=== switch_debounce ===
`src/rtl/switch_debounce.sv`:
```
// Per-bit synchronizer plus stability-counter debouncer for raw slide switches.
// sw_out is the accepted level; changed pulses for one cycle after each accepted transition.
module switch_debounce #(
    parameter int WIDTH           = 2,
    parameter int SYNC_STAGES     = 2,
    parameter int DEBOUNCE_CYCLES = 500000
) (
    input  logic             clk,
    input  logic             rst,
    input  logic [WIDTH-1:0] sw_in,
    output logic [WIDTH-1:0] sw_out,
    output logic [WIDTH-1:0] changed
);

    localparam int CNT_W = $clog2(DEBOUNCE_CYCLES + 1);
    localparam logic [CNT_W-1:0] CNT_LAST = CNT_W'(DEBOUNCE_CYCLES - 1);

    // Stage 0 is the LSB of each chain; the MSB is the synchronized level.
    logic [SYNC_STAGES-1:0] sync [WIDTH];
    logic [CNT_W-1:0]       cnt  [WIDTH];

    always_ff @(posedge clk) begin
        if (rst) begin
            for (int i = 0; i < WIDTH; i++) begin
                sync[i] <= '0;
                cnt[i]  <= '0;
            end
            sw_out  <= '0;
            changed <= '0;
        end else begin
            for (int i = 0; i < WIDTH; i++) begin
                sync[i]    <= {sync[i][SYNC_STAGES-2:0], sw_in[i]};
                changed[i] <= 1'b0;
                // Any return to the accepted level discards partial progress.
                if (sync[i][SYNC_STAGES-1] == sw_out[i]) begin
                    cnt[i] <= '0;
                end else if (cnt[i] == CNT_LAST) begin
                    sw_out[i]  <= sync[i][SYNC_STAGES-1];
                    cnt[i]     <= '0;
                    changed[i] <= 1'b1;
                end else begin
                    cnt[i] <= cnt[i] + CNT_W'(1);
                end
            end
        end
    end

endmodule

```
`config.mk`:
```
export PLATFORM = sky130hd
export DESIGN_NAME = switch_debounce
export DESIGN_NICKNAME = d
export VERILOG_FILES = /design/src/rtl/switch_debounce.sv
export SDC_FILE = /design/constraint.sdc
export NUM_CORES = 1
export LEC_CHECK = 0
export ABC_AREA = 1
export CORE_MARGIN = 5
export CORE_UTILIZATION = 63
export DETAILED_ROUTE_END_ITERATION = 6
export PLACE_DENSITY = 0.91
export SLEW_MARGIN = 20
export SYNTH_ARGS = -nofsm -noshare
export SYNTH_HDL_FRONTEND = slang
export SYNTH_SLANG_ARGS = --single-unit
```
`constraint.sdc`:
```
create_clock -name clk -period 2.3 [get_ports clk]
set_input_delay 0.69 -clock clk [delete_from_list [all_inputs] [get_ports clk]]
set_output_delay 0.69 -clock clk [all_outputs]
set_load 0.02 [all_outputs]
```
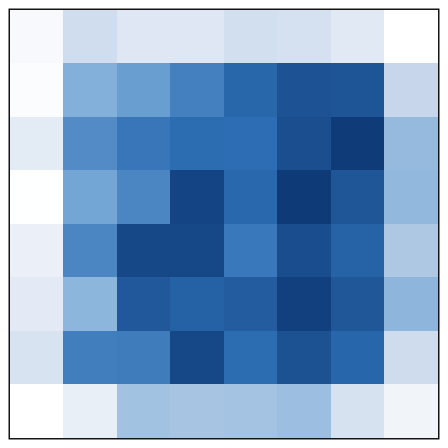
(switch_debounce/density.png)
The die is cut into 8 by 8 equal tiles; white is low, dark blue is high, 0 to 100% covered.
nearly empty tiles	6.2%
emptiest ninth of the die	top left
fullest tile	96%
tiles over 75% full	38%

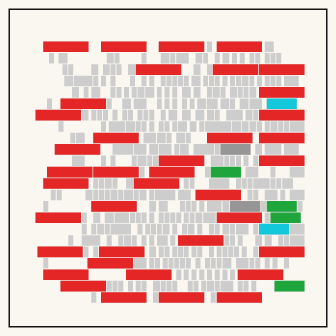
(switch_debounce/registers.png)
signal	colour	placed flops
sync	green	4
cnt	red	38
changed	cyan	2

==> flow_metrics.py <==
# Auto-generated metrics
metrics = {
    "run": {
        "cap_violations": 0,
    },
    "layout": {
        "drive_gt1_share_pct": 9.610,
        "reg_top3": "cnt x38, sync x4",
        "final_cells": 435,
        "fin_util_pct": 73.82,
        "fill_cells": 308,
    },
    "run_status": {
        "status": "completed",
    },
    "floorplanning": {
        "rows": 23,
        "num_io_pins": 8,
    },
    "yosys": {
        "area_leaders": "edfxtp_1 42%, nand2_1 12%, nor2_1 8.8%, dfxtp_1 5.9%, inv_1 5.8%",
        "synth_cell_types": 29,
    },
    "timing": {
        "max_freq_mhz": 509.7,
    },
    "route": {
        "dr.first_iter.drc_count": 247,
    },
    "power_and_ir_drop": {
        "ir_worst_vdd_uv": 306.2,
        "power_mw": 1.517,
    },
    "placement": {
        "placed_area_um2": 2940,
    },
}

=== hamming_serial_rx ===
<file path="src/rtl/hamming_serial_rx.sv">
// hamming_serial_rx: frames a bit-serial Hamming codeword stream, corrects single-bit errors and delivers data over valid/ready.
module hamming_serial_rx #(
  parameter int P = 3,
  localparam int N = 2**P - 1,
  localparam int K = 2**P - P - 1
) (
  input  logic         clk,
  input  logic         rst,
  input  logic         rx_bit,
  input  logic         rx_valid,
  input  logic         rx_sof,
  output logic [K-1:0] out_data,
  output logic         out_valid,
  input  logic         out_ready,
  output logic         out_corrected,
  output logic [P-1:0] out_syndrome,
  output logic [7:0]   err_count,
  output logic         overrun
);
  typedef enum logic [1:0] {IDLE, SHIFT, DECODE} state_t;
  localparam logic [P-1:0] LAST = P'(N - 1);
  state_t state, state_nx;
  logic [N-1:0] cw, fixed;
  logic [P-1:0] cnt, syn;
  logic [K-1:0] dec_data;
  logic sof, hs;
  function automatic int dpos(int j);
    int c, r;
    c = 0;
    r = 1;
    for (int p = 1; p <= N; p++)
      if ((p & (p - 1)) != 0) begin
        if (c == j) r = p;
        c++;
      end
    return r;
  endfunction
  assign sof = rx_valid && rx_sof;
  assign hs = out_valid && out_ready;
  always_comb begin
    syn = '0;
    for (int i = 0; i < N; i++) syn = syn ^ (cw[i] ? P'(i + 1) : '0);
  end
  assign fixed = cw ^ ((syn != '0) ? (N'(1) << (syn - 1'b1)) : '0);
  for (genvar d = 0; d < K; d++) begin : g_data
    assign dec_data[d] = fixed[dpos(d) - 1];
  end
  // An rx_sof always (re)starts a frame, including in the DECODE cycle
  always_comb begin
    state_nx = sof ? SHIFT
             : (state == SHIFT && rx_valid && cnt == LAST) ? DECODE
             : (state == DECODE) ? IDLE
             : state;
  end
  always_ff @(posedge clk or posedge rst) begin
    if (rst) state <= IDLE;
    else state <= state_nx;
  end
  always_ff @(posedge clk or posedge rst) begin
    if (rst) begin
      cw <= '0;
      cnt <= '0;
      out_data <= '0;
      out_valid <= 1'b0;
      out_corrected <= 1'b0;
      out_syndrome <= '0;
      err_count <= '0;
      overrun <= 1'b0;
    end else begin
      if (sof) begin
        cw <= {{(N-1){1'b0}}, rx_bit};
        cnt <= P'(1);
      end else if (state == SHIFT && rx_valid) begin
        cw[cnt] <= rx_bit;
        cnt <= cnt + 1'b1;
      end else if (state == DECODE) begin
        cnt <= '0;
      end
      if (state == DECODE) begin
        if (out_valid && !out_ready) overrun <= 1'b1;
        else begin
          out_data <= dec_data;
          out_corrected <= syn != '0;
          out_syndrome <= syn;
          out_valid <= 1'b1;
        end
        if (syn != '0 && err_count != 8'hff) err_count <= err_count + 8'd1;
      end else if (hs) begin
        out_valid <= 1'b0;
      end
    end
  end
endmodule

</file>
<file path="config.mk">
export PLATFORM = sky130hd
export DESIGN_NAME = hamming_serial_rx
export DESIGN_NICKNAME = d
export VERILOG_FILES = /design/src/rtl/hamming_serial_rx.sv
export SDC_FILE = /design/constraint.sdc
export NUM_CORES = 1
export LEC_CHECK = 0
export CORE_MARGIN = 4
export CORE_UTILIZATION = 25
export DETAILED_ROUTE_END_ITERATION = 8
export PLACE_DENSITY = 0.51
export SLEW_MARGIN = 0
export SYNTH_ARGS = -nofsm -noshare
export SYNTH_HDL_FRONTEND = slang
export SYNTH_SLANG_ARGS = --single-unit
</file>
<file path="constraint.sdc">
create_clock -name clk -period 2.9 [get_ports clk]
set_input_delay 0.29 -clock clk [delete_from_list [all_inputs] [get_ports clk]]
set_output_delay 0.29 -clock clk [all_outputs]
set_load 0.005 [all_outputs]
</file>
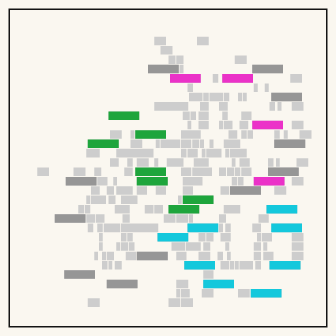
(hamming_serial_rx/registers.png)
signal	colour	placed flops
err_count	cyan	8
out_data	magenta	4
cw	green	7

==> flow_metrics.py <==
# Auto-generated metrics
metrics = {
    "run_status": {
        "status": "completed",
    },
    "layout": {
        "design_area_um2": 2195,
        "fill_cells": 735,
        "buffer_area_share_pct": 10.83,
        "logic_gates": 132,
        "largest_reg_flops": 8,
        "sh_comb_area_pct": 42.13,
    },
    "route": {
        "drc": 0,
    },
    "global_route": {
        "grt_pass1_vias": 1322,
        "grt_max_degree": 31,
    },
    "power_and_ir_drop": {
        "top_power_group": "clock",
        "internal_power_mw": 0.8801,
    },
    "critical_path": {
        "rr_worst_depth": 7,
        "setup.worst_path.end": "out_data[1]$_DFFE_PP0P_",
    },
    "timing": {
        "rsz0062_at_grt": "no",
        "max-slew-margin-rel_pct": 49.59,
    },
    "yosys": {
        "simple_gate_area_share_pct": 22.85,
        "yosysChipArea_um2": 1763,
    },
    "placement": {
        "place.gp.congestion": 0.8268,
        "post-place-cells": 287,
    },
    "cts": {
        "clk_latency_ns": 0.28,
    },
}
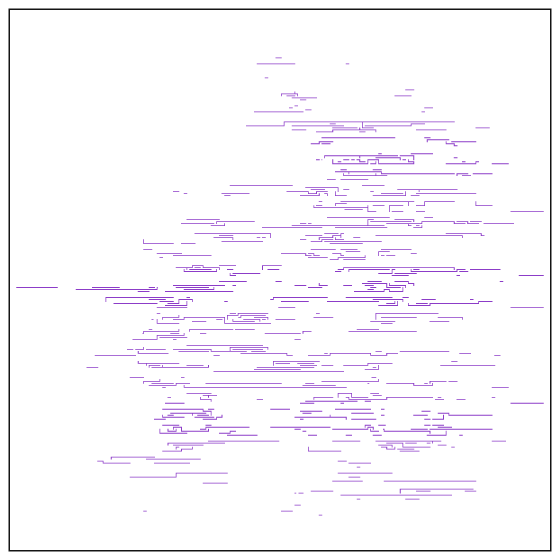
(hamming_serial_rx/met1.png)
share of all routed wire	50%
nets with wire on the layer	188


=== relu_backward_ctrl ===
==> relu_backward_ctrl/met2.png <==
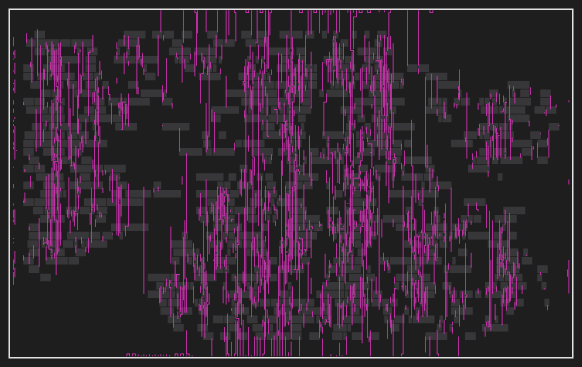
$ cat config.mk
export PLATFORM = sky130hd
export DESIGN_NAME = relu_backward_ctrl
export DESIGN_NICKNAME = d
export VERILOG_FILES = /design/src/rtl/relu_backward_ctrl.sv
export SDC_FILE = /design/constraint.sdc
export NUM_CORES = 1
export LEC_CHECK = 0
export CAP_MARGIN = 40
export CORE_ASPECT_RATIO = 0.6
export CORE_MARGIN = 4
export CORE_UTILIZATION = 30
export CTS_CLUSTER_DIAMETER = 40
export DETAILED_ROUTE_END_ITERATION = 16
export MAX_ROUTING_LAYER = met4
export PLACE_DENSITY = 0.54
export SLEW_MARGIN = 20
export SYNTH_ARGS = -nofsm -noshare
export SYNTH_HDL_FRONTEND = slang
export SYNTH_SLANG_ARGS = --single-unit
export TNS_END_PERCENT = 5
$ cat constraint.sdc
create_clock -name clk -period 2.8 [get_ports clk]
set_input_delay 0.7 -clock clk [delete_from_list [all_inputs] [get_ports clk]]
set_output_delay 0.7 -clock clk [all_outputs]
set_load 0.01 [all_outputs]
$ cat src/rtl/relu_backward_ctrl.sv
// Purpose: sequences one relu_backward_opt job: stream LEN source words through the datapath into the destination buffer.
// Latency: write i lands MEM_RD_LAT+1+RELU_LAT cycles after read i; done at LEN+MEM_RD_LAT+RELU_LAT+2 after accepted start.
// Backpressure: none; one read per cycle with no gaps, memories and datapath must accept every strobe.
//
// Ports:
//   clk, reset            clock (posedge) and synchronous active-high reset
//   start/len/src_base/dst_base
//                         job request; sampled only while idle
//   busy, done            busy from the cycle after acceptance through the done cycle; done is a 1-cycle pulse
//   rd_en/rd_addr/rd_data source buffer read port (synchronous-read RAM)
//   relu_in/relu_out      to/from the external relu_backward_opt instance
//   wr_en/wr_addr/wr_data destination buffer write port
//   pos_count             number of strictly positive inputs in the last/current job
module relu_backward_ctrl #(
  parameter int DATA_WIDTH = 32,
  parameter int ADDR_WIDTH = 10,
  parameter int MEM_RD_LAT = 1,
  parameter int RELU_LAT   = 1
) (
  input  logic                  clk,
  input  logic                  reset,
  input  logic                  start,
  input  logic [ADDR_WIDTH:0]   len,
  input  logic [ADDR_WIDTH-1:0] src_base,
  input  logic [ADDR_WIDTH-1:0] dst_base,
  output logic                  busy,
  output logic                  done,
  output logic                  rd_en,
  output logic [ADDR_WIDTH-1:0] rd_addr,
  input  logic [DATA_WIDTH-1:0] rd_data,
  output logic [DATA_WIDTH-1:0] relu_in,
  input  logic [DATA_WIDTH-1:0] relu_out,
  output logic                  wr_en,
  output logic [ADDR_WIDTH-1:0] wr_addr,
  output logic [DATA_WIDTH-1:0] wr_data,
  output logic [ADDR_WIDTH:0]   pos_count
);

  // Read strobe -> data valid (MEM_RD_LAT) -> relu_in register (1) -> datapath (RELU_LAT) -> write.
  localparam int PIPE_DEPTH = MEM_RD_LAT + 1 + RELU_LAT;
  localparam int CNT_W      = ADDR_WIDTH + 1;

  typedef enum logic [1:0] {
    ST_IDLE  = 2'd0,
    ST_ISSUE = 2'd1,
    ST_DRAIN = 2'd2,
    ST_DONE  = 2'd3
  } state_t;

  state_t state_q;
  state_t state_d;

  // Job parameters captured at acceptance; later start/len/base changes are ignored.
  logic [CNT_W-1:0]      len_q;
  logic [ADDR_WIDTH-1:0] src_q;
  logic [ADDR_WIDTH-1:0] dst_q;

  // Counts of reads issued and writes issued in the current job. They are one bit
  // wider than an address so that LEN = 2^ADDR_WIDTH is representable.
  logic [CNT_W-1:0] rd_cnt_q;
  logic [CNT_W-1:0] wr_cnt_q;

  // Bit k set means a read was issued k+1 cycles ago.
  logic [PIPE_DEPTH-1:0] vld_pipe_q;

  logic start_acc;
  logic rd_vld;
  logic last_rd;
  logic last_wr;
  logic in_pos;
  logic [CNT_W-1:0] len_m1;

  assign start_acc = (state_q == ST_IDLE) && start;
  assign len_m1    = len_q - CNT_W'(1);

  assign rd_en   = (state_q == ST_ISSUE);
  assign rd_vld  = vld_pipe_q[MEM_RD_LAT-1];
  assign wr_en   = vld_pipe_q[PIPE_DEPTH-1];

  assign last_rd = rd_en && (rd_cnt_q == len_m1);
  assign last_wr = wr_en && (wr_cnt_q == len_m1);

  // Address arithmetic wraps modulo 2^ADDR_WIDTH by truncation.
  assign rd_addr = src_q + rd_cnt_q[ADDR_WIDTH-1:0];
  assign wr_addr = dst_q + wr_cnt_q[ADDR_WIDTH-1:0];
  assign wr_data = relu_out;

  assign busy = (state_q != ST_IDLE);
  assign done = (state_q == ST_DONE);

  // Strictly positive: sign clear and not +0.0. Positive NaN/Inf count, matching
  // the datapath's own sign/zero test.
  assign in_pos = !rd_data[DATA_WIDTH-1] && (rd_data[DATA_WIDTH-2:0] != '0);

  always_comb begin
    state_d = state_q;
    case (state_q)
      ST_IDLE: begin
        if (start) begin
          // A zero-length job skips straight to the done pulse with no memory traffic.
          state_d = (len == '0) ? ST_DONE : ST_ISSUE;
        end
      end
      ST_ISSUE: begin
        if (last_rd) state_d = ST_DRAIN;
      end
      ST_DRAIN: begin
        if (last_wr) state_d = ST_DONE;
      end
      ST_DONE: begin
        state_d = ST_IDLE;
      end
      default: begin
        state_d = ST_IDLE;
      end
    endcase
  end

  always_ff @(posedge clk) begin
    if (reset) begin
      // Clearing the valid pipe drops any in-flight writes of an aborted job.
      state_q    <= ST_IDLE;
      len_q      <= '0;
      src_q      <= '0;
      dst_q      <= '0;
      rd_cnt_q   <= '0;
      wr_cnt_q   <= '0;
      vld_pipe_q <= '0;
      relu_in    <= '0;
      pos_count  <= '0;
    end else begin
      state_q    <= state_d;
      vld_pipe_q <= {vld_pipe_q[PIPE_DEPTH-2:0], rd_en};

      if (start_acc) begin
        len_q     <= len;
        src_q     <= src_base;
        dst_q     <= dst_base;
        rd_cnt_q  <= '0;
        wr_cnt_q  <= '0;
        pos_count <= '0;
      end else begin
        if (rd_en)  rd_cnt_q <= rd_cnt_q + CNT_W'(1);
        if (wr_en)  wr_cnt_q <= wr_cnt_q + CNT_W'(1);
        if (rd_vld && in_pos) pos_count <= pos_count + CNT_W'(1);
      end

      // relu_in holds its last value between loads.
      if (rd_vld) relu_in <= rd_data;
    end
  end

endmodule

==> flow_metrics.py <==
# Auto-generated metrics
metrics = {
    "critical_path": {
        "path_class": "reg -> out",
        "r2r-start": "len_q[1]$_SDFFE_PP0P_",
    },
    "global_route": {
        "grt_pass1_vias": 4891,
        "grt_overflow": 0,
        "gr-usage-met2_pct": 23.75,
    },
    "placement": {
        "port_buffers": 132,
        "hpwlAfterDp_um": 12030,
    },
    "timing": {
        "fin_crit_sh_pct": 106.5,
        "max_freq_mhz": 335.5,
        "drv_slew": 0,
        "setup_viol_count_final": 7,
        "setup_slack_ns": -0.1808,
    },
    "run_status": {
        "violations": "negative setup slack",
        "status": "finished with violations",
    },
    "hold_path": {
        "hp-class": "reg -> reg",
    },
    "cts": {
        "clk_latency_ns": 0.34,
    },
    "route": {
        "met1_length_um": 7870,
    },
    "yosys": {
        "syn-num-nets": 765,
        "top_cell": "dfxtp_1",
    },
    "layout": {
        "num-nonclk-buffers": 191,
        "flop_area_um2": 2032,
    },
    "power_and_ir_drop": {
        "seqPwrFrac_pct": 35.9,
    },
}
About relu_backward_ctrl/met2.png:
share of all routed wire	43%
longest straight run	73.8 µm
main direction	vertical
wire length on this layer	6860 µm
nets with wire on the layer	764


=== regfile_ctrl ===
==> regfile_ctrl/met1.png <==
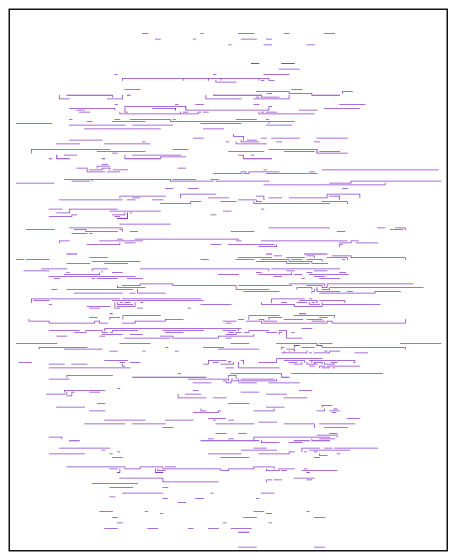
==> regfile_ctrl/registers.png <==
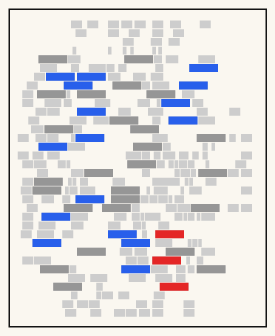
==> regfile_ctrl/final_placement.png <==
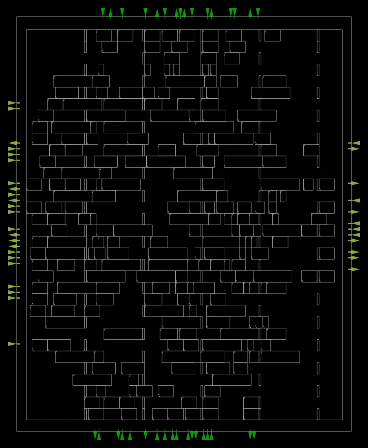
==> src/rtl/regfile_ctrl.sv <==
// regfile_ctrl: sequences WRITE_IMM / COPY / SWAP / CLEAR_ALL commands onto an external 8-entry register file.
// SWAP datapath is built only when REGFILE_CTRL_SWAP_EN is defined; otherwise SWAP completes with err=1.
module regfile_ctrl #(
    parameter int W = 16
) (
    input  logic         clk,
    input  logic         reset,
    input  logic         cmd_valid,
    output logic         cmd_ready,
    input  logic [1:0]   cmd_op,
    input  logic [2:0]   cmd_rd,
    input  logic [2:0]   cmd_rs,
    input  logic [W-1:0] cmd_imm,
    output logic         done,
    output logic         err,
    output logic [W-1:0] rf_data_in,
    output logic [2:0]   rf_writenum,
    output logic         rf_write,
    output logic [2:0]   rf_readnum,
    input  logic [W-1:0] rf_data_out
);

    localparam logic [1:0] OP_WIMM = 2'b00;
    localparam logic [1:0] OP_COPY = 2'b01;
    localparam logic [1:0] OP_SWAP = 2'b10;

    typedef enum logic [2:0] {
        IDLE,
        WIMM,
        RD_A,
        RD_B,
        WR_A,
        WR_B,
        CLR,
        FIN
    } state_t;

    state_t       state;
    logic [2:0]   rd_q;
    logic [2:0]   rs_q;
    logic [2:0]   count;
    logic [W-1:0] imm_q;
    logic [W-1:0] tmp_a;
`ifdef REGFILE_CTRL_SWAP_EN
    logic         swap_q;
    logic [W-1:0] tmp_b;
`else
    logic         err_q;
`endif

    // Command fields are latched once at accept, so later input changes cannot disturb the sequence.
    always_ff @(posedge clk or posedge reset) begin
        if (reset) begin
            state  <= IDLE;
            rd_q   <= '0;
            rs_q   <= '0;
            imm_q  <= '0;
            tmp_a  <= '0;
            count  <= '0;
`ifdef REGFILE_CTRL_SWAP_EN
            swap_q <= 1'b0;
            tmp_b  <= '0;
`else
            err_q  <= 1'b0;
`endif
        end else begin
            case (state)
                IDLE: begin
                    if (cmd_valid) begin
                        rd_q  <= cmd_rd;
                        rs_q  <= cmd_rs;
                        imm_q <= cmd_imm;
`ifdef REGFILE_CTRL_SWAP_EN
                        swap_q <= (cmd_op == OP_SWAP);
`else
                        err_q  <= (cmd_op == OP_SWAP);
`endif
                        case (cmd_op)
                            OP_WIMM: state <= WIMM;
                            OP_COPY: state <= RD_A;
`ifdef REGFILE_CTRL_SWAP_EN
                            OP_SWAP: state <= RD_A;
`else
                            OP_SWAP: state <= FIN;
`endif
                            default: begin
                                state <= CLR;
                                count <= '0;
                            end
                        endcase
                    end
                end
                WIMM: state <= FIN;
                RD_A: begin
                    tmp_a <= rf_data_out;
`ifdef REGFILE_CTRL_SWAP_EN
                    state <= swap_q ? RD_B : WR_A;
`else
                    state <= WR_A;
`endif
                end
`ifdef REGFILE_CTRL_SWAP_EN
                RD_B: begin
                    tmp_b <= rf_data_out;
                    state <= WR_A;
                end
                WR_A: state <= swap_q ? WR_B : FIN;
                WR_B: state <= FIN;
`else
                WR_A: state <= FIN;
`endif
                CLR: begin
                    if (count == 3'd7) begin
                        state <= FIN;
                    end else begin
                        count <= count + 3'd1;
                    end
                end
                FIN:     state <= IDLE;
                default: state <= IDLE;
            endcase
        end
    end

    // Moore decode: every output is a function of the registered state and latched fields only.
    always_comb begin
        cmd_ready   = (state == IDLE);
        done        = (state == FIN);
`ifdef REGFILE_CTRL_SWAP_EN
        err         = 1'b0;
`else
        err         = (state == FIN) && err_q;
`endif
        rf_write    = 1'b0;
        rf_writenum = '0;
        rf_data_in  = '0;
        rf_readnum  = '0;
        case (state)
            WIMM: begin
                rf_write    = 1'b1;
                rf_writenum = rd_q;
                rf_data_in  = imm_q;
            end
            RD_A: rf_readnum = rs_q;
            WR_A: begin
                rf_write    = 1'b1;
                rf_writenum = rd_q;
                rf_data_in  = tmp_a;
            end
`ifdef REGFILE_CTRL_SWAP_EN
            RD_B: rf_readnum = rd_q;
            WR_B: begin
                rf_write    = 1'b1;
                rf_writenum = rs_q;
                rf_data_in  = tmp_b;
            end
`endif
            CLR: begin
                rf_write    = 1'b1;
                rf_writenum = count;
            end
            default: ;
        endcase
    end

endmodule

==> config.mk <==
export PLATFORM = sky130hd
export DESIGN_NAME = regfile_ctrl
export DESIGN_NICKNAME = d
export VERILOG_FILES = /design/src/rtl/regfile_ctrl.sv
export SDC_FILE = /design/constraint.sdc
export NUM_CORES = 1
export LEC_CHECK = 0
export CAP_MARGIN = 5
export CORE_ASPECT_RATIO = 1.25
export CORE_MARGIN = 2
export CORE_UTILIZATION = 31
export DETAILED_ROUTE_END_ITERATION = 12
export SLEW_MARGIN = 30
export SYNTH_ARGS = -nofsm -noshare
export SYNTH_HDL_FRONTEND = slang
export SYNTH_SLANG_ARGS = --single-unit
==> constraint.sdc <==
create_clock -name clk -period 3.5 [get_ports clk]
set_input_delay 0.7 -clock clk [delete_from_list [all_inputs] [get_ports clk]]
set_output_delay 0.7 -clock clk [all_outputs]
set_load 0.02 [all_outputs]
==> flow_metrics.py <==
# Auto-generated metrics
metrics = {
    "critical_path": {
        "cp.depth": 5,
        "worstPathMaxFanout": 13,
    },
    "yosys": {
        "area_leaders": "dfrtp_1 51%, mux2_4 12%, mux2_2 11%, a22oi_1 5.4%, nor2_1 3.2%",
        "top_logic_kind": "multiplexers",
        "yosysCellCount": 174,
        "edf_count": 0,
        "ys_sh_aoi_pct": 10.32,
    },
    "layout": {
        "reg_top3": "imm_q x16, tmp_a x16",
        "n_antenna_cell": 0,
        "logic_gates": 110,
    },
    "power_and_ir_drop": {
        "seqPwrFrac_pct": 37.4,
    },
    "placement": {
        "place.gp.congestion": 0.7235,
    },
    "run_status": {
        "status": "completed",
    },
    "cts": {
        "root_buffer": "clkbuf_8",
    },
    "route": {
        "wl_per_cell_um": 14.86,
    },
}
About regfile_ctrl/met1.png:
main direction	horizontal
wire length on this layer	2280 µm
share of all routed wire	46%
longest straight run	26.7 µm
nets with wire on the layer	248

About regfile_ctrl/registers.png:
signal	colour	placed flops
rd_q	red	3
imm_q	blue	16
not coloured	26

About regfile_ctrl/final_placement.png:
Seq area share: 36.72%
non-filler cells, final: 333


=== fft_dit_scheduler_flat ===
<file path="src/rtl/fft_dit_scheduler_if.sv">
// Control/handshake bundle between the FFT controller, twiddle ROM, butterfly datapath and the DIT scheduler.
interface fft_dit_scheduler_if #(
  parameter int LOG_N = 5
);
  logic             start;
  logic             busy;
  logic             done;
  logic [LOG_N-2:0] tf_addr;
  logic             tf_addr_nd;
  logic             bf_ready;
  logic             bf_valid;
  logic [LOG_N-1:0] bf_idx_a;
  logic [LOG_N-1:0] bf_idx_b;
  logic [2:0]       bf_stage;
  logic             bf_last;

  modport master (
    input  start, bf_ready,
    output busy, done, tf_addr, tf_addr_nd,
           bf_valid, bf_idx_a, bf_idx_b, bf_stage, bf_last
  );

  modport slave (
    output start, bf_ready,
    input  busy, done, tf_addr, tf_addr_nd,
           bf_valid, bf_idx_a, bf_idx_b, bf_stage, bf_last
  );
endinterface

</file>
<file path="src/rtl/fft_dit_scheduler.sv">
// Radix-2 DIT pass sequencer: ROM strobe now, operand beat 1 cycle later; bf_ready=0 in ISSUE stalls
// the butterfly counter (bubble), and each stage ends with a BF_LATENCY+1 cycle drain that ignores bf_ready.
module fft_dit_scheduler #(
  parameter int N          = 32,
  parameter int LOG_N      = 5,
  parameter int BF_LATENCY = 4
) (
  input  logic                clk,
  input  logic                rst,
  fft_dit_scheduler_if.master bus
);
  localparam int            BW     = LOG_N - 1;
  localparam int            DW     = $clog2(BF_LATENCY + 2);
  localparam logic [BW-1:0] B_LAST = BW'(N / 2 - 1);
  localparam logic [2:0]    S_LAST = 3'(LOG_N - 1);

  typedef enum logic [1:0] {IDLE, ISSUE, DRAIN, DONE} state_t;

  state_t           state, state_nxt;
  logic [2:0]       stage, stage_nxt;
  logic [BW-1:0]    bfly, bfly_nxt;
  logic [DW-1:0]    drain_cnt, drain_nxt;
  logic             issue;

  logic [BW-1:0]    mask, j, tf_calc, tf_q;
  logic [LOG_N-1:0] span, idx_a, idx_b;
  logic             vld_q, last_q;
  logic [LOG_N-1:0] a_q, b_q;
  logic [2:0]       stage_q;

  // On the final stage the mask shift overflows to zero, so the subtraction yields all ones.
  assign mask    = (BW'(1) << stage) - BW'(1);
  assign j       = bfly & mask;
  assign span    = LOG_N'(1) << stage;
  assign idx_a   = (({1'b0, bfly} >> stage) << (stage + 3'd1)) | {1'b0, j};
  assign idx_b   = idx_a + span;
  assign tf_calc = j << (S_LAST - stage);

  always_ff @(posedge clk) begin
    if (rst) begin
      state     <= IDLE;
      stage     <= '0;
      bfly      <= '0;
      drain_cnt <= '0;
    end else begin
      state     <= state_nxt;
      stage     <= stage_nxt;
      bfly      <= bfly_nxt;
      drain_cnt <= drain_nxt;
    end
  end

  always_comb begin
    state_nxt = state;
    stage_nxt = stage;
    bfly_nxt  = bfly;
    drain_nxt = drain_cnt;
    issue     = 1'b0;
    case (state)
      IDLE: begin
        if (bus.start) begin
          state_nxt = ISSUE;
          stage_nxt = '0;
          bfly_nxt  = '0;
        end
      end
      ISSUE: begin
        if (bus.bf_ready) begin
          issue    = 1'b1;
          bfly_nxt = bfly + BW'(1);
          if (bfly == B_LAST) begin
            bfly_nxt  = '0;
            drain_nxt = DW'(BF_LATENCY);
            state_nxt = DRAIN;
          end
        end
      end
      DRAIN: begin
        if (drain_cnt == '0) begin
          if (stage == S_LAST) begin
            state_nxt = DONE;
          end else begin
            stage_nxt = stage + 3'd1;
            state_nxt = ISSUE;
          end
        end else begin
          drain_nxt = drain_cnt - DW'(1);
        end
      end
      default: state_nxt = IDLE;
    endcase
  end

  // Operand beat registers line up with the twiddle ROM's registered output.
  always_ff @(posedge clk) begin
    if (rst) begin
      vld_q   <= 1'b0;
      last_q  <= 1'b0;
      a_q     <= '0;
      b_q     <= '0;
      stage_q <= '0;
      tf_q    <= '0;
    end else begin
      vld_q  <= issue;
      last_q <= issue && (bfly == B_LAST);
      if (issue) begin
        a_q     <= idx_a;
        b_q     <= idx_b;
        stage_q <= stage;
        tf_q    <= tf_calc;
      end
    end
  end

  assign bus.busy       = (state != IDLE);
  assign bus.done       = (state == DONE);
  assign bus.tf_addr_nd = issue;
  assign bus.tf_addr    = issue ? tf_calc : tf_q;
  assign bus.bf_valid   = vld_q;
  assign bus.bf_idx_a   = a_q;
  assign bus.bf_idx_b   = b_q;
  assign bus.bf_stage   = stage_q;
  assign bus.bf_last    = last_q;
endmodule

</file>
<file path="src/flat_wrapper.sv">
// flat-port wrapper written by rule: the top's interface ports become plain ports
module fft_dit_scheduler_flat 
#(
  parameter int N          = 32,
  parameter int LOG_N      = 5,
  parameter int BF_LATENCY = 4
)
  (clk, rst, bus_start, bus_bf_ready, bus_busy, bus_done, bus_tf_addr, bus_tf_addr_nd, bus_bf_valid, bus_bf_idx_a, bus_bf_idx_b, bus_bf_stage, bus_bf_last);
  fft_dit_scheduler_if #(.LOG_N(LOG_N)) bus_i ();
  input  logic clk;
  input  logic rst;
  input wire logic [$bits(bus_i.start)-1:0] bus_start;
  input wire logic [$bits(bus_i.bf_ready)-1:0] bus_bf_ready;
  output wire logic [$bits(bus_i.busy)-1:0] bus_busy;
  output wire logic [$bits(bus_i.done)-1:0] bus_done;
  output wire logic [$bits(bus_i.tf_addr)-1:0] bus_tf_addr;
  output wire logic [$bits(bus_i.tf_addr_nd)-1:0] bus_tf_addr_nd;
  output wire logic [$bits(bus_i.bf_valid)-1:0] bus_bf_valid;
  output wire logic [$bits(bus_i.bf_idx_a)-1:0] bus_bf_idx_a;
  output wire logic [$bits(bus_i.bf_idx_b)-1:0] bus_bf_idx_b;
  output wire logic [$bits(bus_i.bf_stage)-1:0] bus_bf_stage;
  output wire logic [$bits(bus_i.bf_last)-1:0] bus_bf_last;
  assign bus_i.start = bus_start;
  assign bus_i.bf_ready = bus_bf_ready;
  assign bus_busy = bus_i.busy;
  assign bus_done = bus_i.done;
  assign bus_tf_addr = bus_i.tf_addr;
  assign bus_tf_addr_nd = bus_i.tf_addr_nd;
  assign bus_bf_valid = bus_i.bf_valid;
  assign bus_bf_idx_a = bus_i.bf_idx_a;
  assign bus_bf_idx_b = bus_i.bf_idx_b;
  assign bus_bf_stage = bus_i.bf_stage;
  assign bus_bf_last = bus_i.bf_last;
  fft_dit_scheduler #(.N(N), .LOG_N(LOG_N), .BF_LATENCY(BF_LATENCY)) u_core (.clk(clk), .rst(rst), .bus(bus_i));
endmodule
</file>
<file path="config.mk">
export PLATFORM = sky130hd
export DESIGN_NAME = fft_dit_scheduler_flat
export DESIGN_NICKNAME = d
export VERILOG_FILES = /design/src/rtl/fft_dit_scheduler_if.sv /design/src/rtl/fft_dit_scheduler.sv /design/src/flat_wrapper.sv
export SDC_FILE = /design/constraint.sdc
export NUM_CORES = 1
export LEC_CHECK = 0
export CORE_UTILIZATION = 25
export CTS_CLUSTER_DIAMETER = 30
export DETAILED_ROUTE_END_ITERATION = 10
export MAX_ROUTING_LAYER = met4
export PLACE_DENSITY = 0.43
export SETUP_SLACK_MARGIN = 0.5
export SYNTH_ARGS = -nofsm -noshare
export SYNTH_HDL_FRONTEND = slang
export SYNTH_SLANG_ARGS = --single-unit
</file>
<file path="constraint.sdc">
create_clock -name clk -period 6.7 [get_ports clk]
set_input_delay 1.34 -clock clk [delete_from_list [all_inputs] [get_ports clk]]
set_output_delay 1.34 -clock clk [all_outputs]
set_load 0.05 [all_outputs]
</file>
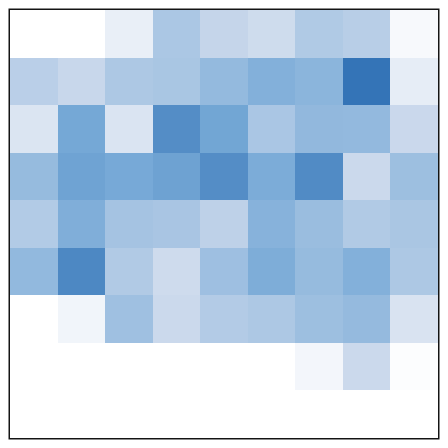
(fft_dit_scheduler_flat/density.png)
The die is cut into 9 by 9 equal tiles; white is low, dark blue is high, 0 to 100% covered.
mean over tiles	28%
emptiest ninth of the die	bottom left
nearly empty tiles	24%
fullest tile	73%

==> flow_metrics.py <==
# Auto-generated metrics
metrics = {
    "layout": {
        "sh_seq_area_pct": 26.96,
        "inv_count": 15,
        "clkbuf_count": 6,
        "largestClassByArea": "logic gates",
        "area_growth_pct": 21.61,
        "fin_nets": 276,
        "drive_gt1_share_pct": 7.031,
    },
    "timing": {
        "setup_viol_count_final": 0,
    },
    "run": {
        "cap_violations": 0,
    },
    "cts": {
        "postCtsResizedCells": 0,
        "clk_latency_ns": 0.28,
        "numCtsBuffers": 5,
        "clkSinkCount": 31,
    },
    "yosys": {
        "yosys.area.top_type_share_pct": 32.78,
        "syn-num-nets": 255,
    },
    "placement": {
        "port_buffers": 25,
    },
    "hold_path": {
        "hold_start": "u_core.bus.bf_idx_a[2]$_SDFFE_PP0P_",
    },
    "power_and_ir_drop": {
        "ir_worst_vdd_uv": 95.82,
    },
    "critical_path": {
        "path_class": "in -> out",
        "setup.worst_path.end": "bus_tf_addr[2]",
        "rr_worst_depth": 13,
        "worstPathMaxFanout": 20,
    },
    "route": {
        "via_per_inst": 4.662,
    },
    "floorplanning": {
        "die_y_um": 89.02,
        "num_io_pins": 26,
    },
    "run_status": {
        "status": "completed",
    },
}
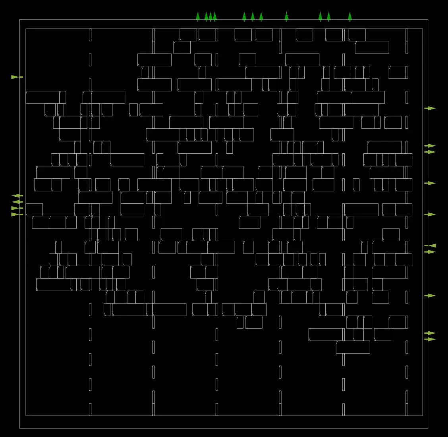
(fft_dit_scheduler_flat/final_placement.png)
CORE AREA: 7292 µm²
non-filler cells, final: 355
Flops: 31
tap cell count: 99
Final Util: 31.57%


=== product_bcd_display ===
==> product_bcd_display/registers.png <==
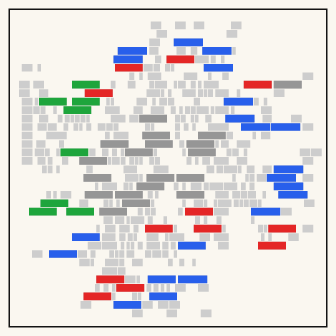
==> product_bcd_display/density.png <==
The die is cut into 10 by 10 equal tiles; white is low, dark blue is high, 0 to 100% covered.
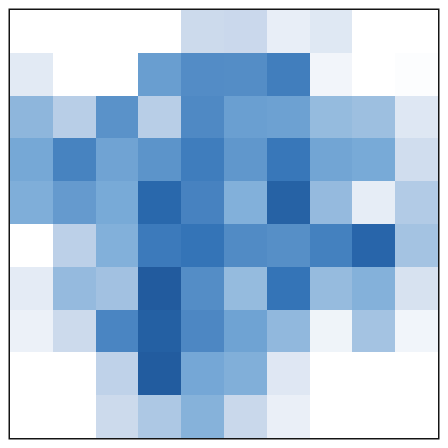
==> product_bcd_display/met2.png <==
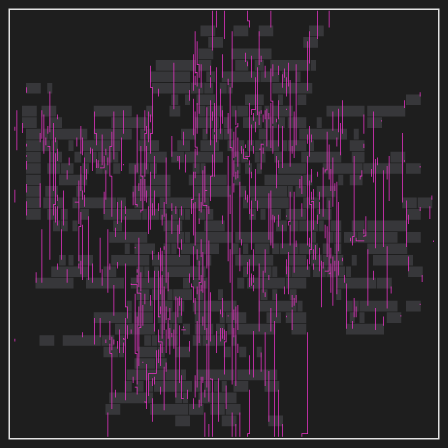
**src/rtl/product_bcd_display.sv**
```systemverilog
// ============================================================================
// product_bcd_display : serial double-dabble converter with registered
// BCD digits and active-low seven-segment patterns (leading-zero blanked).
// Revision: 1.0
// ============================================================================
`default_nettype none

module product_bcd_display #(
  parameter int N      = 4,
  parameter int DIGITS = 3
) (
  input  logic                  clk,
  input  logic                  rst,
  input  logic [2*N-1:0]        M,
  input  logic                  start,
  output logic                  busy,
  output logic                  done,
  output logic [4*DIGITS-1:0]   bcd,
  output logic [7*DIGITS-1:0]   seg
);

  localparam int PW = 2 * N;
  localparam int BW = 4 * DIGITS;
  localparam int SW = 7 * DIGITS;
  localparam int CW = $clog2(PW + 1);
  localparam logic [SW-1:0] SEG_RESET = {{(SW-7){1'b1}}, 7'b1000000};

  typedef enum logic [1:0] {
    IDLE  = 2'd0,
    SHIFT = 2'd1,
    DONE  = 2'd2
  } state_t;

  state_t          state_q, state_d;
  logic [PW-1:0]   bin_q,   bin_d;
  logic [BW-1:0]   work_q,  work_d;
  logic [CW-1:0]   cnt_q,   cnt_d;
  logic [BW-1:0]   bcd_q,   bcd_d;
  logic [SW-1:0]   seg_q,   seg_d;
  logic            done_q,  done_d;

  logic [BW-1:0]   work_adj;
  logic [SW-1:0]   seg_next;

  function automatic logic [6:0] seg7(input logic [3:0] d);
    case (d)
      4'd0:    seg7 = 7'b1000000;
      4'd1:    seg7 = 7'b1111001;
      4'd2:    seg7 = 7'b0100100;
      4'd3:    seg7 = 7'b0110000;
      4'd4:    seg7 = 7'b0011001;
      4'd5:    seg7 = 7'b0010010;
      4'd6:    seg7 = 7'b0000010;
      4'd7:    seg7 = 7'b1111000;
      4'd8:    seg7 = 7'b0000000;
      4'd9:    seg7 = 7'b0010000;
      default: seg7 = 7'b1111111;
    endcase
  endfunction

  // Add-3 correction on every digit, and segment patterns with leading zeros
  // blanked: walk from the top digit down, lighting once a non-zero is seen.
  always_comb begin
    logic       seen;
    logic [3:0] dig;
    work_adj = work_q;
    seg_next = '1;
    seen     = 1'b0;
    dig      = 4'd0;
    for (int i = 0; i < DIGITS; i++) begin
      dig = work_q[4*i +: 4];
      work_adj[4*i +: 4] = (dig >= 4'd5) ? dig + 4'd3 : dig;
    end
    for (int i = DIGITS - 1; i >= 0; i--) begin
      dig  = work_q[4*i +: 4];
      seen = seen | (dig != 4'd0);
      seg_next[7*i +: 7] = (seen || (i == 0)) ? seg7(dig) : 7'b1111111;
    end
  end

  always_comb begin
    state_d = state_q;
    bin_d   = bin_q;
    work_d  = work_q;
    cnt_d   = cnt_q;
    bcd_d   = bcd_q;
    seg_d   = seg_q;
    done_d  = 1'b0;
    case (state_q)
      IDLE: begin
        if (start) begin
          bin_d   = M;
          work_d  = '0;
          cnt_d   = CW'(PW);
          state_d = SHIFT;
        end
      end
      SHIFT: begin
        {work_d, bin_d} = {work_adj, bin_q} << 1;
        cnt_d = cnt_q - CW'(1);
        if (cnt_q == CW'(1)) state_d = DONE;
      end
      DONE: begin
        bcd_d   = work_q;
        seg_d   = seg_next;
        done_d  = 1'b1;
        state_d = IDLE;
      end
      default: state_d = IDLE;
    endcase
  end

  always_ff @(posedge clk or posedge rst) begin
    if (rst) begin
      state_q <= IDLE;
      bin_q   <= '0;
      work_q  <= '0;
      cnt_q   <= '0;
      bcd_q   <= '0;
      seg_q   <= SEG_RESET;
      done_q  <= 1'b0;
    end else begin
      state_q <= state_d;
      bin_q   <= bin_d;
      work_q  <= work_d;
      cnt_q   <= cnt_d;
      bcd_q   <= bcd_d;
      seg_q   <= seg_d;
      done_q  <= done_d;
    end
  end

  assign busy = (state_q != IDLE);
  assign done = done_q;
  assign bcd  = bcd_q;
  assign seg  = seg_q;

endmodule

`default_nettype wire

```
**config.mk**
```make
export PLATFORM = sky130hd
export DESIGN_NAME = product_bcd_display
export DESIGN_NICKNAME = d
export VERILOG_FILES = /design/src/rtl/product_bcd_display.sv
export SDC_FILE = /design/constraint.sdc
export NUM_CORES = 1
export LEC_CHECK = 0
export CORE_UTILIZATION = 32
export CTS_BUF_LIST = sky130_fd_sc_hd__clkbuf_8
export CTS_CLUSTER_DIAMETER = 80
export CTS_CLUSTER_SIZE = 14
export DETAILED_ROUTE_END_ITERATION = 8
export PLACE_DENSITY = 0.63
export SETUP_SLACK_MARGIN = 0.5
export SKIP_CTS_REPAIR_TIMING = 1
export SLEW_MARGIN = 30
export SYNTH_ARGS = -nofsm -noshare
export SYNTH_HDL_FRONTEND = slang
export SYNTH_SLANG_ARGS = --single-unit
```
**constraint.sdc**
```tcl
create_clock -name clk -period 4.9 [get_ports clk]
set_clock_uncertainty 0.15 [all_clocks]
set_input_delay 0.98 -clock clk [delete_from_list [all_inputs] [get_ports clk]]
set_output_delay 0.98 -clock clk [all_outputs]
set_load 0.05 [all_outputs]
```
==> flow_metrics.py <==
# Auto-generated metrics
metrics = {
    "layout": {
        "fin_util_pct": 40.64,
        "design_area_um2": 3826,
        "most-common-layout-cells": "48 x nand2_1, 45 x dfrtp_1, 45 x clkdlybuf4s50_1",
        "fin_nets": 389,
        "lay_top_count": "nand2_1",
        "n_antenna_cell": 0,
        "fill_cells": 953,
        "clkbuf_count": 11,
        "sh_comb_area_pct": 37.84,
        "largest_reg_flops": 21,
    },
    "route": {
        "highest_layer": "met4",
        "met2_wirelength_um": 2854,
    },
    "timing": {
        "max_freq_mhz": 315.6,
        "finalSetupTns_ns": 0,
        "drv_slew": 0,
    },
    "power_and_ir_drop": {
        "internal_power_mw": 1.520,
    },
    "yosys": {
        "synth-adder-area-share_pct": 6.711,
    },
    "critical_path": {
        "critical_path.top_delay_family": "buffers and inverters",
    },
    "run_status": {
        "status": "completed",
    },
    "hold_path": {
        "hold_end": "seg[20]$_DFFE_PP1P_",
    },
    "global_route": {
        "grt_overflow": 0,
    },
    "placement": {
        "port_buffers": 45,
    },
}
## Picture notes: product_bcd_display/registers.png
signal	colour	placed flops
bin_q	green	8
bcd	red	12
seg	blue	21

## Picture notes: product_bcd_display/density.png
mean over tiles	36%
tiles over 75% full	6.0%
emptiest ninth of the die	bottom right
densest ninth of the die	middle
fullest tile	83%

## Picture notes: product_bcd_display/met2.png
main direction	vertical
longest straight run	56.1 µm
wire length on this layer	2850 µm
share of all routed wire	45%


=== jtag_uart_bridge_flat ===
==> jtag_uart_bridge_flat/final_placement.png <==
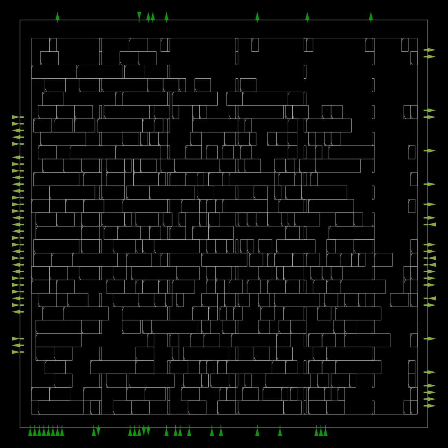
==> jtag_uart_bridge_flat/met1.png <==
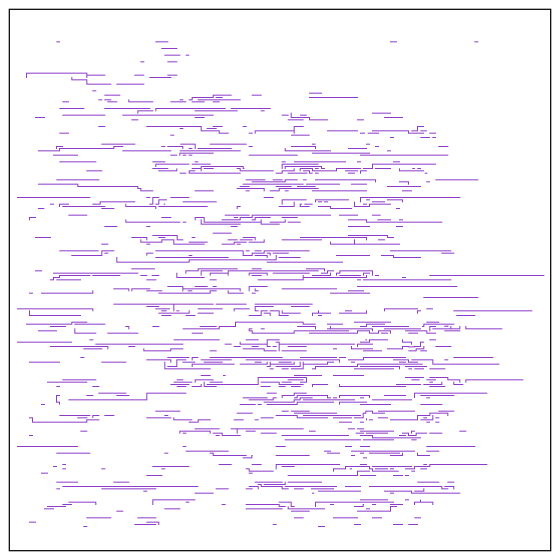
`src/rtl/jtag_bridge_pkg.sv`:
```
// Shared definitions for the JTAG UART bridge: FSM encoding and the
// JTAG UART register map (DATA/CONTROL addresses and field positions).
package jtag_bridge_pkg;

  typedef enum logic [1:0] {
    S_IDLE    = 2'd0,
    S_POLL_RX = 2'd1,
    S_POLL_TX = 2'd2,
    S_WRITE   = 2'd3
  } state_e;

  localparam logic ADDR_DATA    = 1'b0;
  localparam logic ADDR_CONTROL = 1'b1;

  localparam int RVALID_BIT = 15;
  localparam int WSPACE_MSB = 31;
  localparam int WSPACE_LSB = 16;

endpackage

```
`src/rtl/jtag_uart_bridge_if.sv`:
```
// Avalon-MM master bus between the bridge and the JTAG UART core.
interface jtag_uart_bridge_if;
  logic        avm_address;
  logic        avm_read;
  logic        avm_write;
  logic [31:0] avm_writedata;
  logic [31:0] avm_readdata;
  logic        avm_waitrequest;

  modport master (
    output avm_address, avm_read, avm_write, avm_writedata,
    input  avm_readdata, avm_waitrequest
  );

  modport slave (
    input  avm_address, avm_read, avm_write, avm_writedata,
    output avm_readdata, avm_waitrequest
  );
endinterface

```
`src/rtl/jtag_uart_bridge_poll_timer.sv`:
```
// Idle-cycle counter that flags when a background status poll is due.
module poll_timer #(
  parameter logic [15:0] POLL_INTERVAL = 16'd256
) (
  input  logic Clk,
  input  logic Reset,
  input  logic clr,
  input  logic en,
  output logic expired
);

  logic [15:0] cnt_reg;

  always_ff @(posedge Clk or negedge Reset) begin
    if (!Reset)
      cnt_reg <= 16'h0;
    else if (clr)
      cnt_reg <= 16'h0;
    else if (en)
      cnt_reg <= cnt_reg + 16'd1;
  end

  assign expired = en && (cnt_reg == POLL_INTERVAL - 16'd1);

endmodule

```
`src/rtl/jtag_uart_bridge.sv`:
```
// Byte-wide consumer port onto a JTAG UART Avalon slave, with periodic
// RX-data and TX-space polling while idle.
module jtag_uart_bridge
  import jtag_bridge_pkg::*;
#(
  parameter logic [15:0] POLL_INTERVAL = 16'd256
) (
  input  logic        Clk,
  input  logic        Reset,
  input  logic        WE,
  input  logic        Act,
  input  logic [7:0]  Din,
  output logic [7:0]  Dout,
  output logic        R,
  output logic        A,
  jtag_uart_bridge_if.master avm
);

  state_e      state_reg, state_next;
  logic        rx_valid_reg;
  logic [7:0]  rx_byte_reg;
  logic [7:0]  tx_byte_reg;
  logic [15:0] wspace_reg;

  logic act_ok;
  logic accept;
  logic poll_expired;
  logic poll_clr;
  logic unused_rd_bits;

  assign R      = (state_reg == S_IDLE);
  assign A      = WE ? (wspace_reg != 16'h0) : rx_valid_reg;
  assign act_ok = Act && R && A;
  assign accept = !avm.avm_waitrequest;
  assign Dout   = rx_byte_reg;

  // A due poll that finds nothing to do still restarts the interval.
  assign poll_clr = !R || act_ok || poll_expired;

  poll_timer #(.POLL_INTERVAL(POLL_INTERVAL)) u_poll_timer (
    .Clk     (Clk),
    .Reset   (Reset),
    .clr     (poll_clr),
    .en      (R && !act_ok),
    .expired (poll_expired)
  );

  always_comb begin
    state_next = state_reg;
    case (state_reg)
      S_IDLE: begin
        if (act_ok)
          state_next = WE ? S_WRITE : S_POLL_RX;
        else if (poll_expired) begin
          if (!rx_valid_reg)
            state_next = S_POLL_RX;
          else if (wspace_reg == 16'h0)
            state_next = S_POLL_TX;
        end
      end
      S_POLL_RX, S_POLL_TX, S_WRITE: begin
        if (accept)
          state_next = S_IDLE;
      end
      default: state_next = S_IDLE;
    endcase
  end

  always_ff @(posedge Clk or negedge Reset) begin
    if (!Reset) begin
      state_reg    <= S_IDLE;
      rx_valid_reg <= 1'b0;
      rx_byte_reg  <= 8'h0;
      tx_byte_reg  <= 8'h0;
      wspace_reg   <= 16'h0;
    end else begin
      state_reg <= state_next;
      if (act_ok) begin
        if (WE) begin
          tx_byte_reg <= Din;
          wspace_reg  <= wspace_reg - 16'd1;
        end else begin
          rx_valid_reg <= 1'b0;
        end
      end
      if (state_reg == S_POLL_RX && accept && avm.avm_readdata[RVALID_BIT]) begin
        rx_byte_reg  <= avm.avm_readdata[7:0];
        rx_valid_reg <= 1'b1;
      end
      // The latest CONTROL read is authoritative, replacing any local estimate.
      if (state_reg == S_POLL_TX && accept)
        wspace_reg <= avm.avm_readdata[WSPACE_MSB:WSPACE_LSB];
    end
  end

  // Strobes decode straight from state so a reset drops them immediately.
  assign avm.avm_read      = (state_reg == S_POLL_RX) || (state_reg == S_POLL_TX);
  assign avm.avm_write     = (state_reg == S_WRITE);
  assign avm.avm_address   = (state_reg == S_POLL_TX) ? ADDR_CONTROL : ADDR_DATA;
  assign avm.avm_writedata = {24'h0, tx_byte_reg};

  assign unused_rd_bits = ^avm.avm_readdata[14:8];

endmodule

```
`src/flat_wrapper.sv`:
```
// flat-port wrapper written by rule: the top's interface ports become plain ports
module jtag_uart_bridge_flat import jtag_bridge_pkg::*;
#(
  parameter logic [15:0] POLL_INTERVAL = 16'd256
)
  (Clk, Reset, WE, Act, Din, Dout, R, A, avm_avm_address, avm_avm_read, avm_avm_write, avm_avm_writedata, avm_avm_readdata, avm_avm_waitrequest);
  jtag_uart_bridge_if avm_i ();
  input  logic Clk;
  input  logic Reset;
  input  logic WE;
  input  logic Act;
  input  logic [7:0] Din;
  output logic [7:0] Dout;
  output logic R;
  output logic A;
  output wire logic [$bits(avm_i.avm_address)-1:0] avm_avm_address;
  output wire logic [$bits(avm_i.avm_read)-1:0] avm_avm_read;
  output wire logic [$bits(avm_i.avm_write)-1:0] avm_avm_write;
  output wire logic [$bits(avm_i.avm_writedata)-1:0] avm_avm_writedata;
  input wire logic [$bits(avm_i.avm_readdata)-1:0] avm_avm_readdata;
  input wire logic [$bits(avm_i.avm_waitrequest)-1:0] avm_avm_waitrequest;
  assign avm_avm_address = avm_i.avm_address;
  assign avm_avm_read = avm_i.avm_read;
  assign avm_avm_write = avm_i.avm_write;
  assign avm_avm_writedata = avm_i.avm_writedata;
  assign avm_i.avm_readdata = avm_avm_readdata;
  assign avm_i.avm_waitrequest = avm_avm_waitrequest;
  jtag_uart_bridge #(.POLL_INTERVAL(POLL_INTERVAL)) u_core (.Clk(Clk), .Reset(Reset), .WE(WE), .Act(Act), .Din(Din), .Dout(Dout), .R(R), .A(A), .avm(avm_i));
endmodule
```
`config.mk`:
```
export PLATFORM = sky130hd
export DESIGN_NAME = jtag_uart_bridge_flat
export DESIGN_NICKNAME = d
export VERILOG_FILES = /design/src/rtl/jtag_bridge_pkg.sv /design/src/rtl/jtag_uart_bridge_if.sv /design/src/rtl/jtag_uart_bridge_poll_timer.sv /design/src/rtl/jtag_uart_bridge.sv /design/src/flat_wrapper.sv
export SDC_FILE = /design/constraint.sdc
export NUM_CORES = 1
export LEC_CHECK = 0
export ABC_AREA = 0
export CORE_MARGIN = 2
export CORE_UTILIZATION = 45
export CTS_BUF_LIST = sky130_fd_sc_hd__clkbuf_8
export DETAILED_ROUTE_END_ITERATION = 8
export PLACE_DENSITY = 0.78
export SLEW_MARGIN = 20
export SYNTH_ARGS = -nofsm -noshare
export SYNTH_HDL_FRONTEND = slang
export SYNTH_SLANG_ARGS = --single-unit
```
`constraint.sdc`:
```
create_clock -name Clk -period 2.9 [get_ports Clk]
set_input_delay 0.58 -clock Clk [delete_from_list [all_inputs] [get_ports Clk]]
set_output_delay 0.58 -clock Clk [all_outputs]
set_load 0.02 [all_outputs]
```
==> flow_metrics.py <==
# Auto-generated metrics
metrics = {
    "layout": {
        "sh_comb_area_pct": 38.67,
        "most-common-layout-cells": "56 x clkdlybuf4s50_1, 51 x dfrtp_1, 31 x nor2_1",
        "drive_gt1_share_pct": 13.70,
    },
    "yosys": {
        "ys_sh_xor_pct": 5.676,
        "yosys.area.top_type_share_pct": 45.95,
        "yosys_warnings": 0,
        "ys.flops": 51,
        "ys_seq_share_pct": 45.95,
        "yosysChipArea_um2": 2778,
    },
    "timing": {
        "fin_crit_sh_pct": 94.97,
        "tightest_slew_ns": 0.7141,
        "rsz0062_at_grt": "no",
    },
    "cts": {
        "cts_buffer_depth": 2,
    },
    "hold_path": {
        "hp-class": "in -> async",
    },
    "critical_path": {
        "rr_worst_depth": 5,
        "critical_path.top_delay_family": "simple AND/OR/NAND/NOR gates",
        "end_kind": "primary output",
    },
    "route": {
        "routed_wl_um": 5611,
    },
    "run_status": {
        "status": "completed",
    },
    "power_and_ir_drop": {
        "internal_power_mw": 1.803,
    },
    "placement": {
        "hpwlAfterDp_um": 4047,
    },
    "floorplanning": {
        "die_w_um": 82.57,
        "rows": 28,
    },
}
About jtag_uart_bridge_flat/final_placement.png:
Final Util: 58.61%
Seq area share: 36.56%
CORE AREA: 5956 µm²
tap cell count: 75

About jtag_uart_bridge_flat/met1.png:
share of all routed wire	45%
longest straight run	20.7 µm
wire length on this layer	2550 µm


=== demux32_rr_scheduler ===
### config.mk
export PLATFORM = sky130hd
export DESIGN_NAME = demux32_rr_scheduler
export DESIGN_NICKNAME = d
export VERILOG_FILES = /design/src/rtl/demux32_rr_scheduler.sv
export SDC_FILE = /design/constraint.sdc
export NUM_CORES = 1
export LEC_CHECK = 0
export CORE_UTILIZATION = 41
export CTS_BUF_LIST = sky130_fd_sc_hd__clkbuf_2 sky130_fd_sc_hd__clkbuf_4 sky130_fd_sc_hd__clkbuf_8
export DETAILED_ROUTE_END_ITERATION = 12
export GPL_TIMING_DRIVEN = 1
export REMOVE_ABC_BUFFERS = 1
export SKIP_CTS_REPAIR_TIMING = 1
export SYNTH_ARGS = -nofsm -noshare
export SYNTH_HDL_FRONTEND = slang
export SYNTH_SLANG_ARGS = --single-unit
### constraint.sdc
create_clock -name clk -period 5.3 [get_ports clk]
set_clock_uncertainty 0.2 [all_clocks]
set_input_delay 1.06 -clock clk [delete_from_list [all_inputs] [get_ports clk]]
set_output_delay 1.06 -clock clk [all_outputs]
set_load 0.005 [all_outputs]
### src/rtl/demux32_rr_scheduler.sv
// Round-robin sequencer for a 1:32 bit demultiplexer: steps the select across the
// enabled channels, captures each accepted bit and counts completed frames.
module demux32_rr_scheduler (
    input  logic        clk,
    input  logic        rst,
    input  logic [31:0] chan_en,
    input  logic        in_valid,
    input  logic        in,
    output logic        in_ready,
    output logic [4:0]  sel,
    output logic [31:0] y,
    output logic        frame_done,
    output logic [7:0]  frame_cnt
);

    typedef enum logic [0:0] {
        ST_IDLE = 1'b0,
        ST_RUN  = 1'b1
    } state_t;

    state_t      state_q, state_d;
    logic [4:0]  ptr_q, ptr_d;
    logic [31:0] en_q, en_d;
    logic [31:0] y_q, y_d;
    logic        frame_done_q, frame_done_d;
    logic [7:0]  frame_cnt_q, frame_cnt_d;
    logic        accept_s;
    logic [5:0]  next_s;

    // Index of the lowest set bit; zero for an empty mask.
    function automatic logic [4:0] lowest_set(input logic [31:0] m);
        logic [4:0] idx;
        logic       found;
        idx   = 5'd0;
        found = 1'b0;
        for (int i = 0; i < 32; i++) begin
            if (m[i] && !found) begin
                idx   = 5'(i);
                found = 1'b1;
            end else begin
                found = found;
            end
        end
        return idx;
    endfunction

    // Next set bit strictly above p; bit 5 flags that one exists.
    function automatic logic [5:0] next_above(input logic [31:0] m, input logic [4:0] p);
        logic [4:0] idx;
        logic       found;
        idx   = 5'd0;
        found = 1'b0;
        for (int i = 0; i < 32; i++) begin
            if (m[i] && (i > int'(p)) && !found) begin
                idx   = 5'(i);
                found = 1'b1;
            end else begin
                found = found;
            end
        end
        return {found, idx};
    endfunction

    // Handshake and scan position derive only from registered state.
    always_comb begin
        accept_s = in_valid && (state_q == ST_RUN);
        next_s   = next_above(en_q, ptr_q);
    end

    // Next-state, pointer advance, capture and frame accounting.
    always_comb begin
        state_d      = state_q;
        ptr_d        = ptr_q;
        en_d         = en_q;
        y_d          = y_q;
        frame_done_d = 1'b0;
        frame_cnt_d  = frame_cnt_q;
        case (state_q)
            ST_IDLE: begin
                if (chan_en != 32'd0) begin
                    en_d    = chan_en;
                    ptr_d   = lowest_set(chan_en);
                    state_d = ST_RUN;
                end else begin
                    ptr_d   = 5'd0;
                end
            end
            ST_RUN: begin
                if (accept_s) begin
                    y_d[ptr_q] = in;
                    if (next_s[5]) begin
                        ptr_d = next_s[4:0];
                    end else begin
                        // Frame end: the mask is re-sampled here so mid-frame edits wait.
                        frame_done_d = 1'b1;
                        frame_cnt_d  = frame_cnt_q + 8'd1;
                        en_d         = chan_en;
                        if (chan_en != 32'd0) begin
                            ptr_d = lowest_set(chan_en);
                        end else begin
                            ptr_d   = 5'd0;
                            state_d = ST_IDLE;
                        end
                    end
                end else begin
                    ptr_d = ptr_q;
                end
            end
            default: begin
                state_d = ST_IDLE;
                ptr_d   = 5'd0;
            end
        endcase
    end

    // State registers with asynchronous reset.
    always_ff @(posedge clk or posedge rst) begin
        if (rst) begin
            state_q      <= ST_IDLE;
            ptr_q        <= 5'd0;
            en_q         <= 32'd0;
            y_q          <= 32'd0;
            frame_done_q <= 1'b0;
            frame_cnt_q  <= 8'd0;
        end else begin
            state_q      <= state_d;
            ptr_q        <= ptr_d;
            en_q         <= en_d;
            y_q          <= y_d;
            frame_done_q <= frame_done_d;
            frame_cnt_q  <= frame_cnt_d;
        end
    end

    assign in_ready   = (state_q == ST_RUN);
    assign sel        = ptr_q;
    assign y          = y_q;
    assign frame_done = frame_done_q;
    assign frame_cnt  = frame_cnt_q;

endmodule

==> flow_metrics.py <==
# Auto-generated metrics
metrics = {
    "run_status": {
        "status": "completed",
    },
    "placement": {
        "place_ws_ns": 0.8831,
        "placed_area_um2": 5456,
        "post-place-cells": 640,
    },
    "route": {
        "routed_wl_um": 11980,
        "via_count": 3723,
        "met2_wirelength_um": 5595,
    },
    "critical_path": {
        "setup.worst_path.end": "en_q[28]$_DFFE_PP0P_",
        "timing.rr.end": "en_q[28]$_DFFE_PP0P_",
        "cp_slowest_cell": "dfrtp_1",
    },
    "layout": {
        "largestClassByArea": "logic gates",
        "buffer_area_share_pct": 15.33,
        "fin_util_pct": 52.11,
        "fill_cells": 1056,
        "num-nonclk-buffers": 88,
    },
    "floorplanning": {
        "fp_util_pct": 42.19,
    },
    "timing": {
        "drv_slew": 0,
        "holdWs_ns": 0.2834,
    },
    "power_and_ir_drop": {
        "seqPwrFrac_pct": 39.0,
        "pg_comb_mw": 0.925,
    },
    "cts": {
        "cts_buffer_depth": 2,
        "root_buffer": "clkbuf_8",
    },
    "global_route": {
        "grt_overflow": 0,
        "gr-usage-met2_pct": 33.93,
    },
    "yosys": {
        "synth-adder-area-share_pct": 0.2736,
    },
}
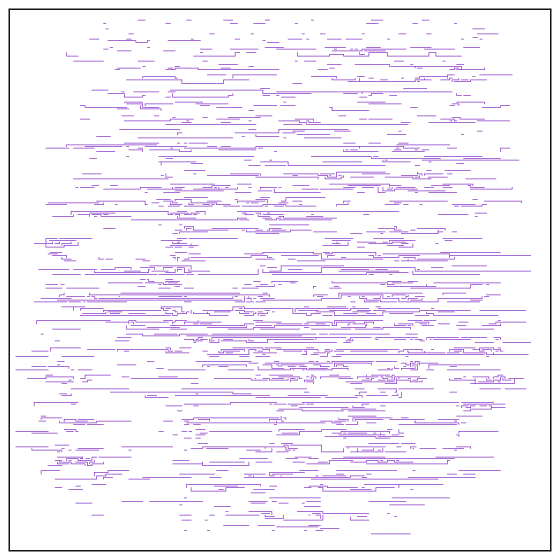
(demux32_rr_scheduler/met1.png)
nets with wire on the layer	484
wire length on this layer	5520 µm

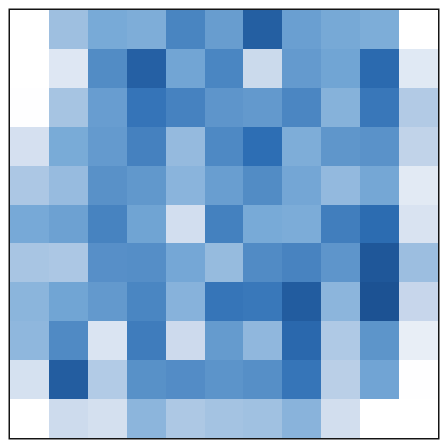
(demux32_rr_scheduler/density.png)
The die is cut into 11 by 11 equal tiles; white is low, dark blue is high, 0 to 100% covered.
mean over tiles	47%
fullest tile	86%
tiles over 75% full	8.3%
nearly empty tiles	6.6%
densest ninth of the die	top middle


=== user_input_cond ===
==> src/rtl/axe5000_ui_pkg.sv <==
// Shared definitions for the AXE5000 user-input conditioning logic:
// button FSM states, default timing constants and a small state decode helper.
package axe5000_ui_pkg;

   localparam int DEFAULT_DEBOUNCE_CYCLES   = 20000;
   localparam int DEFAULT_LONG_PRESS_CYCLES = 2000000;

   typedef enum logic [2:0] {
      IDLE,
      PRESS_WAIT,
      PRESSED,
      LONG_HELD,
      RELEASE_WAIT
   } btn_state_t;

   // RELEASE_WAIT still counts as held: the release has not been accepted yet.
   function automatic logic is_held(input btn_state_t s);
      return (s == PRESSED) || (s == LONG_HELD) || (s == RELEASE_WAIT);
   endfunction

endpackage

==> src/rtl/sync_2ff.sv <==
// Parameterized-width two-flop synchronizer for asynchronous inputs,
// with a configurable reset value so idle levels are known after reset.
module sync_2ff #(
   parameter int               WIDTH       = 1,
   parameter logic [WIDTH-1:0] RESET_VALUE = '0
) (
   input  logic             clk_2m,
   input  logic             combo_reset,
   input  logic [WIDTH-1:0] d,
   output logic [WIDTH-1:0] q
);

   logic [WIDTH-1:0] meta;

   always_ff @(posedge clk_2m) begin
      if (combo_reset) begin
         meta <= RESET_VALUE;
         q    <= RESET_VALUE;
      end else begin
         meta <= d;
         q    <= meta;
      end
   end

endmodule

==> src/rtl/user_input_cond.sv <==
// Conditions the board push button and DIP switches: synchronizes, debounces,
// and produces press / release / long-press strobes plus a debounced switch value.
module user_input_cond
   import axe5000_ui_pkg::*;
#(
   parameter int DEBOUNCE_CYCLES   = DEFAULT_DEBOUNCE_CYCLES,
   parameter int LONG_PRESS_CYCLES = DEFAULT_LONG_PRESS_CYCLES
) (
   input  logic       clk_2m,
   input  logic       combo_reset,
   input  logic       USER_BTN,
   input  logic [1:0] DIP_SW,
   output logic       btn_pressed,
   output logic       btn_press_pulse,
   output logic       btn_release_pulse,
   output logic       btn_long_pulse,
   output logic [1:0] dip_sw_db,
   output logic       dip_valid,
   output logic       dip_change_pulse
);

   localparam int DB_W = $clog2(DEBOUNCE_CYCLES);
   localparam int LP_W = $clog2(LONG_PRESS_CYCLES);

   // The button counter starts at 0 on the cycle that enters the wait state,
   // so that cycle is already the first stable sample; acceptance fires on
   // the DEBOUNCE_CYCLES-th stable sample.
   localparam logic [DB_W-1:0] DB_ACCEPT = DB_W'(DEBOUNCE_CYCLES - 2);
   localparam logic [DB_W-1:0] DB_LAST   = DB_W'(DEBOUNCE_CYCLES - 1);
   localparam logic [LP_W-1:0] LP_LAST   = LP_W'(LONG_PRESS_CYCLES - 1);

   logic       btn_sync;
   logic [1:0] dip_sync;

   sync_2ff #(
      .WIDTH       (1),
      .RESET_VALUE (1'b1)
   ) u_btn_sync (
      .clk_2m      (clk_2m),
      .combo_reset (combo_reset),
      .d           (USER_BTN),
      .q           (btn_sync)
   );

   sync_2ff #(
      .WIDTH       (2),
      .RESET_VALUE (2'b00)
   ) u_dip_sync (
      .clk_2m      (clk_2m),
      .combo_reset (combo_reset),
      .d           (DIP_SW),
      .q           (dip_sync)
   );

   btn_state_t      state;
   btn_state_t      state_next;
   logic [DB_W-1:0] db_cnt;
   logic [DB_W-1:0] db_cnt_next;
   logic [LP_W-1:0] hold_cnt;
   logic [LP_W-1:0] hold_cnt_next;
   logic            from_long;
   logic            from_long_next;
   logic            press_set;
   logic            long_set;
   logic            release_set;
   logic            pressed_set;

   always_ff @(posedge clk_2m) begin
      if (combo_reset) begin
         state             <= IDLE;
         db_cnt            <= '0;
         hold_cnt          <= '0;
         from_long         <= 1'b0;
         btn_pressed       <= 1'b0;
         btn_press_pulse   <= 1'b0;
         btn_long_pulse    <= 1'b0;
         btn_release_pulse <= 1'b0;
      end else begin
         state             <= state_next;
         db_cnt            <= db_cnt_next;
         hold_cnt          <= hold_cnt_next;
         from_long         <= from_long_next;
         btn_pressed       <= pressed_set;
         btn_press_pulse   <= press_set;
         btn_long_pulse    <= long_set;
         btn_release_pulse <= release_set;
      end
   end

   // A release glitch freezes the hold count and remembers whether the long
   // strobe already fired, so returning to the hold never re-issues it.
   always_comb begin
      state_next     = state;
      db_cnt_next    = db_cnt;
      hold_cnt_next  = hold_cnt;
      from_long_next = from_long;
      case (state)
         IDLE: begin
            if (!btn_sync) begin
               state_next  = PRESS_WAIT;
               db_cnt_next = '0;
            end
         end
         PRESS_WAIT: begin
            if (btn_sync) begin
               state_next = IDLE;
            end else if (db_cnt == DB_ACCEPT) begin
               state_next    = PRESSED;
               hold_cnt_next = '0;
            end else begin
               db_cnt_next = db_cnt + 1'b1;
            end
         end
         PRESSED: begin
            if (btn_sync) begin
               state_next     = RELEASE_WAIT;
               db_cnt_next    = '0;
               from_long_next = 1'b0;
            end else if (hold_cnt == LP_LAST) begin
               state_next = LONG_HELD;
            end else begin
               hold_cnt_next = hold_cnt + 1'b1;
            end
         end
         LONG_HELD: begin
            if (btn_sync) begin
               state_next     = RELEASE_WAIT;
               db_cnt_next    = '0;
               from_long_next = 1'b1;
            end
         end
         RELEASE_WAIT: begin
            if (!btn_sync) begin
               state_next = from_long ? LONG_HELD : PRESSED;
            end else if (db_cnt == DB_ACCEPT) begin
               state_next = IDLE;
            end else begin
               db_cnt_next = db_cnt + 1'b1;
            end
         end
         default: begin
            state_next = IDLE;
         end
      endcase
   end

   always_comb begin
      press_set   = (state == PRESS_WAIT)   && (state_next == PRESSED);
      long_set    = (state == PRESSED)      && (state_next == LONG_HELD);
      release_set = (state == RELEASE_WAIT) && (state_next == IDLE);
      pressed_set = is_held(state_next);
   end

   logic [1:0]      dip_cand;
   logic [DB_W-1:0] dip_cnt;

   // Any disagreement restarts the shared stability count; the count then
   // saturates so a long-stable switch never re-triggers a load.
   always_ff @(posedge clk_2m) begin
      if (combo_reset) begin
         dip_cand         <= 2'b00;
         dip_cnt          <= '0;
         dip_sw_db        <= 2'b00;
         dip_valid        <= 1'b0;
         dip_change_pulse <= 1'b0;
      end else begin
         dip_change_pulse <= 1'b0;
         if (dip_sync != dip_cand) begin
            dip_cand <= dip_sync;
            dip_cnt  <= '0;
         end else if (dip_cnt != DB_LAST) begin
            dip_cnt <= dip_cnt + 1'b1;
         end else if ((dip_cand != dip_sw_db) || !dip_valid) begin
            dip_sw_db        <= dip_cand;
            dip_valid        <= 1'b1;
            dip_change_pulse <= dip_valid;
         end
      end
   end

endmodule
==> config.mk <==
export PLATFORM = sky130hd
export DESIGN_NAME = user_input_cond
export DESIGN_NICKNAME = d
export VERILOG_FILES = /design/src/rtl/axe5000_ui_pkg.sv /design/src/rtl/sync_2ff.sv /design/src/rtl/user_input_cond.sv
export SDC_FILE = /design/constraint.sdc
export NUM_CORES = 1
export LEC_CHECK = 0
export CORE_MARGIN = 4
export CORE_UTILIZATION = 45
export CTS_CLUSTER_SIZE = 30
export DETAILED_ROUTE_END_ITERATION = 8
export PLACE_DENSITY = 0.68
export SYNTH_ARGS = -nofsm -noshare
export SYNTH_HDL_FRONTEND = slang
export SYNTH_SLANG_ARGS = --single-unit
==> constraint.sdc <==
create_clock -name clk_2m -period 6 [get_ports clk_2m]
set_input_delay 1.2 -clock clk_2m [delete_from_list [all_inputs] [get_ports clk_2m]]
set_output_delay 1.2 -clock clk_2m [all_outputs]
set_load 0.05 [all_outputs]
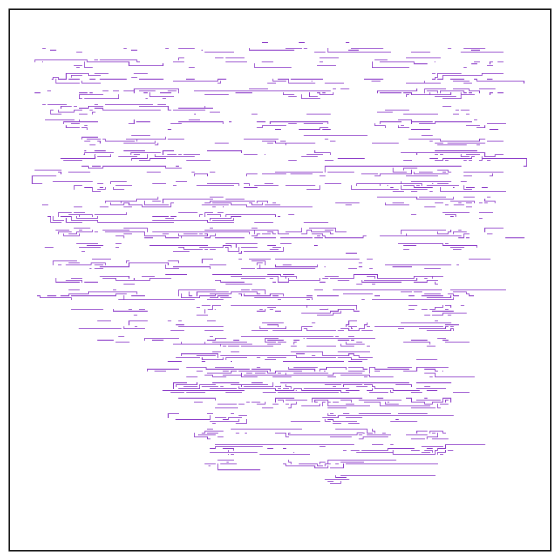
(user_input_cond/met1.png)
wire length on this layer	3340 µm
main direction	horizontal
share of all routed wire	48%
nets with wire on the layer	394
longest straight run	24.4 µm

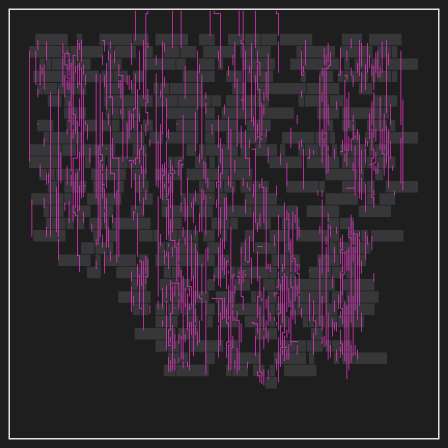
(user_input_cond/met2.png)
longest straight run	32.6 µm
share of all routed wire	48%

==> flow_metrics.py <==
# Auto-generated metrics
metrics = {
    "timing": {
        "holdWs_ns": 0.4107,
    },
    "critical_path": {
        "path_cells": "clkdlybuf4s50_1, a21oi_1, o211ai_1, nand2_1",
        "slowest_delay_ns": 1.04,
        "crit_buf_inv": 1,
        "end_kind": "register",
        "cp.depth": 4,
    },
    "cts": {
        "htree_num_levels": 3,
        "clkSinkCount": 71,
    },
    "route": {
        "route.met3.wl_um": 198,
        "dr.pass1.iters": 4,
        "via_per_inst": 5.581,
        "ant_nets": 0,
    },
    "run": {
        "tool_warnings": 27,
    },
    "yosys": {
        "synth-adder-area-share_pct": 1.471,
        "yosysChipArea_um2": 3403,
        "yosys_warnings": 0,
        "ys_sh_aoi_pct": 12.28,
        "synthFlopType": "dfxtp_1",
        "ys_sh_xor_pct": 7.721,
    },
    "layout": {
        "regMostFlops": "hold_cnt",
        "most-common-layout-cells": "71 x dfxtp_1, 43 x nor2_1, 36 x nand2_1",
        "final-clk-cell-share_pct": 6.626,
        "logic_gates": 299,
    },
    "global_route": {
        "grt_max_degree": 24,
        "gr-usage-met2_pct": 26.60,
    },
    "run_status": {
        "status": "completed",
    },
    "power_and_ir_drop": {
        "ir_worst_vdd_uv": 147.1,
    },
    "hold_path": {
        "hold_start": "u_btn_sync.meta$_SDFF_PP1_",
    },
    "placement": {
        "place.gp.congestion": 0.8335,
    },
}

=== approx_prod_accum ===
==> approx_prod_accum/registers.png <==
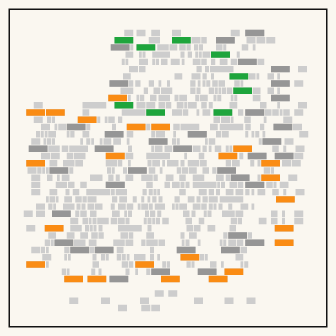
==> approx_prod_accum/met1.png <==
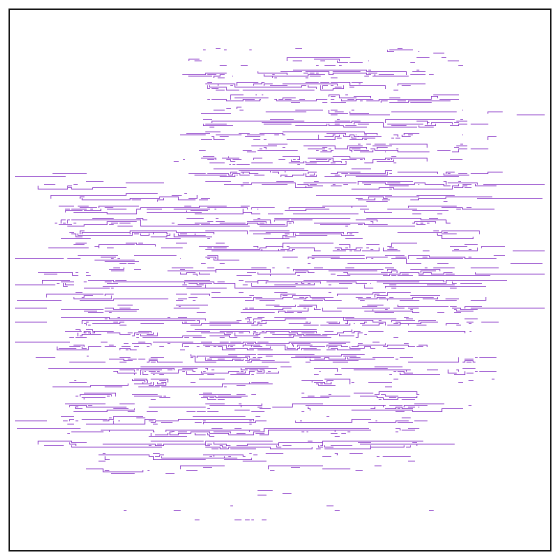
===== src/rtl/approx_mul_pkg.sv =====
`default_nettype none
// ============================================================================
// approx_mul_pkg -- shared constants and types for the approximate-multiplier
// accumulation stage.                                       Revision: 1.0
// ============================================================================
package approx_mul_pkg;

  localparam int PROD_W = 16;
  localparam int CNT_W  = 9;

  typedef enum logic [0:0] {
    ACCUM = 1'b0,
    HOLD  = 1'b1
  } state_t;

endpackage
`default_nettype wire


===== src/rtl/sat_add_u.sv =====
`default_nettype none
// ============================================================================
// sat_add_u -- unsigned W-bit + 16-bit saturating adder (combinational).
//                                                           Revision: 1.0
// ============================================================================
module sat_add_u
  import approx_mul_pkg::*;
#(
  parameter int W = 24
) (
  input  logic [W-1:0]      i_a,
  input  logic [PROD_W-1:0] i_b,
  output logic [W-1:0]      o_sum,
  output logic              o_sat
);

  logic [W:0] w_full;

  // One extra bit catches the carry-out that triggers clamping.
  assign w_full = {1'b0, i_a} + {{(W + 1 - PROD_W){1'b0}}, i_b};
  assign o_sat  = w_full[W];
  assign o_sum  = w_full[W] ? {W{1'b1}} : w_full[W-1:0];

endmodule
`default_nettype wire


===== src/rtl/approx_prod_accum.sv =====
`default_nettype none
// ============================================================================
// approx_prod_accum -- sums fixed-length runs of 16-bit products into a
// saturating accumulator and hands out one result per run. Revision: 1.0
// ============================================================================
module approx_prod_accum
  import approx_mul_pkg::*;
#(
  parameter int LEN   = 8,
  parameter int ACC_W = 24
) (
  input  logic              clk,
  input  logic              rst,
  input  logic              in_valid,
  output logic              in_ready,
  input  logic [PROD_W-1:0] in_prod,
  input  logic              flush,
  output logic              out_valid,
  input  logic              out_ready,
  output logic [ACC_W-1:0]  out_sum,
  output logic [CNT_W-1:0]  out_count,
  output logic              out_ovf
);

  state_t             r_state;
  logic [ACC_W-1:0]   r_acc;
  logic [CNT_W-1:0]   r_cnt;
  logic               r_ovf;

  logic               w_accept;
  logic [ACC_W-1:0]   w_sum;
  logic               w_sat;
  logic [CNT_W-1:0]   w_cnt_inc;
  logic               w_run_end;
  logic [ACC_W-1:0]   w_fin_sum;
  logic [CNT_W-1:0]   w_fin_cnt;
  logic               w_fin_ovf;

  sat_add_u #(
    .W (ACC_W)
  ) u_sat_add (
    .i_a   (r_acc),
    .i_b   (in_prod),
    .o_sum (w_sum),
    .o_sat (w_sat)
  );

  assign in_ready  = (r_state == ACCUM) & ~rst;
  assign w_accept  = in_valid & in_ready;
  assign w_cnt_inc = r_cnt + 1'b1;

  // A flush with nothing accumulated and nothing arriving produces no result.
  assign w_run_end = (w_accept && (w_cnt_inc == CNT_W'(LEN)))
                   || (flush && ((r_cnt != '0) || w_accept));

  assign w_fin_sum = w_accept ? w_sum : r_acc;
  assign w_fin_cnt = w_accept ? w_cnt_inc : r_cnt;
  assign w_fin_ovf = r_ovf | (w_accept & w_sat);

  always_ff @(posedge clk) begin
    if (rst) begin
      r_state   <= ACCUM;
      r_acc     <= '0;
      r_cnt     <= '0;
      r_ovf     <= 1'b0;
      out_valid <= 1'b0;
      out_sum   <= '0;
      out_count <= '0;
      out_ovf   <= 1'b0;
    end else begin
      case (r_state)
        ACCUM: begin
          if (w_run_end) begin
            out_sum   <= w_fin_sum;
            out_count <= w_fin_cnt;
            out_ovf   <= w_fin_ovf;
            out_valid <= 1'b1;
            r_acc     <= '0;
            r_cnt     <= '0;
            r_ovf     <= 1'b0;
            r_state   <= HOLD;
          end else if (w_accept) begin
            r_acc <= w_sum;
            r_cnt <= w_cnt_inc;
            r_ovf <= w_fin_ovf;
          end
        end
        HOLD: begin
          if (out_ready) begin
            out_valid <= 1'b0;
            r_state   <= ACCUM;
          end
        end
        default: r_state <= ACCUM;
      endcase
    end
  end

endmodule
`default_nettype wire

===== config.mk =====
export PLATFORM = sky130hd
export DESIGN_NAME = approx_prod_accum
export DESIGN_NICKNAME = d
export VERILOG_FILES = /design/src/rtl/approx_mul_pkg.sv /design/src/rtl/sat_add_u.sv /design/src/rtl/approx_prod_accum.sv
export SDC_FILE = /design/constraint.sdc
export NUM_CORES = 1
export LEC_CHECK = 0
export CAP_MARGIN = 20
export CORE_MARGIN = 5
export CORE_UTILIZATION = 35
export CTS_CLUSTER_DIAMETER = 50
export DETAILED_ROUTE_END_ITERATION = 10
export PLACE_DENSITY = 0.62
export RECOVER_POWER = 25
export REMOVE_ABC_BUFFERS = 1
export SLEW_MARGIN = 20
export SYNTH_ARGS = -nofsm -noshare
export SYNTH_HDL_FRONTEND = slang
export SYNTH_SLANG_ARGS = --single-unit

===== constraint.sdc =====
create_clock -name clk -period 5.3 [get_ports clk]
set_clock_uncertainty 0.15 [all_clocks]
set_input_delay 1.06 -clock clk [delete_from_list [all_inputs] [get_ports clk]]
set_output_delay 1.06 -clock clk [all_outputs]
set_load 0.1 [all_outputs]

==> flow_metrics.py <==
# Auto-generated metrics
metrics = {
    "power_and_ir_drop": {
        "switching_power_mw": 0.6228,
        "internal_power_mw": 1.062,
        "pg_comb_mw": 0.493,
    },
    "layout": {
        "flop-count": 70,
        "reg_top3": "out_sum x24, r_acc x24",
        "buffer_area_share_pct": 12.13,
    },
    "placement": {
        "post-place-cells": 687,
        "hpwlAfterDp_um": 7795,
        "place_ws_ns": 1.065,
    },
    "yosys": {
        "synthMuxAreaShare_pct": 0.4834,
    },
    "timing": {
        "max_freq_mhz": 255.6,
        "fin_crit_ns": 3.912,
    },
    "cts": {
        "htree_num_levels": 3,
        "cts_tree": "done",
        "numCtsBuffers": 9,
        "cts.reportedPaths.clkPinSlew_ns": 0.06,
    },
    "run": {
        "cap_violations": 0,
    },
    "route": {
        "via_count": 3872,
        "via_per_inst": 5.508,
    },
    "floorplanning": {
        "die_y_um": 118.8,
        "nWellTaps": 143,
    },
    "critical_path": {
        "cp.arrival_ns": 4.01,
        "r2r-start": "r_cnt[0]$_SDFFE_PP0N_",
        "critical_path.top_delay_family": "AND-OR/OR-AND gates",
        "crit_path_frequent_cell": "a211oi_1",
    },
    "run_status": {
        "status": "completed",
    },
}
About approx_prod_accum/registers.png:
signal	colour	placed flops
r_cnt	green	9
out_sum	orange	24

About approx_prod_accum/met1.png:
wire length on this layer	5690 µm
main direction	horizontal
nets with wire on the layer	554


=== vend_countdown_timer ===
File: config.mk
export PLATFORM = sky130hd
export DESIGN_NAME = vend_countdown_timer
export DESIGN_NICKNAME = d
export VERILOG_FILES = /design/src/rtl/vend_countdown_timer.sv
export SDC_FILE = /design/constraint.sdc
export NUM_CORES = 1
export LEC_CHECK = 0
export ABC_AREA = 1
export CAP_MARGIN = 10
export CORE_ASPECT_RATIO = 1.2
export CORE_MARGIN = 2
export CORE_UTILIZATION = 57
export DETAILED_ROUTE_END_ITERATION = 6
export MAX_ROUTING_LAYER = met4
export PLACE_DENSITY = 0.88
export SLEW_MARGIN = 20
export SYNTH_ARGS = -nofsm -noshare
export SYNTH_HDL_FRONTEND = slang
export SYNTH_SLANG_ARGS = --single-unit
File: constraint.sdc
create_clock -name clk -period 4.5 [get_ports clk]
set_input_delay 0.675 -clock clk [delete_from_list [all_inputs] [get_ports clk]]
set_output_delay 0.675 -clock clk [all_outputs]
set_load 0.02 [all_outputs]
File: src/rtl/vend_countdown_timer.sv
// ----------------------------------------------------------------------------
// vend_countdown_timer
//
// Vending-machine transaction timeout. Counts a 2-digit BCD seconds value down
// from START_SECS on each 1 Hz trigger pulse. While the count is in the
// warning window it toggles a blink strobe on each 2 Hz pulse. When the count
// reaches zero it raises a one-cycle timeout pulse to the main vending FSM.
//
// Parameters
//   START_SECS  countdown load value in seconds (1..99)
//   WARN_SECS   warning window threshold, count <= WARN_SECS (0..START_SECS-1)
//
// Ports
//   clk         system clock; all logic on posedge
//   rst_n       asynchronous active-low reset
//   trig_1Hz    one-cycle pulse once per second
//   trig_2Hz    one-cycle pulse twice per second (coincides with trig_1Hz)
//   start       begin a countdown from IDLE or DONE
//   kick        reload the count while RUN/WARN (customer activity)
//   cancel      abort to IDLE from any state
//   secs_bcd    {tens,ones} BCD seconds remaining
//   busy        high in RUN or WARN
//   warn_blink  blink strobe, toggles on trig_2Hz in WARN, else 0
//   done        high in DONE
//   timeout     one-cycle pulse on entry to DONE
// ----------------------------------------------------------------------------
module vend_countdown_timer #(
    parameter int START_SECS = 30,
    parameter int WARN_SECS  = 5
) (
    input  logic       clk,
    input  logic       rst_n,
    input  logic       trig_1Hz,
    input  logic       trig_2Hz,
    input  logic       start,
    input  logic       kick,
    input  logic       cancel,
    output logic [7:0] secs_bcd,
    output logic       busy,
    output logic       warn_blink,
    output logic       done,
    output logic       timeout
);

    typedef enum logic [1:0] {
        ST_IDLE = 2'd0,
        ST_RUN  = 2'd1,
        ST_WARN = 2'd2,
        ST_DONE = 2'd3
    } state_t;

    localparam logic [3:0] START_TENS = 4'(START_SECS / 10);
    localparam logic [3:0] START_ONES = 4'(START_SECS % 10);
    localparam logic [7:0] START_BCD  = {START_TENS, START_ONES};
    localparam logic [6:0] WARN_BIN   = 7'(WARN_SECS);

    state_t     state_q, state_d;
    logic [7:0] secs_d;
    logic       blink_d;
    logic       timeout_d;

    logic [7:0] secs_dec;      // count after one BCD decrement
    logic [6:0] secs_dec_bin;  // same value in binary, for the window compare

    // BCD decrement with borrow from tens; saturates at 00.
    always_comb begin
        secs_dec = secs_bcd;
        if (secs_bcd != 8'h00) begin
            if (secs_bcd[3:0] == 4'd0) begin
                secs_dec = {secs_bcd[7:4] - 4'd1, 4'd9};
            end else begin
                secs_dec = {secs_bcd[7:4], secs_bcd[3:0] - 4'd1};
            end
        end
        secs_dec_bin = 7'(secs_dec[7:4]) * 7'd10 + 7'(secs_dec[3:0]);
    end

    // Next-state and next-output logic. cancel > kick > start > triggers;
    // a control input in the same cycle as a trigger swallows the trigger.
    always_comb begin
        // NOTE: every variable assigned here gets a default first so no path
        // leaves it unassigned and no latch is inferred.
        state_d   = state_q;
        secs_d    = secs_bcd;
        blink_d   = warn_blink;
        timeout_d = 1'b0;

        if (cancel) begin
            state_d = ST_IDLE;
            secs_d  = 8'h00;
            blink_d = 1'b0;
        end else begin
            unique case (state_q)
                ST_IDLE: begin
                    if (start) begin
                        state_d = ST_RUN;
                        secs_d  = START_BCD;
                        blink_d = 1'b0;
                    end
                end
                ST_RUN, ST_WARN: begin
                    if (kick) begin
                        state_d = ST_RUN;
                        secs_d  = START_BCD;
                        blink_d = 1'b0;
                    end else if (!start) begin
                        if (trig_1Hz) begin
                            secs_d = secs_dec;
                            if (secs_dec == 8'h00) begin
                                state_d   = ST_DONE;
                                timeout_d = 1'b1;
                                blink_d   = 1'b0;
                            end else if (secs_dec_bin <= WARN_BIN) begin
                                state_d = ST_WARN;
                                // Blink only advances once already in WARN.
                                if (state_q == ST_WARN && trig_2Hz) begin
                                    blink_d = ~warn_blink;
                                end
                            end else begin
                                state_d = ST_RUN;
                                blink_d = 1'b0;
                            end
                        end else if (state_q == ST_WARN && trig_2Hz) begin
                            blink_d = ~warn_blink;
                        end
                    end
                end
                ST_DONE: begin
                    secs_d  = 8'h00;
                    blink_d = 1'b0;
                    if (start) begin
                        state_d = ST_RUN;
                        secs_d  = START_BCD;
                    end
                end
            endcase
        end
    end

    // NOTE: state is updated with non-blocking assignments so every register
    // samples the pre-edge values computed above.
    // NOTE: all registers here are small control flops, so each one is reset;
    // a mid-count reset drops straight to idle without raising timeout.
    always_ff @(posedge clk or negedge rst_n) begin
        if (!rst_n) begin
            state_q    <= ST_IDLE;
            secs_bcd   <= 8'h00;
            warn_blink <= 1'b0;
            timeout    <= 1'b0;
        end else begin
            state_q    <= state_d;
            secs_bcd   <= secs_d;
            warn_blink <= blink_d;
            timeout    <= timeout_d;
        end
    end

    assign busy = (state_q == ST_RUN) || (state_q == ST_WARN);
    assign done = (state_q == ST_DONE);

endmodule

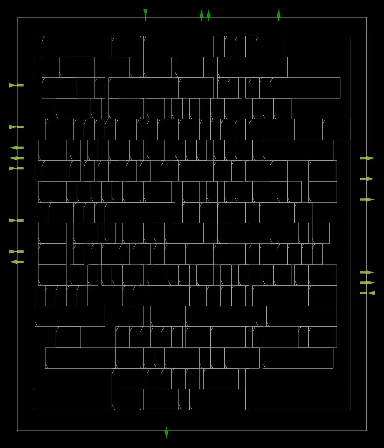
(vend_countdown_timer/final_placement.png)
Seq area share: 20.92%
FILL cells: 159

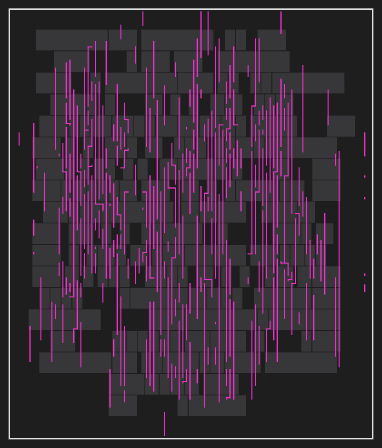
(vend_countdown_timer/met2.png)
share of all routed wire	54%
wire length on this layer	1400 µm
nets with wire on the layer	175

==> flow_metrics.py <==
# Auto-generated metrics
metrics = {
    "run_status": {
        "status": "completed",
    },
    "cts": {
        "clkSinkCount": 12,
        "cts_tree": "done",
    },
    "yosys": {
        "top_cell": "nand2_1",
        "avgSynthCellArea_um2": 7.105,
        "async_flop_share_pct": 100.0,
        "simple_gate_area_share_pct": 35.22,
    },
    "global_route": {
        "grt-busiest-layer": "met2",
    },
    "hold_path": {
        "hp-class": "reg -> reg",
    },
    "critical_path": {
        "path_cells": "inv_1, ha_1, nand2_2, nor2_8, nand3_2, nand3_2, inv_2, ha_1, ha_1, fa_1, inv_1, nand2_1, nand2_1, nor3_1, nand2_1, inv_1, nand2_1, nand2_1, nand2_1, nand2_1",
        "timing.rr.end": "state_q[1]$_DFFE_PN0P_",
        "worstPathMaxFanout": 6,
    },
    "timing": {
        "max_freq_mhz": 311.0,
    },
    "layout": {
        "regMostFlops": "secs_bcd",
        "largestClassByArea": "logic gates",
    },
}

=== drt_enumerator ===
==> drt_enumerator/registers.png <==
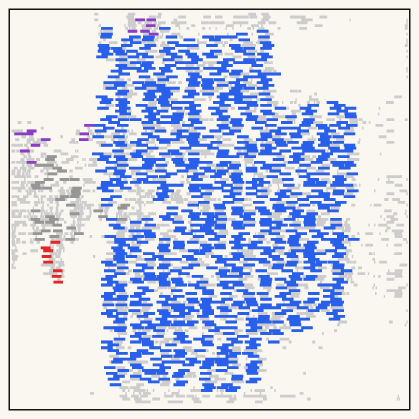
==> drt_enumerator/density.png <==
The die is cut into 38 by 38 equal tiles; white is low, dark blue is high, 0 to 100% covered.
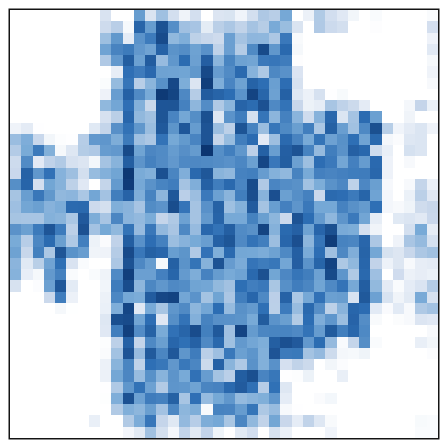
===== src/rtl/drt_enumerator_pkg.sv =====
// Shared constants, state encodings and helpers for the DRT enumerator.
package drt_enumerator_pkg;

  // DRT layout: a fixed header followed by a fixed-size record per device
  localparam int DRT_SIZE_OF_HEADER = 4;
  localparam int DRT_SIZE_OF_DEV    = 4;

  // Field offsets inside a device record
  localparam logic [1:0] DEV_ID       = 2'd0;
  localparam logic [1:0] DEV_INFO     = 2'd1;
  localparam logic [1:0] DEV_MEM_OFF  = 2'd2;
  localparam logic [1:0] DEV_SIZE_OFF = 2'd3;

  // Error codes reported on err_code_o
  localparam logic [1:0] ERR_NONE     = 2'd0;
  localparam logic [1:0] ERR_BAD_ID   = 2'd1;
  localparam logic [1:0] ERR_TOO_MANY = 2'd2;
  localparam logic [1:0] ERR_TIMEOUT  = 2'd3;

  // Wishbone read engine states
  typedef enum logic [1:0] {
    RD_IDLE = 2'd0,
    RD_READ = 2'd1,
    RD_GAP  = 2'd2
  } rd_state_t;

  // Enumeration sequencer states; DONE/ERR are transient and fold into IDLE
  typedef enum logic {
    SEQ_IDLE = 1'b0,
    SEQ_BUSY = 1'b1
  } seq_state_t;

  // Word pointer of the last word of a table holding n devices
  function automatic logic [15:0] last_word_ptr(input logic [7:0] n);
    return 16'(DRT_SIZE_OF_HEADER - 1) + 16'(DRT_SIZE_OF_DEV) * {8'd0, n};
  endfunction

endpackage


===== src/rtl/drt_wb_reader.sv =====
// Single-word Wishbone read engine: drives cyc/stb for one read, enforces a
// one-cycle strobe-low gap after each ack and aborts on an ack timeout.
module drt_wb_reader
  import drt_enumerator_pkg::*;
#(
  parameter logic [7:0] ACK_TIMEOUT = 8'd255
) (
  input  logic        clk,
  input  logic        rst,
  input  logic        req_i,
  input  logic [31:0] addr_i,
  output logic        valid_o,
  output logic        timeout_o,
  output logic [31:0] data_o,
  output logic        wbm_cyc_o,
  output logic        wbm_stb_o,
  output logic [31:0] wbm_adr_o,
  input  logic [31:0] wbm_dat_i,
  input  logic        wbm_ack_i
);

  rd_state_t  state_q, state_d;
  logic [7:0] cnt_q, cnt_d;

  // State and timeout counter registers; reset drops the bus cycle at once
  always_ff @(posedge clk or posedge rst) begin
    if (rst) begin
      state_q <= RD_IDLE;
      cnt_q   <= 8'd0;
    end else begin
      state_q <= state_d;
      cnt_q   <= cnt_d;
    end
  end

  // Next state: an ack completes the read, the counter expiring abandons it
  always_comb begin
    state_d   = state_q;
    cnt_d     = cnt_q;
    valid_o   = 1'b0;
    timeout_o = 1'b0;
    case (state_q)
      RD_IDLE: begin
        if (req_i) begin
          state_d = RD_READ;
          cnt_d   = 8'd0;
        end
      end
      RD_READ: begin
        if (wbm_ack_i) begin
          valid_o = 1'b1;
          state_d = RD_GAP;
        end else if (cnt_q == ACK_TIMEOUT - 8'd1) begin
          timeout_o = 1'b1;
          state_d   = RD_IDLE;
        end else begin
          cnt_d = cnt_q + 8'd1;
        end
      end
      RD_GAP: begin
        // strobe is low here so the slave can release its ack
        if (req_i) begin
          state_d = RD_READ;
          cnt_d   = 8'd0;
        end else begin
          state_d = RD_IDLE;
        end
      end
      default: state_d = RD_IDLE;
    endcase
  end

  assign data_o    = wbm_dat_i;
  assign wbm_cyc_o = (state_q == RD_READ);
  assign wbm_stb_o = (state_q == RD_READ);
  assign wbm_adr_o = (state_q == RD_READ) ? addr_i : 32'd0;

endmodule


===== src/rtl/drt_enumerator.sv =====
// Walks the Device ROM Table over Wishbone after start, validates the header
// and caches each device record for a combinational lookup port.
module drt_enumerator
  import drt_enumerator_pkg::*;
#(
  parameter int          MAX_DEVICES = 8,
  parameter logic [31:0] DRT_BASE    = 32'h0,
  parameter logic [15:0] EXPECT_ID   = 16'h0001,
  parameter logic [7:0]  ACK_TIMEOUT = 8'd255
) (
  input  logic        clk,
  input  logic        rst,
  input  logic        start_i,
  output logic        busy_o,
  output logic        done_o,
  output logic        err_o,
  output logic [1:0]  err_code_o,
  output logic [15:0] drt_ver_o,
  output logic [7:0]  num_dev_o,
  output logic        wbm_cyc_o,
  output logic        wbm_stb_o,
  output logic        wbm_we_o,
  output logic [31:0] wbm_adr_o,
  output logic [31:0] wbm_dat_o,
  input  logic [31:0] wbm_dat_i,
  input  logic        wbm_ack_i,
  input  logic [7:0]  lkp_idx_i,
  output logic [31:0] lkp_id_o,
  output logic [31:0] lkp_flags_o,
  output logic [31:0] lkp_base_o,
  output logic [31:0] lkp_size_o
);

  localparam int IDX_W = (MAX_DEVICES > 1) ? $clog2(MAX_DEVICES) : 1;

  seq_state_t       state_q, state_d;
  logic [15:0]      ptr_q, ptr_d;
  logic [7:0]       n_q, n_d;
  logic [IDX_W-1:0] dev_q, dev_d;
  logic             done_q, done_d;
  logic             err_q, err_d;
  logic [1:0]       code_q, code_d;
  logic [15:0]      ver_q, ver_d;
  logic [7:0]       num_q, num_d;
  logic             cache_we;
  logic [31:0]      cache_q [MAX_DEVICES][4];

  logic             rd_valid, rd_timeout;
  logic [31:0]      rd_data;
  logic [15:0]      last_ptr;

  assign last_ptr = last_word_ptr(n_q);

  drt_wb_reader #(
    .ACK_TIMEOUT(ACK_TIMEOUT)
  ) u_reader (
    .clk       (clk),
    .rst       (rst),
    .req_i     (state_q == SEQ_BUSY),
    .addr_i    (DRT_BASE + {16'd0, ptr_q}),
    .valid_o   (rd_valid),
    .timeout_o (rd_timeout),
    .data_o    (rd_data),
    .wbm_cyc_o (wbm_cyc_o),
    .wbm_stb_o (wbm_stb_o),
    .wbm_adr_o (wbm_adr_o),
    .wbm_dat_i (wbm_dat_i),
    .wbm_ack_i (wbm_ack_i)
  );

  // Sequencer, pointer and status registers
  always_ff @(posedge clk or posedge rst) begin
    if (rst) begin
      state_q <= SEQ_IDLE;
      ptr_q   <= 16'd0;
      n_q     <= 8'd0;
      dev_q   <= '0;
      done_q  <= 1'b0;
      err_q   <= 1'b0;
      code_q  <= ERR_NONE;
      ver_q   <= 16'd0;
      num_q   <= 8'd0;
    end else begin
      state_q <= state_d;
      ptr_q   <= ptr_d;
      n_q     <= n_d;
      dev_q   <= dev_d;
      done_q  <= done_d;
      err_q   <= err_d;
      code_q  <= code_d;
      ver_q   <= ver_d;
      num_q   <= num_d;
    end
  end

  // Decode each captured word by its position in the table
  always_comb begin
    state_d  = state_q;
    ptr_d    = ptr_q;
    n_d      = n_q;
    dev_d    = dev_q;
    done_d   = done_q;
    err_d    = err_q;
    code_d   = code_q;
    ver_d    = ver_q;
    num_d    = num_q;
    cache_we = 1'b0;
    case (state_q)
      SEQ_IDLE: begin
        if (start_i) begin
          state_d = SEQ_BUSY;
          ptr_d   = 16'd0;
          n_d     = 8'd0;
          dev_d   = '0;
          done_d  = 1'b0;
          err_d   = 1'b0;
          code_d  = ERR_NONE;
          num_d   = 8'd0;
        end
      end
      SEQ_BUSY: begin
        if (rd_timeout) begin
          state_d = SEQ_IDLE;
          err_d   = 1'b1;
          code_d  = ERR_TIMEOUT;
          num_d   = 8'd0;
        end else if (rd_valid) begin
          ptr_d = ptr_q + 16'd1;
          if (ptr_q == 16'd0) begin
            if (rd_data[31:16] != EXPECT_ID) begin
              state_d = SEQ_IDLE;
              err_d   = 1'b1;
              code_d  = ERR_BAD_ID;
              num_d   = 8'd0;
            end else begin
              ver_d = rd_data[15:0];
            end
          end else if (ptr_q == 16'd1) begin
            if (rd_data > 32'(MAX_DEVICES)) begin
              state_d = SEQ_IDLE;
              err_d   = 1'b1;
              code_d  = ERR_TOO_MANY;
              num_d   = 8'd0;
            end else begin
              n_d = rd_data[7:0];
            end
          end else begin
            // words 2 and 3 are reserved and simply skipped
            if (ptr_q >= 16'(DRT_SIZE_OF_HEADER)) begin
              cache_we = 1'b1;
              if (ptr_q[1:0] == DEV_SIZE_OFF) dev_d = dev_q + IDX_W'(1);
            end
            if (ptr_q == last_ptr) begin
              state_d = SEQ_IDLE;
              done_d  = 1'b1;
              num_d   = n_q;
            end
          end
        end
      end
    endcase
  end

  // Device cache; validity is tracked solely by num_dev_o
  always_ff @(posedge clk) begin
    if (cache_we) cache_q[dev_q][ptr_q[1:0]] <= rd_data;
  end

  // Combinational lookup, zero for any index beyond the cached count
  always_comb begin
    lkp_id_o    = 32'd0;
    lkp_flags_o = 32'd0;
    lkp_base_o  = 32'd0;
    lkp_size_o  = 32'd0;
    if (lkp_idx_i < num_q) begin
      lkp_id_o    = cache_q[lkp_idx_i[IDX_W-1:0]][DEV_ID];
      lkp_flags_o = cache_q[lkp_idx_i[IDX_W-1:0]][DEV_INFO];
      lkp_base_o  = cache_q[lkp_idx_i[IDX_W-1:0]][DEV_MEM_OFF];
      lkp_size_o  = cache_q[lkp_idx_i[IDX_W-1:0]][DEV_SIZE_OFF];
    end
  end

  assign busy_o     = (state_q == SEQ_BUSY);
  assign done_o     = done_q;
  assign err_o      = err_q;
  assign err_code_o = code_q;
  assign drt_ver_o  = ver_q;
  assign num_dev_o  = num_q;
  assign wbm_we_o   = 1'b0;
  assign wbm_dat_o  = 32'd0;

endmodule


===== config.mk =====
export PLATFORM = sky130hd
export DESIGN_NAME = drt_enumerator
export DESIGN_NICKNAME = d
export VERILOG_FILES = /design/src/rtl/drt_enumerator_pkg.sv /design/src/rtl/drt_wb_reader.sv /design/src/rtl/drt_enumerator.sv
export SDC_FILE = /design/constraint.sdc
export NUM_CORES = 1
export LEC_CHECK = 0
export CORE_UTILIZATION = 30
export DETAILED_ROUTE_END_ITERATION = 16
export PLACE_DENSITY = 0.55
export SLEW_MARGIN = 20
export SYNTH_ARGS = -nofsm -noshare
export SYNTH_HDL_FRONTEND = slang
export SYNTH_HIERARCHICAL = 1
export SYNTH_SLANG_ARGS = --single-unit

===== constraint.sdc =====
create_clock -name clk -period 3.4 [get_ports clk]
set_input_delay 0.34 -clock clk [delete_from_list [all_inputs] [get_ports clk]]
set_output_delay 0.34 -clock clk [all_outputs]
set_load 0.05 [all_outputs]

==> flow_metrics.py <==
# Auto-generated metrics
metrics = {
    "run_status": {
        "status": "completed",
    },
    "critical_path": {
        "setup.worst_path.end": "lkp_flags_o[2]",
        "reg2reg_slack_ns": 0.25,
        "critical_path.top_delay_family": "AND-OR/OR-AND gates",
    },
    "timing": {
        "holdWs_ns": 0.3288,
    },
    "layout": {
        "lay_top_count": "edfxtp_1",
        "final-clk-cell-share_pct": 6.820,
        "clkbuf_count": 137,
        "logic_gates": 880,
        "final_cells": 4453,
        "sh_seq_area_pct": 60.50,
    },
    "global_route": {
        "grt_overflow": 0,
        "grt-busiest-layer": "met2",
        "grtUsageMet1_pct": 21.06,
    },
    "floorplanning": {
        "die_y_um": 380.7,
        "fp_util_pct": 30.31,
        "num_io_pins": 268,
    },
    "placement": {
        "port_buffers": 218,
    },
    "cts": {
        "post_cts_buffers": 0,
        "numCtsBuffers": 110,
    },
    "power_and_ir_drop": {
        "p_sw_share_pct": 25.11,
        "combPwrFrac_pct": 12.0,
    },
    "yosys": {
        "synthMuxAreaShare_pct": 16.87,
        "simple_gate_area_share_pct": 3.685,
        "largest_area_cell": "edfxtp_1",
        "yosys.area.top_type_share_pct": 71.48,
        "ys_sh_xor_pct": 0.4275,
    },
    "run": {
        "cap_violations": 0,
    },
    "route": {
        "route.met3.wl_um": 7010,
    },
}
## Picture notes: drt_enumerator/registers.png
signal	colour	placed flops
drt_ver_o	purple	16
u_reader/cnt_q	red	8
cache_q	blue	1024
not coloured	42

## Picture notes: drt_enumerator/density.png
mean over tiles	35%
densest ninth of the die	middle
fullest tile	98%


=== sram_arbiter_flat ===
**src/rtl/sram_pkg.sv**
```systemverilog
// -----------------------------------------------------------------------------
// sram_pkg
//   Shared types and default widths for the SRAM arbiter slice.
//   SRAM_ADDR_COUNT / SRAM_DATA_WIDTH : default word address / data widths
//   SramArbState                      : arbiter sequencing states
//   pin_cmd_e                         : what the pin register does at the next edge
// -----------------------------------------------------------------------------
package sram_pkg;

   localparam int SRAM_ADDR_COUNT = 20;
   localparam int SRAM_DATA_WIDTH = 16;

   typedef enum logic [2:0] {
      IDLE,
      DISP,
      AUX_RD,
      AUX_WR,
      WR_HOLD
   } SramArbState;

   typedef enum logic [1:0] {
      PIN_IDLE,   // strobes high, DQ released, address held
      PIN_READ,   // load address, ce_n/oe_n low
      PIN_WRITE,  // load address and data, drive DQ, ce_n/we_n low
      PIN_HOLD    // release we_n, keep address/data/drive for hold time
   } pin_cmd_e;

endpackage

```
**src/rtl/sram_arbiter_if.sv**
```systemverilog
// -----------------------------------------------------------------------------
// sram_arbiter_if
//   Bundles the display read port, the aux valid/ready port and the SRAM pins.
//   modport slave  : the arbiter (consumes requests, drives SRAM pins)
//   modport master : the surroundings (requesters plus SRAM read data)
// -----------------------------------------------------------------------------
interface sram_arbiter_if
   import sram_pkg::*;
#(
   parameter int ADDR_W = SRAM_ADDR_COUNT,
   parameter int DATA_W = SRAM_DATA_WIDTH
) ();

   // display read path
   logic              i_disp_active;
   logic              i_disp_soon;
   logic [ADDR_W-1:0] i_disp_addr;
   logic [DATA_W-1:0] o_disp_data;

   // aux requester
   logic              i_aux_valid;
   logic              o_aux_ready;
   logic              i_aux_we;
   logic [ADDR_W-1:0] i_aux_addr;
   logic [DATA_W-1:0] i_aux_wdata;
   logic              o_aux_rvalid;
   logic [DATA_W-1:0] o_aux_rdata;

   // SRAM pins
   logic [ADDR_W-1:0] o_sram_addr;
   logic [DATA_W-1:0] o_sram_dq;
   logic              o_sram_dq_oe;
   logic [DATA_W-1:0] i_sram_dq;
   logic              o_sram_ce_n;
   logic              o_sram_oe_n;
   logic              o_sram_we_n;

   // status
   logic              o_err;
   logic [15:0]       o_aux_wait_cnt;

   modport slave (
      input  i_disp_active, i_disp_soon, i_disp_addr,
      input  i_aux_valid, i_aux_we, i_aux_addr, i_aux_wdata,
      input  i_sram_dq,
      output o_disp_data, o_aux_ready, o_aux_rvalid, o_aux_rdata,
      output o_sram_addr, o_sram_dq, o_sram_dq_oe,
      output o_sram_ce_n, o_sram_oe_n, o_sram_we_n,
      output o_err, o_aux_wait_cnt
   );

   modport master (
      output i_disp_active, i_disp_soon, i_disp_addr,
      output i_aux_valid, i_aux_we, i_aux_addr, i_aux_wdata,
      output i_sram_dq,
      input  o_disp_data, o_aux_ready, o_aux_rvalid, o_aux_rdata,
      input  o_sram_addr, o_sram_dq, o_sram_dq_oe,
      input  o_sram_ce_n, o_sram_oe_n, o_sram_we_n,
      input  o_err, o_aux_wait_cnt
   );

endinterface

```
**src/rtl/sram_pin_reg.sv**
```systemverilog
// -----------------------------------------------------------------------------
// sram_pin_reg
//   Output register stage for the SRAM pins. Every pin leaves the chip from a
//   flop so pin timing does not depend on the arbiter's decision logic.
//   Ports:
//     clk, rst_n          clock, asynchronous active-low reset
//     cmd                 pin action for the next cycle (pin_cmd_e)
//     next_addr, next_dq  address / write data loaded by READ / WRITE
//     sram_addr, sram_dq, sram_dq_oe, sram_ce_n, sram_oe_n, sram_we_n
//                         registered pin values (strobes reset inactive)
// -----------------------------------------------------------------------------
module sram_pin_reg
   import sram_pkg::*;
#(
   parameter int ADDR_W = SRAM_ADDR_COUNT,
   parameter int DATA_W = SRAM_DATA_WIDTH
) (
   input  logic              clk,
   input  logic              rst_n,
   input  pin_cmd_e          cmd,
   input  logic [ADDR_W-1:0] next_addr,
   input  logic [DATA_W-1:0] next_dq,
   output logic [ADDR_W-1:0] sram_addr,
   output logic [DATA_W-1:0] sram_dq,
   output logic              sram_dq_oe,
   output logic              sram_ce_n,
   output logic              sram_oe_n,
   output logic              sram_we_n
);

   // NOTE: clocked state uses non-blocking (<=) so every flop samples the
   // pre-edge values regardless of statement order.
   always_ff @(posedge clk or negedge rst_n) begin
      if (!rst_n) begin
         sram_addr  <= '0;
         sram_dq    <= '0;
         sram_dq_oe <= 1'b0;
         sram_ce_n  <= 1'b1;
         sram_oe_n  <= 1'b1;
         sram_we_n  <= 1'b1;
      end else begin
         case (cmd)
            PIN_READ: begin
               sram_addr  <= next_addr;
               sram_dq_oe <= 1'b0;
               sram_ce_n  <= 1'b0;
               sram_oe_n  <= 1'b0;
               sram_we_n  <= 1'b1;
            end
            PIN_WRITE: begin
               sram_addr  <= next_addr;
               sram_dq    <= next_dq;
               sram_dq_oe <= 1'b1;
               sram_ce_n  <= 1'b0;
               sram_oe_n  <= 1'b1;
               sram_we_n  <= 1'b0;
            end
            // we_n rises first; address, data and drive stay put for hold time
            PIN_HOLD: sram_we_n <= 1'b1;
            default: begin
               sram_dq_oe <= 1'b0;
               sram_ce_n  <= 1'b1;
               sram_oe_n  <= 1'b1;
               sram_we_n  <= 1'b1;
            end
         endcase
      end
   end

endmodule

```
**src/rtl/sram_arbiter.sv**
```systemverilog
// -----------------------------------------------------------------------------
// sram_arbiter
//   Shares one single-port SRAM between the display read path (owns the bus
//   whenever i_disp_active, fixed 2-cycle address-to-data latency) and one aux
//   requester served with valid/ready in blanking only.
//   Ports:
//     i_clk, i_rst_n  clock, asynchronous active-low reset
//     bus             sram_arbiter_if.slave: display port, aux port, SRAM pins,
//                     o_err (sticky protocol error), o_aux_wait_cnt
//   Build option:
//     SRAM_ARB_STATS_EN  when defined, o_aux_wait_cnt counts (saturating) the
//                        cycles aux is valid but not ready; otherwise tied 0.
// -----------------------------------------------------------------------------
module sram_arbiter
   import sram_pkg::*;
#(
   parameter int ADDR_W = SRAM_ADDR_COUNT,
   parameter int DATA_W = SRAM_DATA_WIDTH
) (
   input  logic          i_clk,
   input  logic          i_rst_n,
   sram_arbiter_if.slave bus
);

   SramArbState       state;
   SramArbState       state_nx;
   pin_cmd_e          cmd;
   logic [ADDR_W-1:0] pin_addr;
   logic              run_q;      // low during reset and the first cycle after it
   logic              disp_rd_q;  // pins currently carry a display read
   logic              accept;

   // Gated by run_q so the aux port never reports ready while in reset.
   assign bus.o_aux_ready = run_q && (state == IDLE) &&
                            !bus.i_disp_active && !bus.i_disp_soon;
   assign accept = bus.i_aux_valid && bus.o_aux_ready;

   // Decide the next state and what the pin register does at the next edge.
   // The pin register itself latches the aux address/data at accept.
   // NOTE: every always_comb output gets a default first so no path leaves it
   // unassigned, which would otherwise infer a latch.
   always_comb begin
      state_nx = state;
      cmd      = PIN_IDLE;
      pin_addr = bus.i_disp_addr;
      case (state)
         AUX_WR: begin
            cmd      = PIN_HOLD;
            state_nx = WR_HOLD;
         end
         // IDLE, DISP, AUX_RD, WR_HOLD: display takes the bus as soon as it asks
         default: begin
            if (bus.i_disp_active) begin
               cmd      = PIN_READ;
               state_nx = DISP;
            end else if (accept) begin
               pin_addr = bus.i_aux_addr;
               cmd      = bus.i_aux_we ? PIN_WRITE : PIN_READ;
               state_nx = bus.i_aux_we ? AUX_WR : AUX_RD;
            end else begin
               state_nx = IDLE;
            end
         end
      endcase
   end

   always_ff @(posedge i_clk or negedge i_rst_n) begin
      if (!i_rst_n) begin
         state            <= IDLE;
         run_q            <= 1'b0;
         disp_rd_q        <= 1'b0;
         bus.o_disp_data  <= '0;
         bus.o_aux_rvalid <= 1'b0;
         bus.o_aux_rdata  <= '0;
         bus.o_err        <= 1'b0;
      end else begin
         run_q     <= 1'b1;
         state     <= state_nx;
         disp_rd_q <= (state_nx == DISP);

         // Data returned for the address on the pins this cycle.
         if (disp_rd_q) bus.o_disp_data <= bus.i_sram_dq;
         bus.o_aux_rvalid <= (state == AUX_RD);
         if (state == AUX_RD) bus.o_aux_rdata <= bus.i_sram_dq;

         // Display arriving mid aux op means upstream broke the lookahead.
         if (bus.i_disp_active &&
             (state == AUX_RD || state == AUX_WR || state == WR_HOLD))
            bus.o_err <= 1'b1;
      end
   end

   sram_pin_reg #(
      .ADDR_W (ADDR_W),
      .DATA_W (DATA_W)
   ) u_pin_reg (
      .clk        (i_clk),
      .rst_n      (i_rst_n),
      .cmd        (cmd),
      .next_addr  (pin_addr),
      .next_dq    (bus.i_aux_wdata),
      .sram_addr  (bus.o_sram_addr),
      .sram_dq    (bus.o_sram_dq),
      .sram_dq_oe (bus.o_sram_dq_oe),
      .sram_ce_n  (bus.o_sram_ce_n),
      .sram_oe_n  (bus.o_sram_oe_n),
      .sram_we_n  (bus.o_sram_we_n)
   );

`ifdef SRAM_ARB_STATS_EN
   logic [15:0] wait_cnt;

   always_ff @(posedge i_clk or negedge i_rst_n) begin
      if (!i_rst_n)
         wait_cnt <= '0;
      else if (bus.i_aux_valid && !bus.o_aux_ready && (wait_cnt != 16'hFFFF))
         wait_cnt <= wait_cnt + 16'd1;
   end

   assign bus.o_aux_wait_cnt = wait_cnt;
`else
   assign bus.o_aux_wait_cnt = '0;
`endif

endmodule

```
**src/flat_wrapper.sv**
```systemverilog
// flat-port wrapper written by rule: the top's interface ports become plain ports
module sram_arbiter_flat import sram_pkg::*;
#(
   parameter int ADDR_W = SRAM_ADDR_COUNT,
   parameter int DATA_W = SRAM_DATA_WIDTH
)
  (i_clk, i_rst_n, bus_i_disp_active, bus_i_disp_soon, bus_i_disp_addr, bus_i_aux_valid, bus_i_aux_we, bus_i_aux_addr, bus_i_aux_wdata, bus_i_sram_dq, bus_o_disp_data, bus_o_aux_ready, bus_o_aux_rvalid, bus_o_aux_rdata, bus_o_sram_addr, bus_o_sram_dq, bus_o_sram_dq_oe, bus_o_sram_ce_n, bus_o_sram_oe_n, bus_o_sram_we_n, bus_o_err, bus_o_aux_wait_cnt);
  sram_arbiter_if #(.ADDR_W(ADDR_W), .DATA_W(DATA_W)) bus_i ();
  input  logic i_clk;
  input  logic i_rst_n;
  input wire logic [$bits(bus_i.i_disp_active)-1:0] bus_i_disp_active;
  input wire logic [$bits(bus_i.i_disp_soon)-1:0] bus_i_disp_soon;
  input wire logic [$bits(bus_i.i_disp_addr)-1:0] bus_i_disp_addr;
  input wire logic [$bits(bus_i.i_aux_valid)-1:0] bus_i_aux_valid;
  input wire logic [$bits(bus_i.i_aux_we)-1:0] bus_i_aux_we;
  input wire logic [$bits(bus_i.i_aux_addr)-1:0] bus_i_aux_addr;
  input wire logic [$bits(bus_i.i_aux_wdata)-1:0] bus_i_aux_wdata;
  input wire logic [$bits(bus_i.i_sram_dq)-1:0] bus_i_sram_dq;
  output wire logic [$bits(bus_i.o_disp_data)-1:0] bus_o_disp_data;
  output wire logic [$bits(bus_i.o_aux_ready)-1:0] bus_o_aux_ready;
  output wire logic [$bits(bus_i.o_aux_rvalid)-1:0] bus_o_aux_rvalid;
  output wire logic [$bits(bus_i.o_aux_rdata)-1:0] bus_o_aux_rdata;
  output wire logic [$bits(bus_i.o_sram_addr)-1:0] bus_o_sram_addr;
  output wire logic [$bits(bus_i.o_sram_dq)-1:0] bus_o_sram_dq;
  output wire logic [$bits(bus_i.o_sram_dq_oe)-1:0] bus_o_sram_dq_oe;
  output wire logic [$bits(bus_i.o_sram_ce_n)-1:0] bus_o_sram_ce_n;
  output wire logic [$bits(bus_i.o_sram_oe_n)-1:0] bus_o_sram_oe_n;
  output wire logic [$bits(bus_i.o_sram_we_n)-1:0] bus_o_sram_we_n;
  output wire logic [$bits(bus_i.o_err)-1:0] bus_o_err;
  output wire logic [$bits(bus_i.o_aux_wait_cnt)-1:0] bus_o_aux_wait_cnt;
  assign bus_i.i_disp_active = bus_i_disp_active;
  assign bus_i.i_disp_soon = bus_i_disp_soon;
  assign bus_i.i_disp_addr = bus_i_disp_addr;
  assign bus_i.i_aux_valid = bus_i_aux_valid;
  assign bus_i.i_aux_we = bus_i_aux_we;
  assign bus_i.i_aux_addr = bus_i_aux_addr;
  assign bus_i.i_aux_wdata = bus_i_aux_wdata;
  assign bus_i.i_sram_dq = bus_i_sram_dq;
  assign bus_o_disp_data = bus_i.o_disp_data;
  assign bus_o_aux_ready = bus_i.o_aux_ready;
  assign bus_o_aux_rvalid = bus_i.o_aux_rvalid;
  assign bus_o_aux_rdata = bus_i.o_aux_rdata;
  assign bus_o_sram_addr = bus_i.o_sram_addr;
  assign bus_o_sram_dq = bus_i.o_sram_dq;
  assign bus_o_sram_dq_oe = bus_i.o_sram_dq_oe;
  assign bus_o_sram_ce_n = bus_i.o_sram_ce_n;
  assign bus_o_sram_oe_n = bus_i.o_sram_oe_n;
  assign bus_o_sram_we_n = bus_i.o_sram_we_n;
  assign bus_o_err = bus_i.o_err;
  assign bus_o_aux_wait_cnt = bus_i.o_aux_wait_cnt;
  sram_arbiter #(.ADDR_W(ADDR_W), .DATA_W(DATA_W)) u_core (.i_clk(i_clk), .i_rst_n(i_rst_n), .bus(bus_i));
endmodule
```
**config.mk**
```make
export PLATFORM = sky130hd
export DESIGN_NAME = sram_arbiter_flat
export DESIGN_NICKNAME = d
export VERILOG_FILES = /design/src/rtl/sram_pkg.sv /design/src/rtl/sram_arbiter_if.sv /design/src/rtl/sram_pin_reg.sv /design/src/rtl/sram_arbiter.sv /design/src/flat_wrapper.sv
export SDC_FILE = /design/constraint.sdc
export NUM_CORES = 1
export LEC_CHECK = 0
export ABC_CLOCK_PERIOD_IN_PS = 4600
export CAP_MARGIN = 10
export CORE_UTILIZATION = 44
export CTS_CLUSTER_DIAMETER = 100
export DETAILED_ROUTE_END_ITERATION = 16
export GPL_ROUTABILITY_DRIVEN = 0
export PLACE_DENSITY = 0.95
export RECOVER_POWER = 100
export SLEW_MARGIN = 20
export SYNTH_ARGS = -nofsm -noshare
export SYNTH_HDL_FRONTEND = slang
export SYNTH_SLANG_ARGS = --single-unit
export TNS_END_PERCENT = 50
```
**constraint.sdc**
```tcl
create_clock -name i_clk -period 4.6 [get_ports i_clk]
set_input_delay 0.69 -clock i_clk [delete_from_list [all_inputs] [get_ports i_clk]]
set_output_delay 0.69 -clock i_clk [all_outputs]
set_load 0.01 [all_outputs]
```
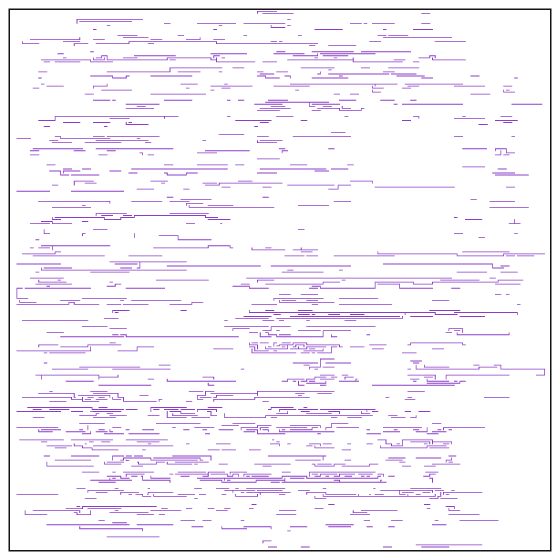
(sram_arbiter_flat/met1.png)
longest straight run	34.5 µm
main direction	horizontal
wire length on this layer	3410 µm
share of all routed wire	40%

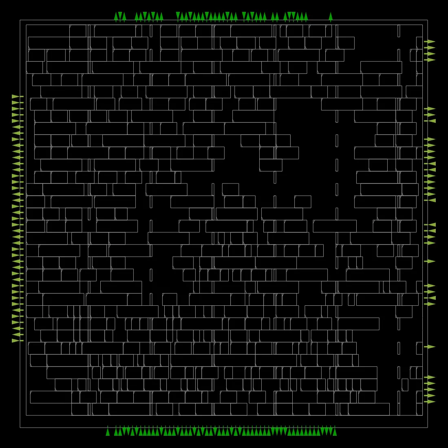
(sram_arbiter_flat/final_placement.png)
tap cell count: 102
Flops: 79
Final Util: 67.04%
non-filler cells, final: 543

==> flow_metrics.py <==
# Auto-generated metrics
metrics = {
    "run_status": {
        "violations": "max-capacitance violations, max-slew violations",
        "status": "finished with violations",
    },
    "yosys": {
        "ys_sh_aoi_pct": 11.86,
        "synthTopCellsByCount": "76 x dfrtp_1, 50 x mux2_2, 23 x nor2_1, 23 x o21ai_0, 20 x inv_1",
        "yosysCellCount": 291,
        "avgSynthCellArea_um2": 11.93,
        "top_cell": "dfrtp_1",
        "simple_gate_area_share_pct": 5.045,
        "async_flop_share_pct": 100.0,
    },
    "route": {
        "via_per_inst": 4.958,
        "met2_wirelength_um": 4413,
        "via_count": 2692,
    },
    "cts": {
        "cts_buffer_depth": 2,
        "postCtsResizedCells": 0,
    },
    "layout": {
        "logic_gates": 172,
        "most-common-layout-cells": "76 x clkdlybuf4s50_1, 76 x dfrtp_1, 75 x dlygate4sd3_1",
    },
    "timing": {
        "tightest_slew_ns": 1.922,
        "max_freq_mhz": 282.3,
        "drv_slew": 80,
    },
    "floorplanning": {
        "rows": 32,
        "core_area_um2": 7687,
    },
    "critical_path": {
        "cp_slowest_cell": "or4b_4",
        "path_class": "in -> out",
    },
    "hold_path": {
        "holdPathStages": 1,
    },
    "run": {
        "cap_violations": 1,
    },
}


==> notes/layouts.md <==
Pictures saved along the way, in no particular order.

Cell outlines without signal wires.
panel A
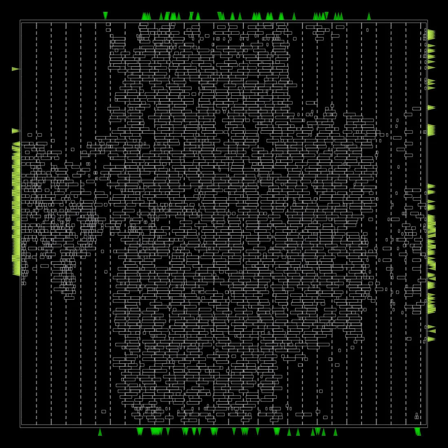
panel B
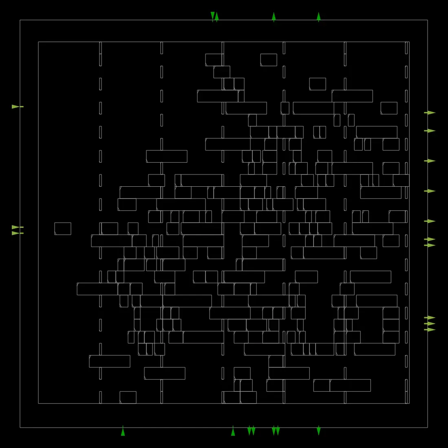
panel C
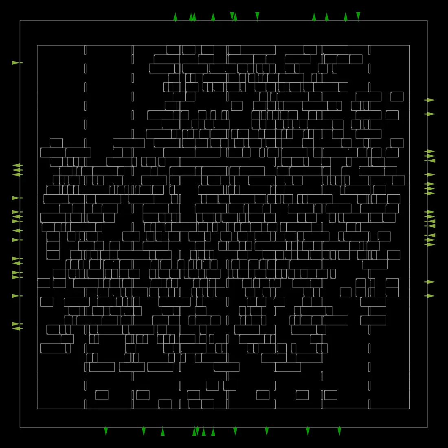
panel D
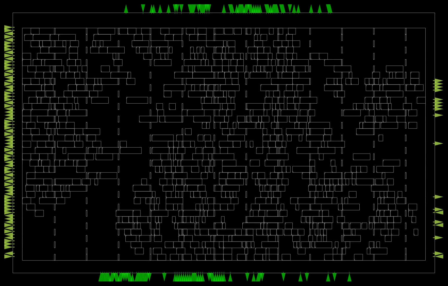
panel E
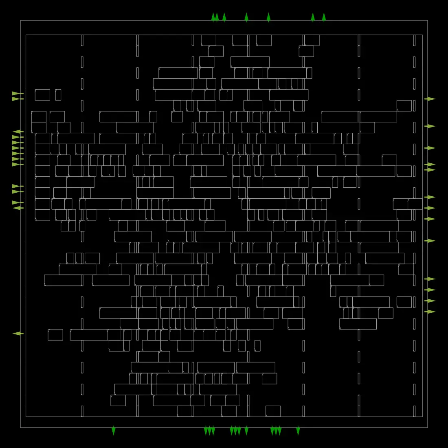
panel F
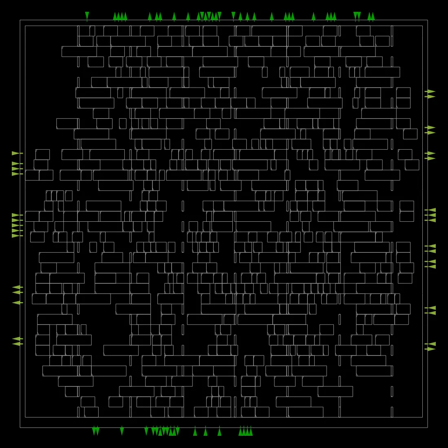
- most sequential cells: panel A
- fewest sequential cells: panel B
- product_bcd_display = panel E
- relu_backward_ctrl = panel D
- drt_enumerator = panel A
- approx_prod_accum = panel C
- hamming_serial_rx = panel B
- demux32_rr_scheduler = panel F


==> gallery <==
Sequential cells grouped by signal name.
Plate I
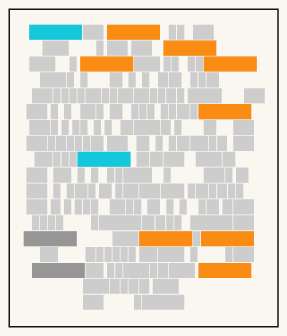
Plate II
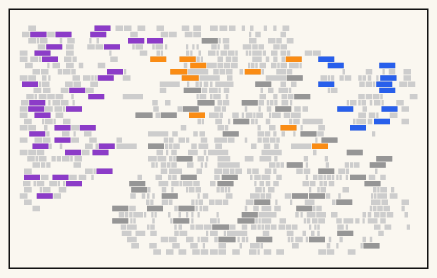
Plate III
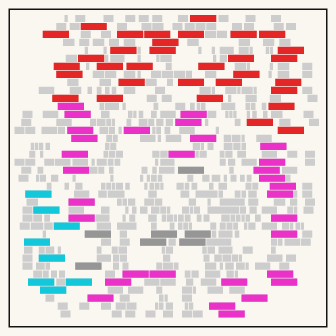
Plate IV
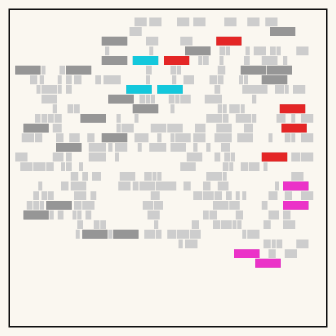
Plate V
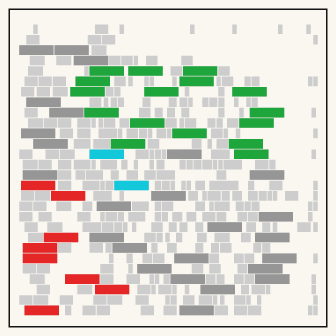
Plate VI
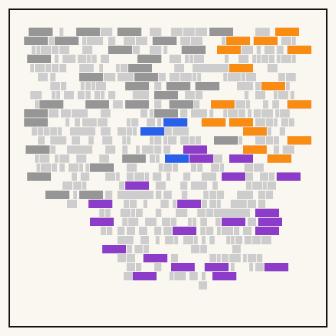
Of these, fewest cells: Plate I
Of these, most sequential cells: Plate II
For relu_backward_ctrl, see Plate II.
For demux32_rr_scheduler, see Plate III.
For jtag_uart_bridge_flat, see Plate V.
For vend_countdown_timer, see Plate I.
For user_input_cond, see Plate VI.
For fft_dit_scheduler_flat, see Plate IV.

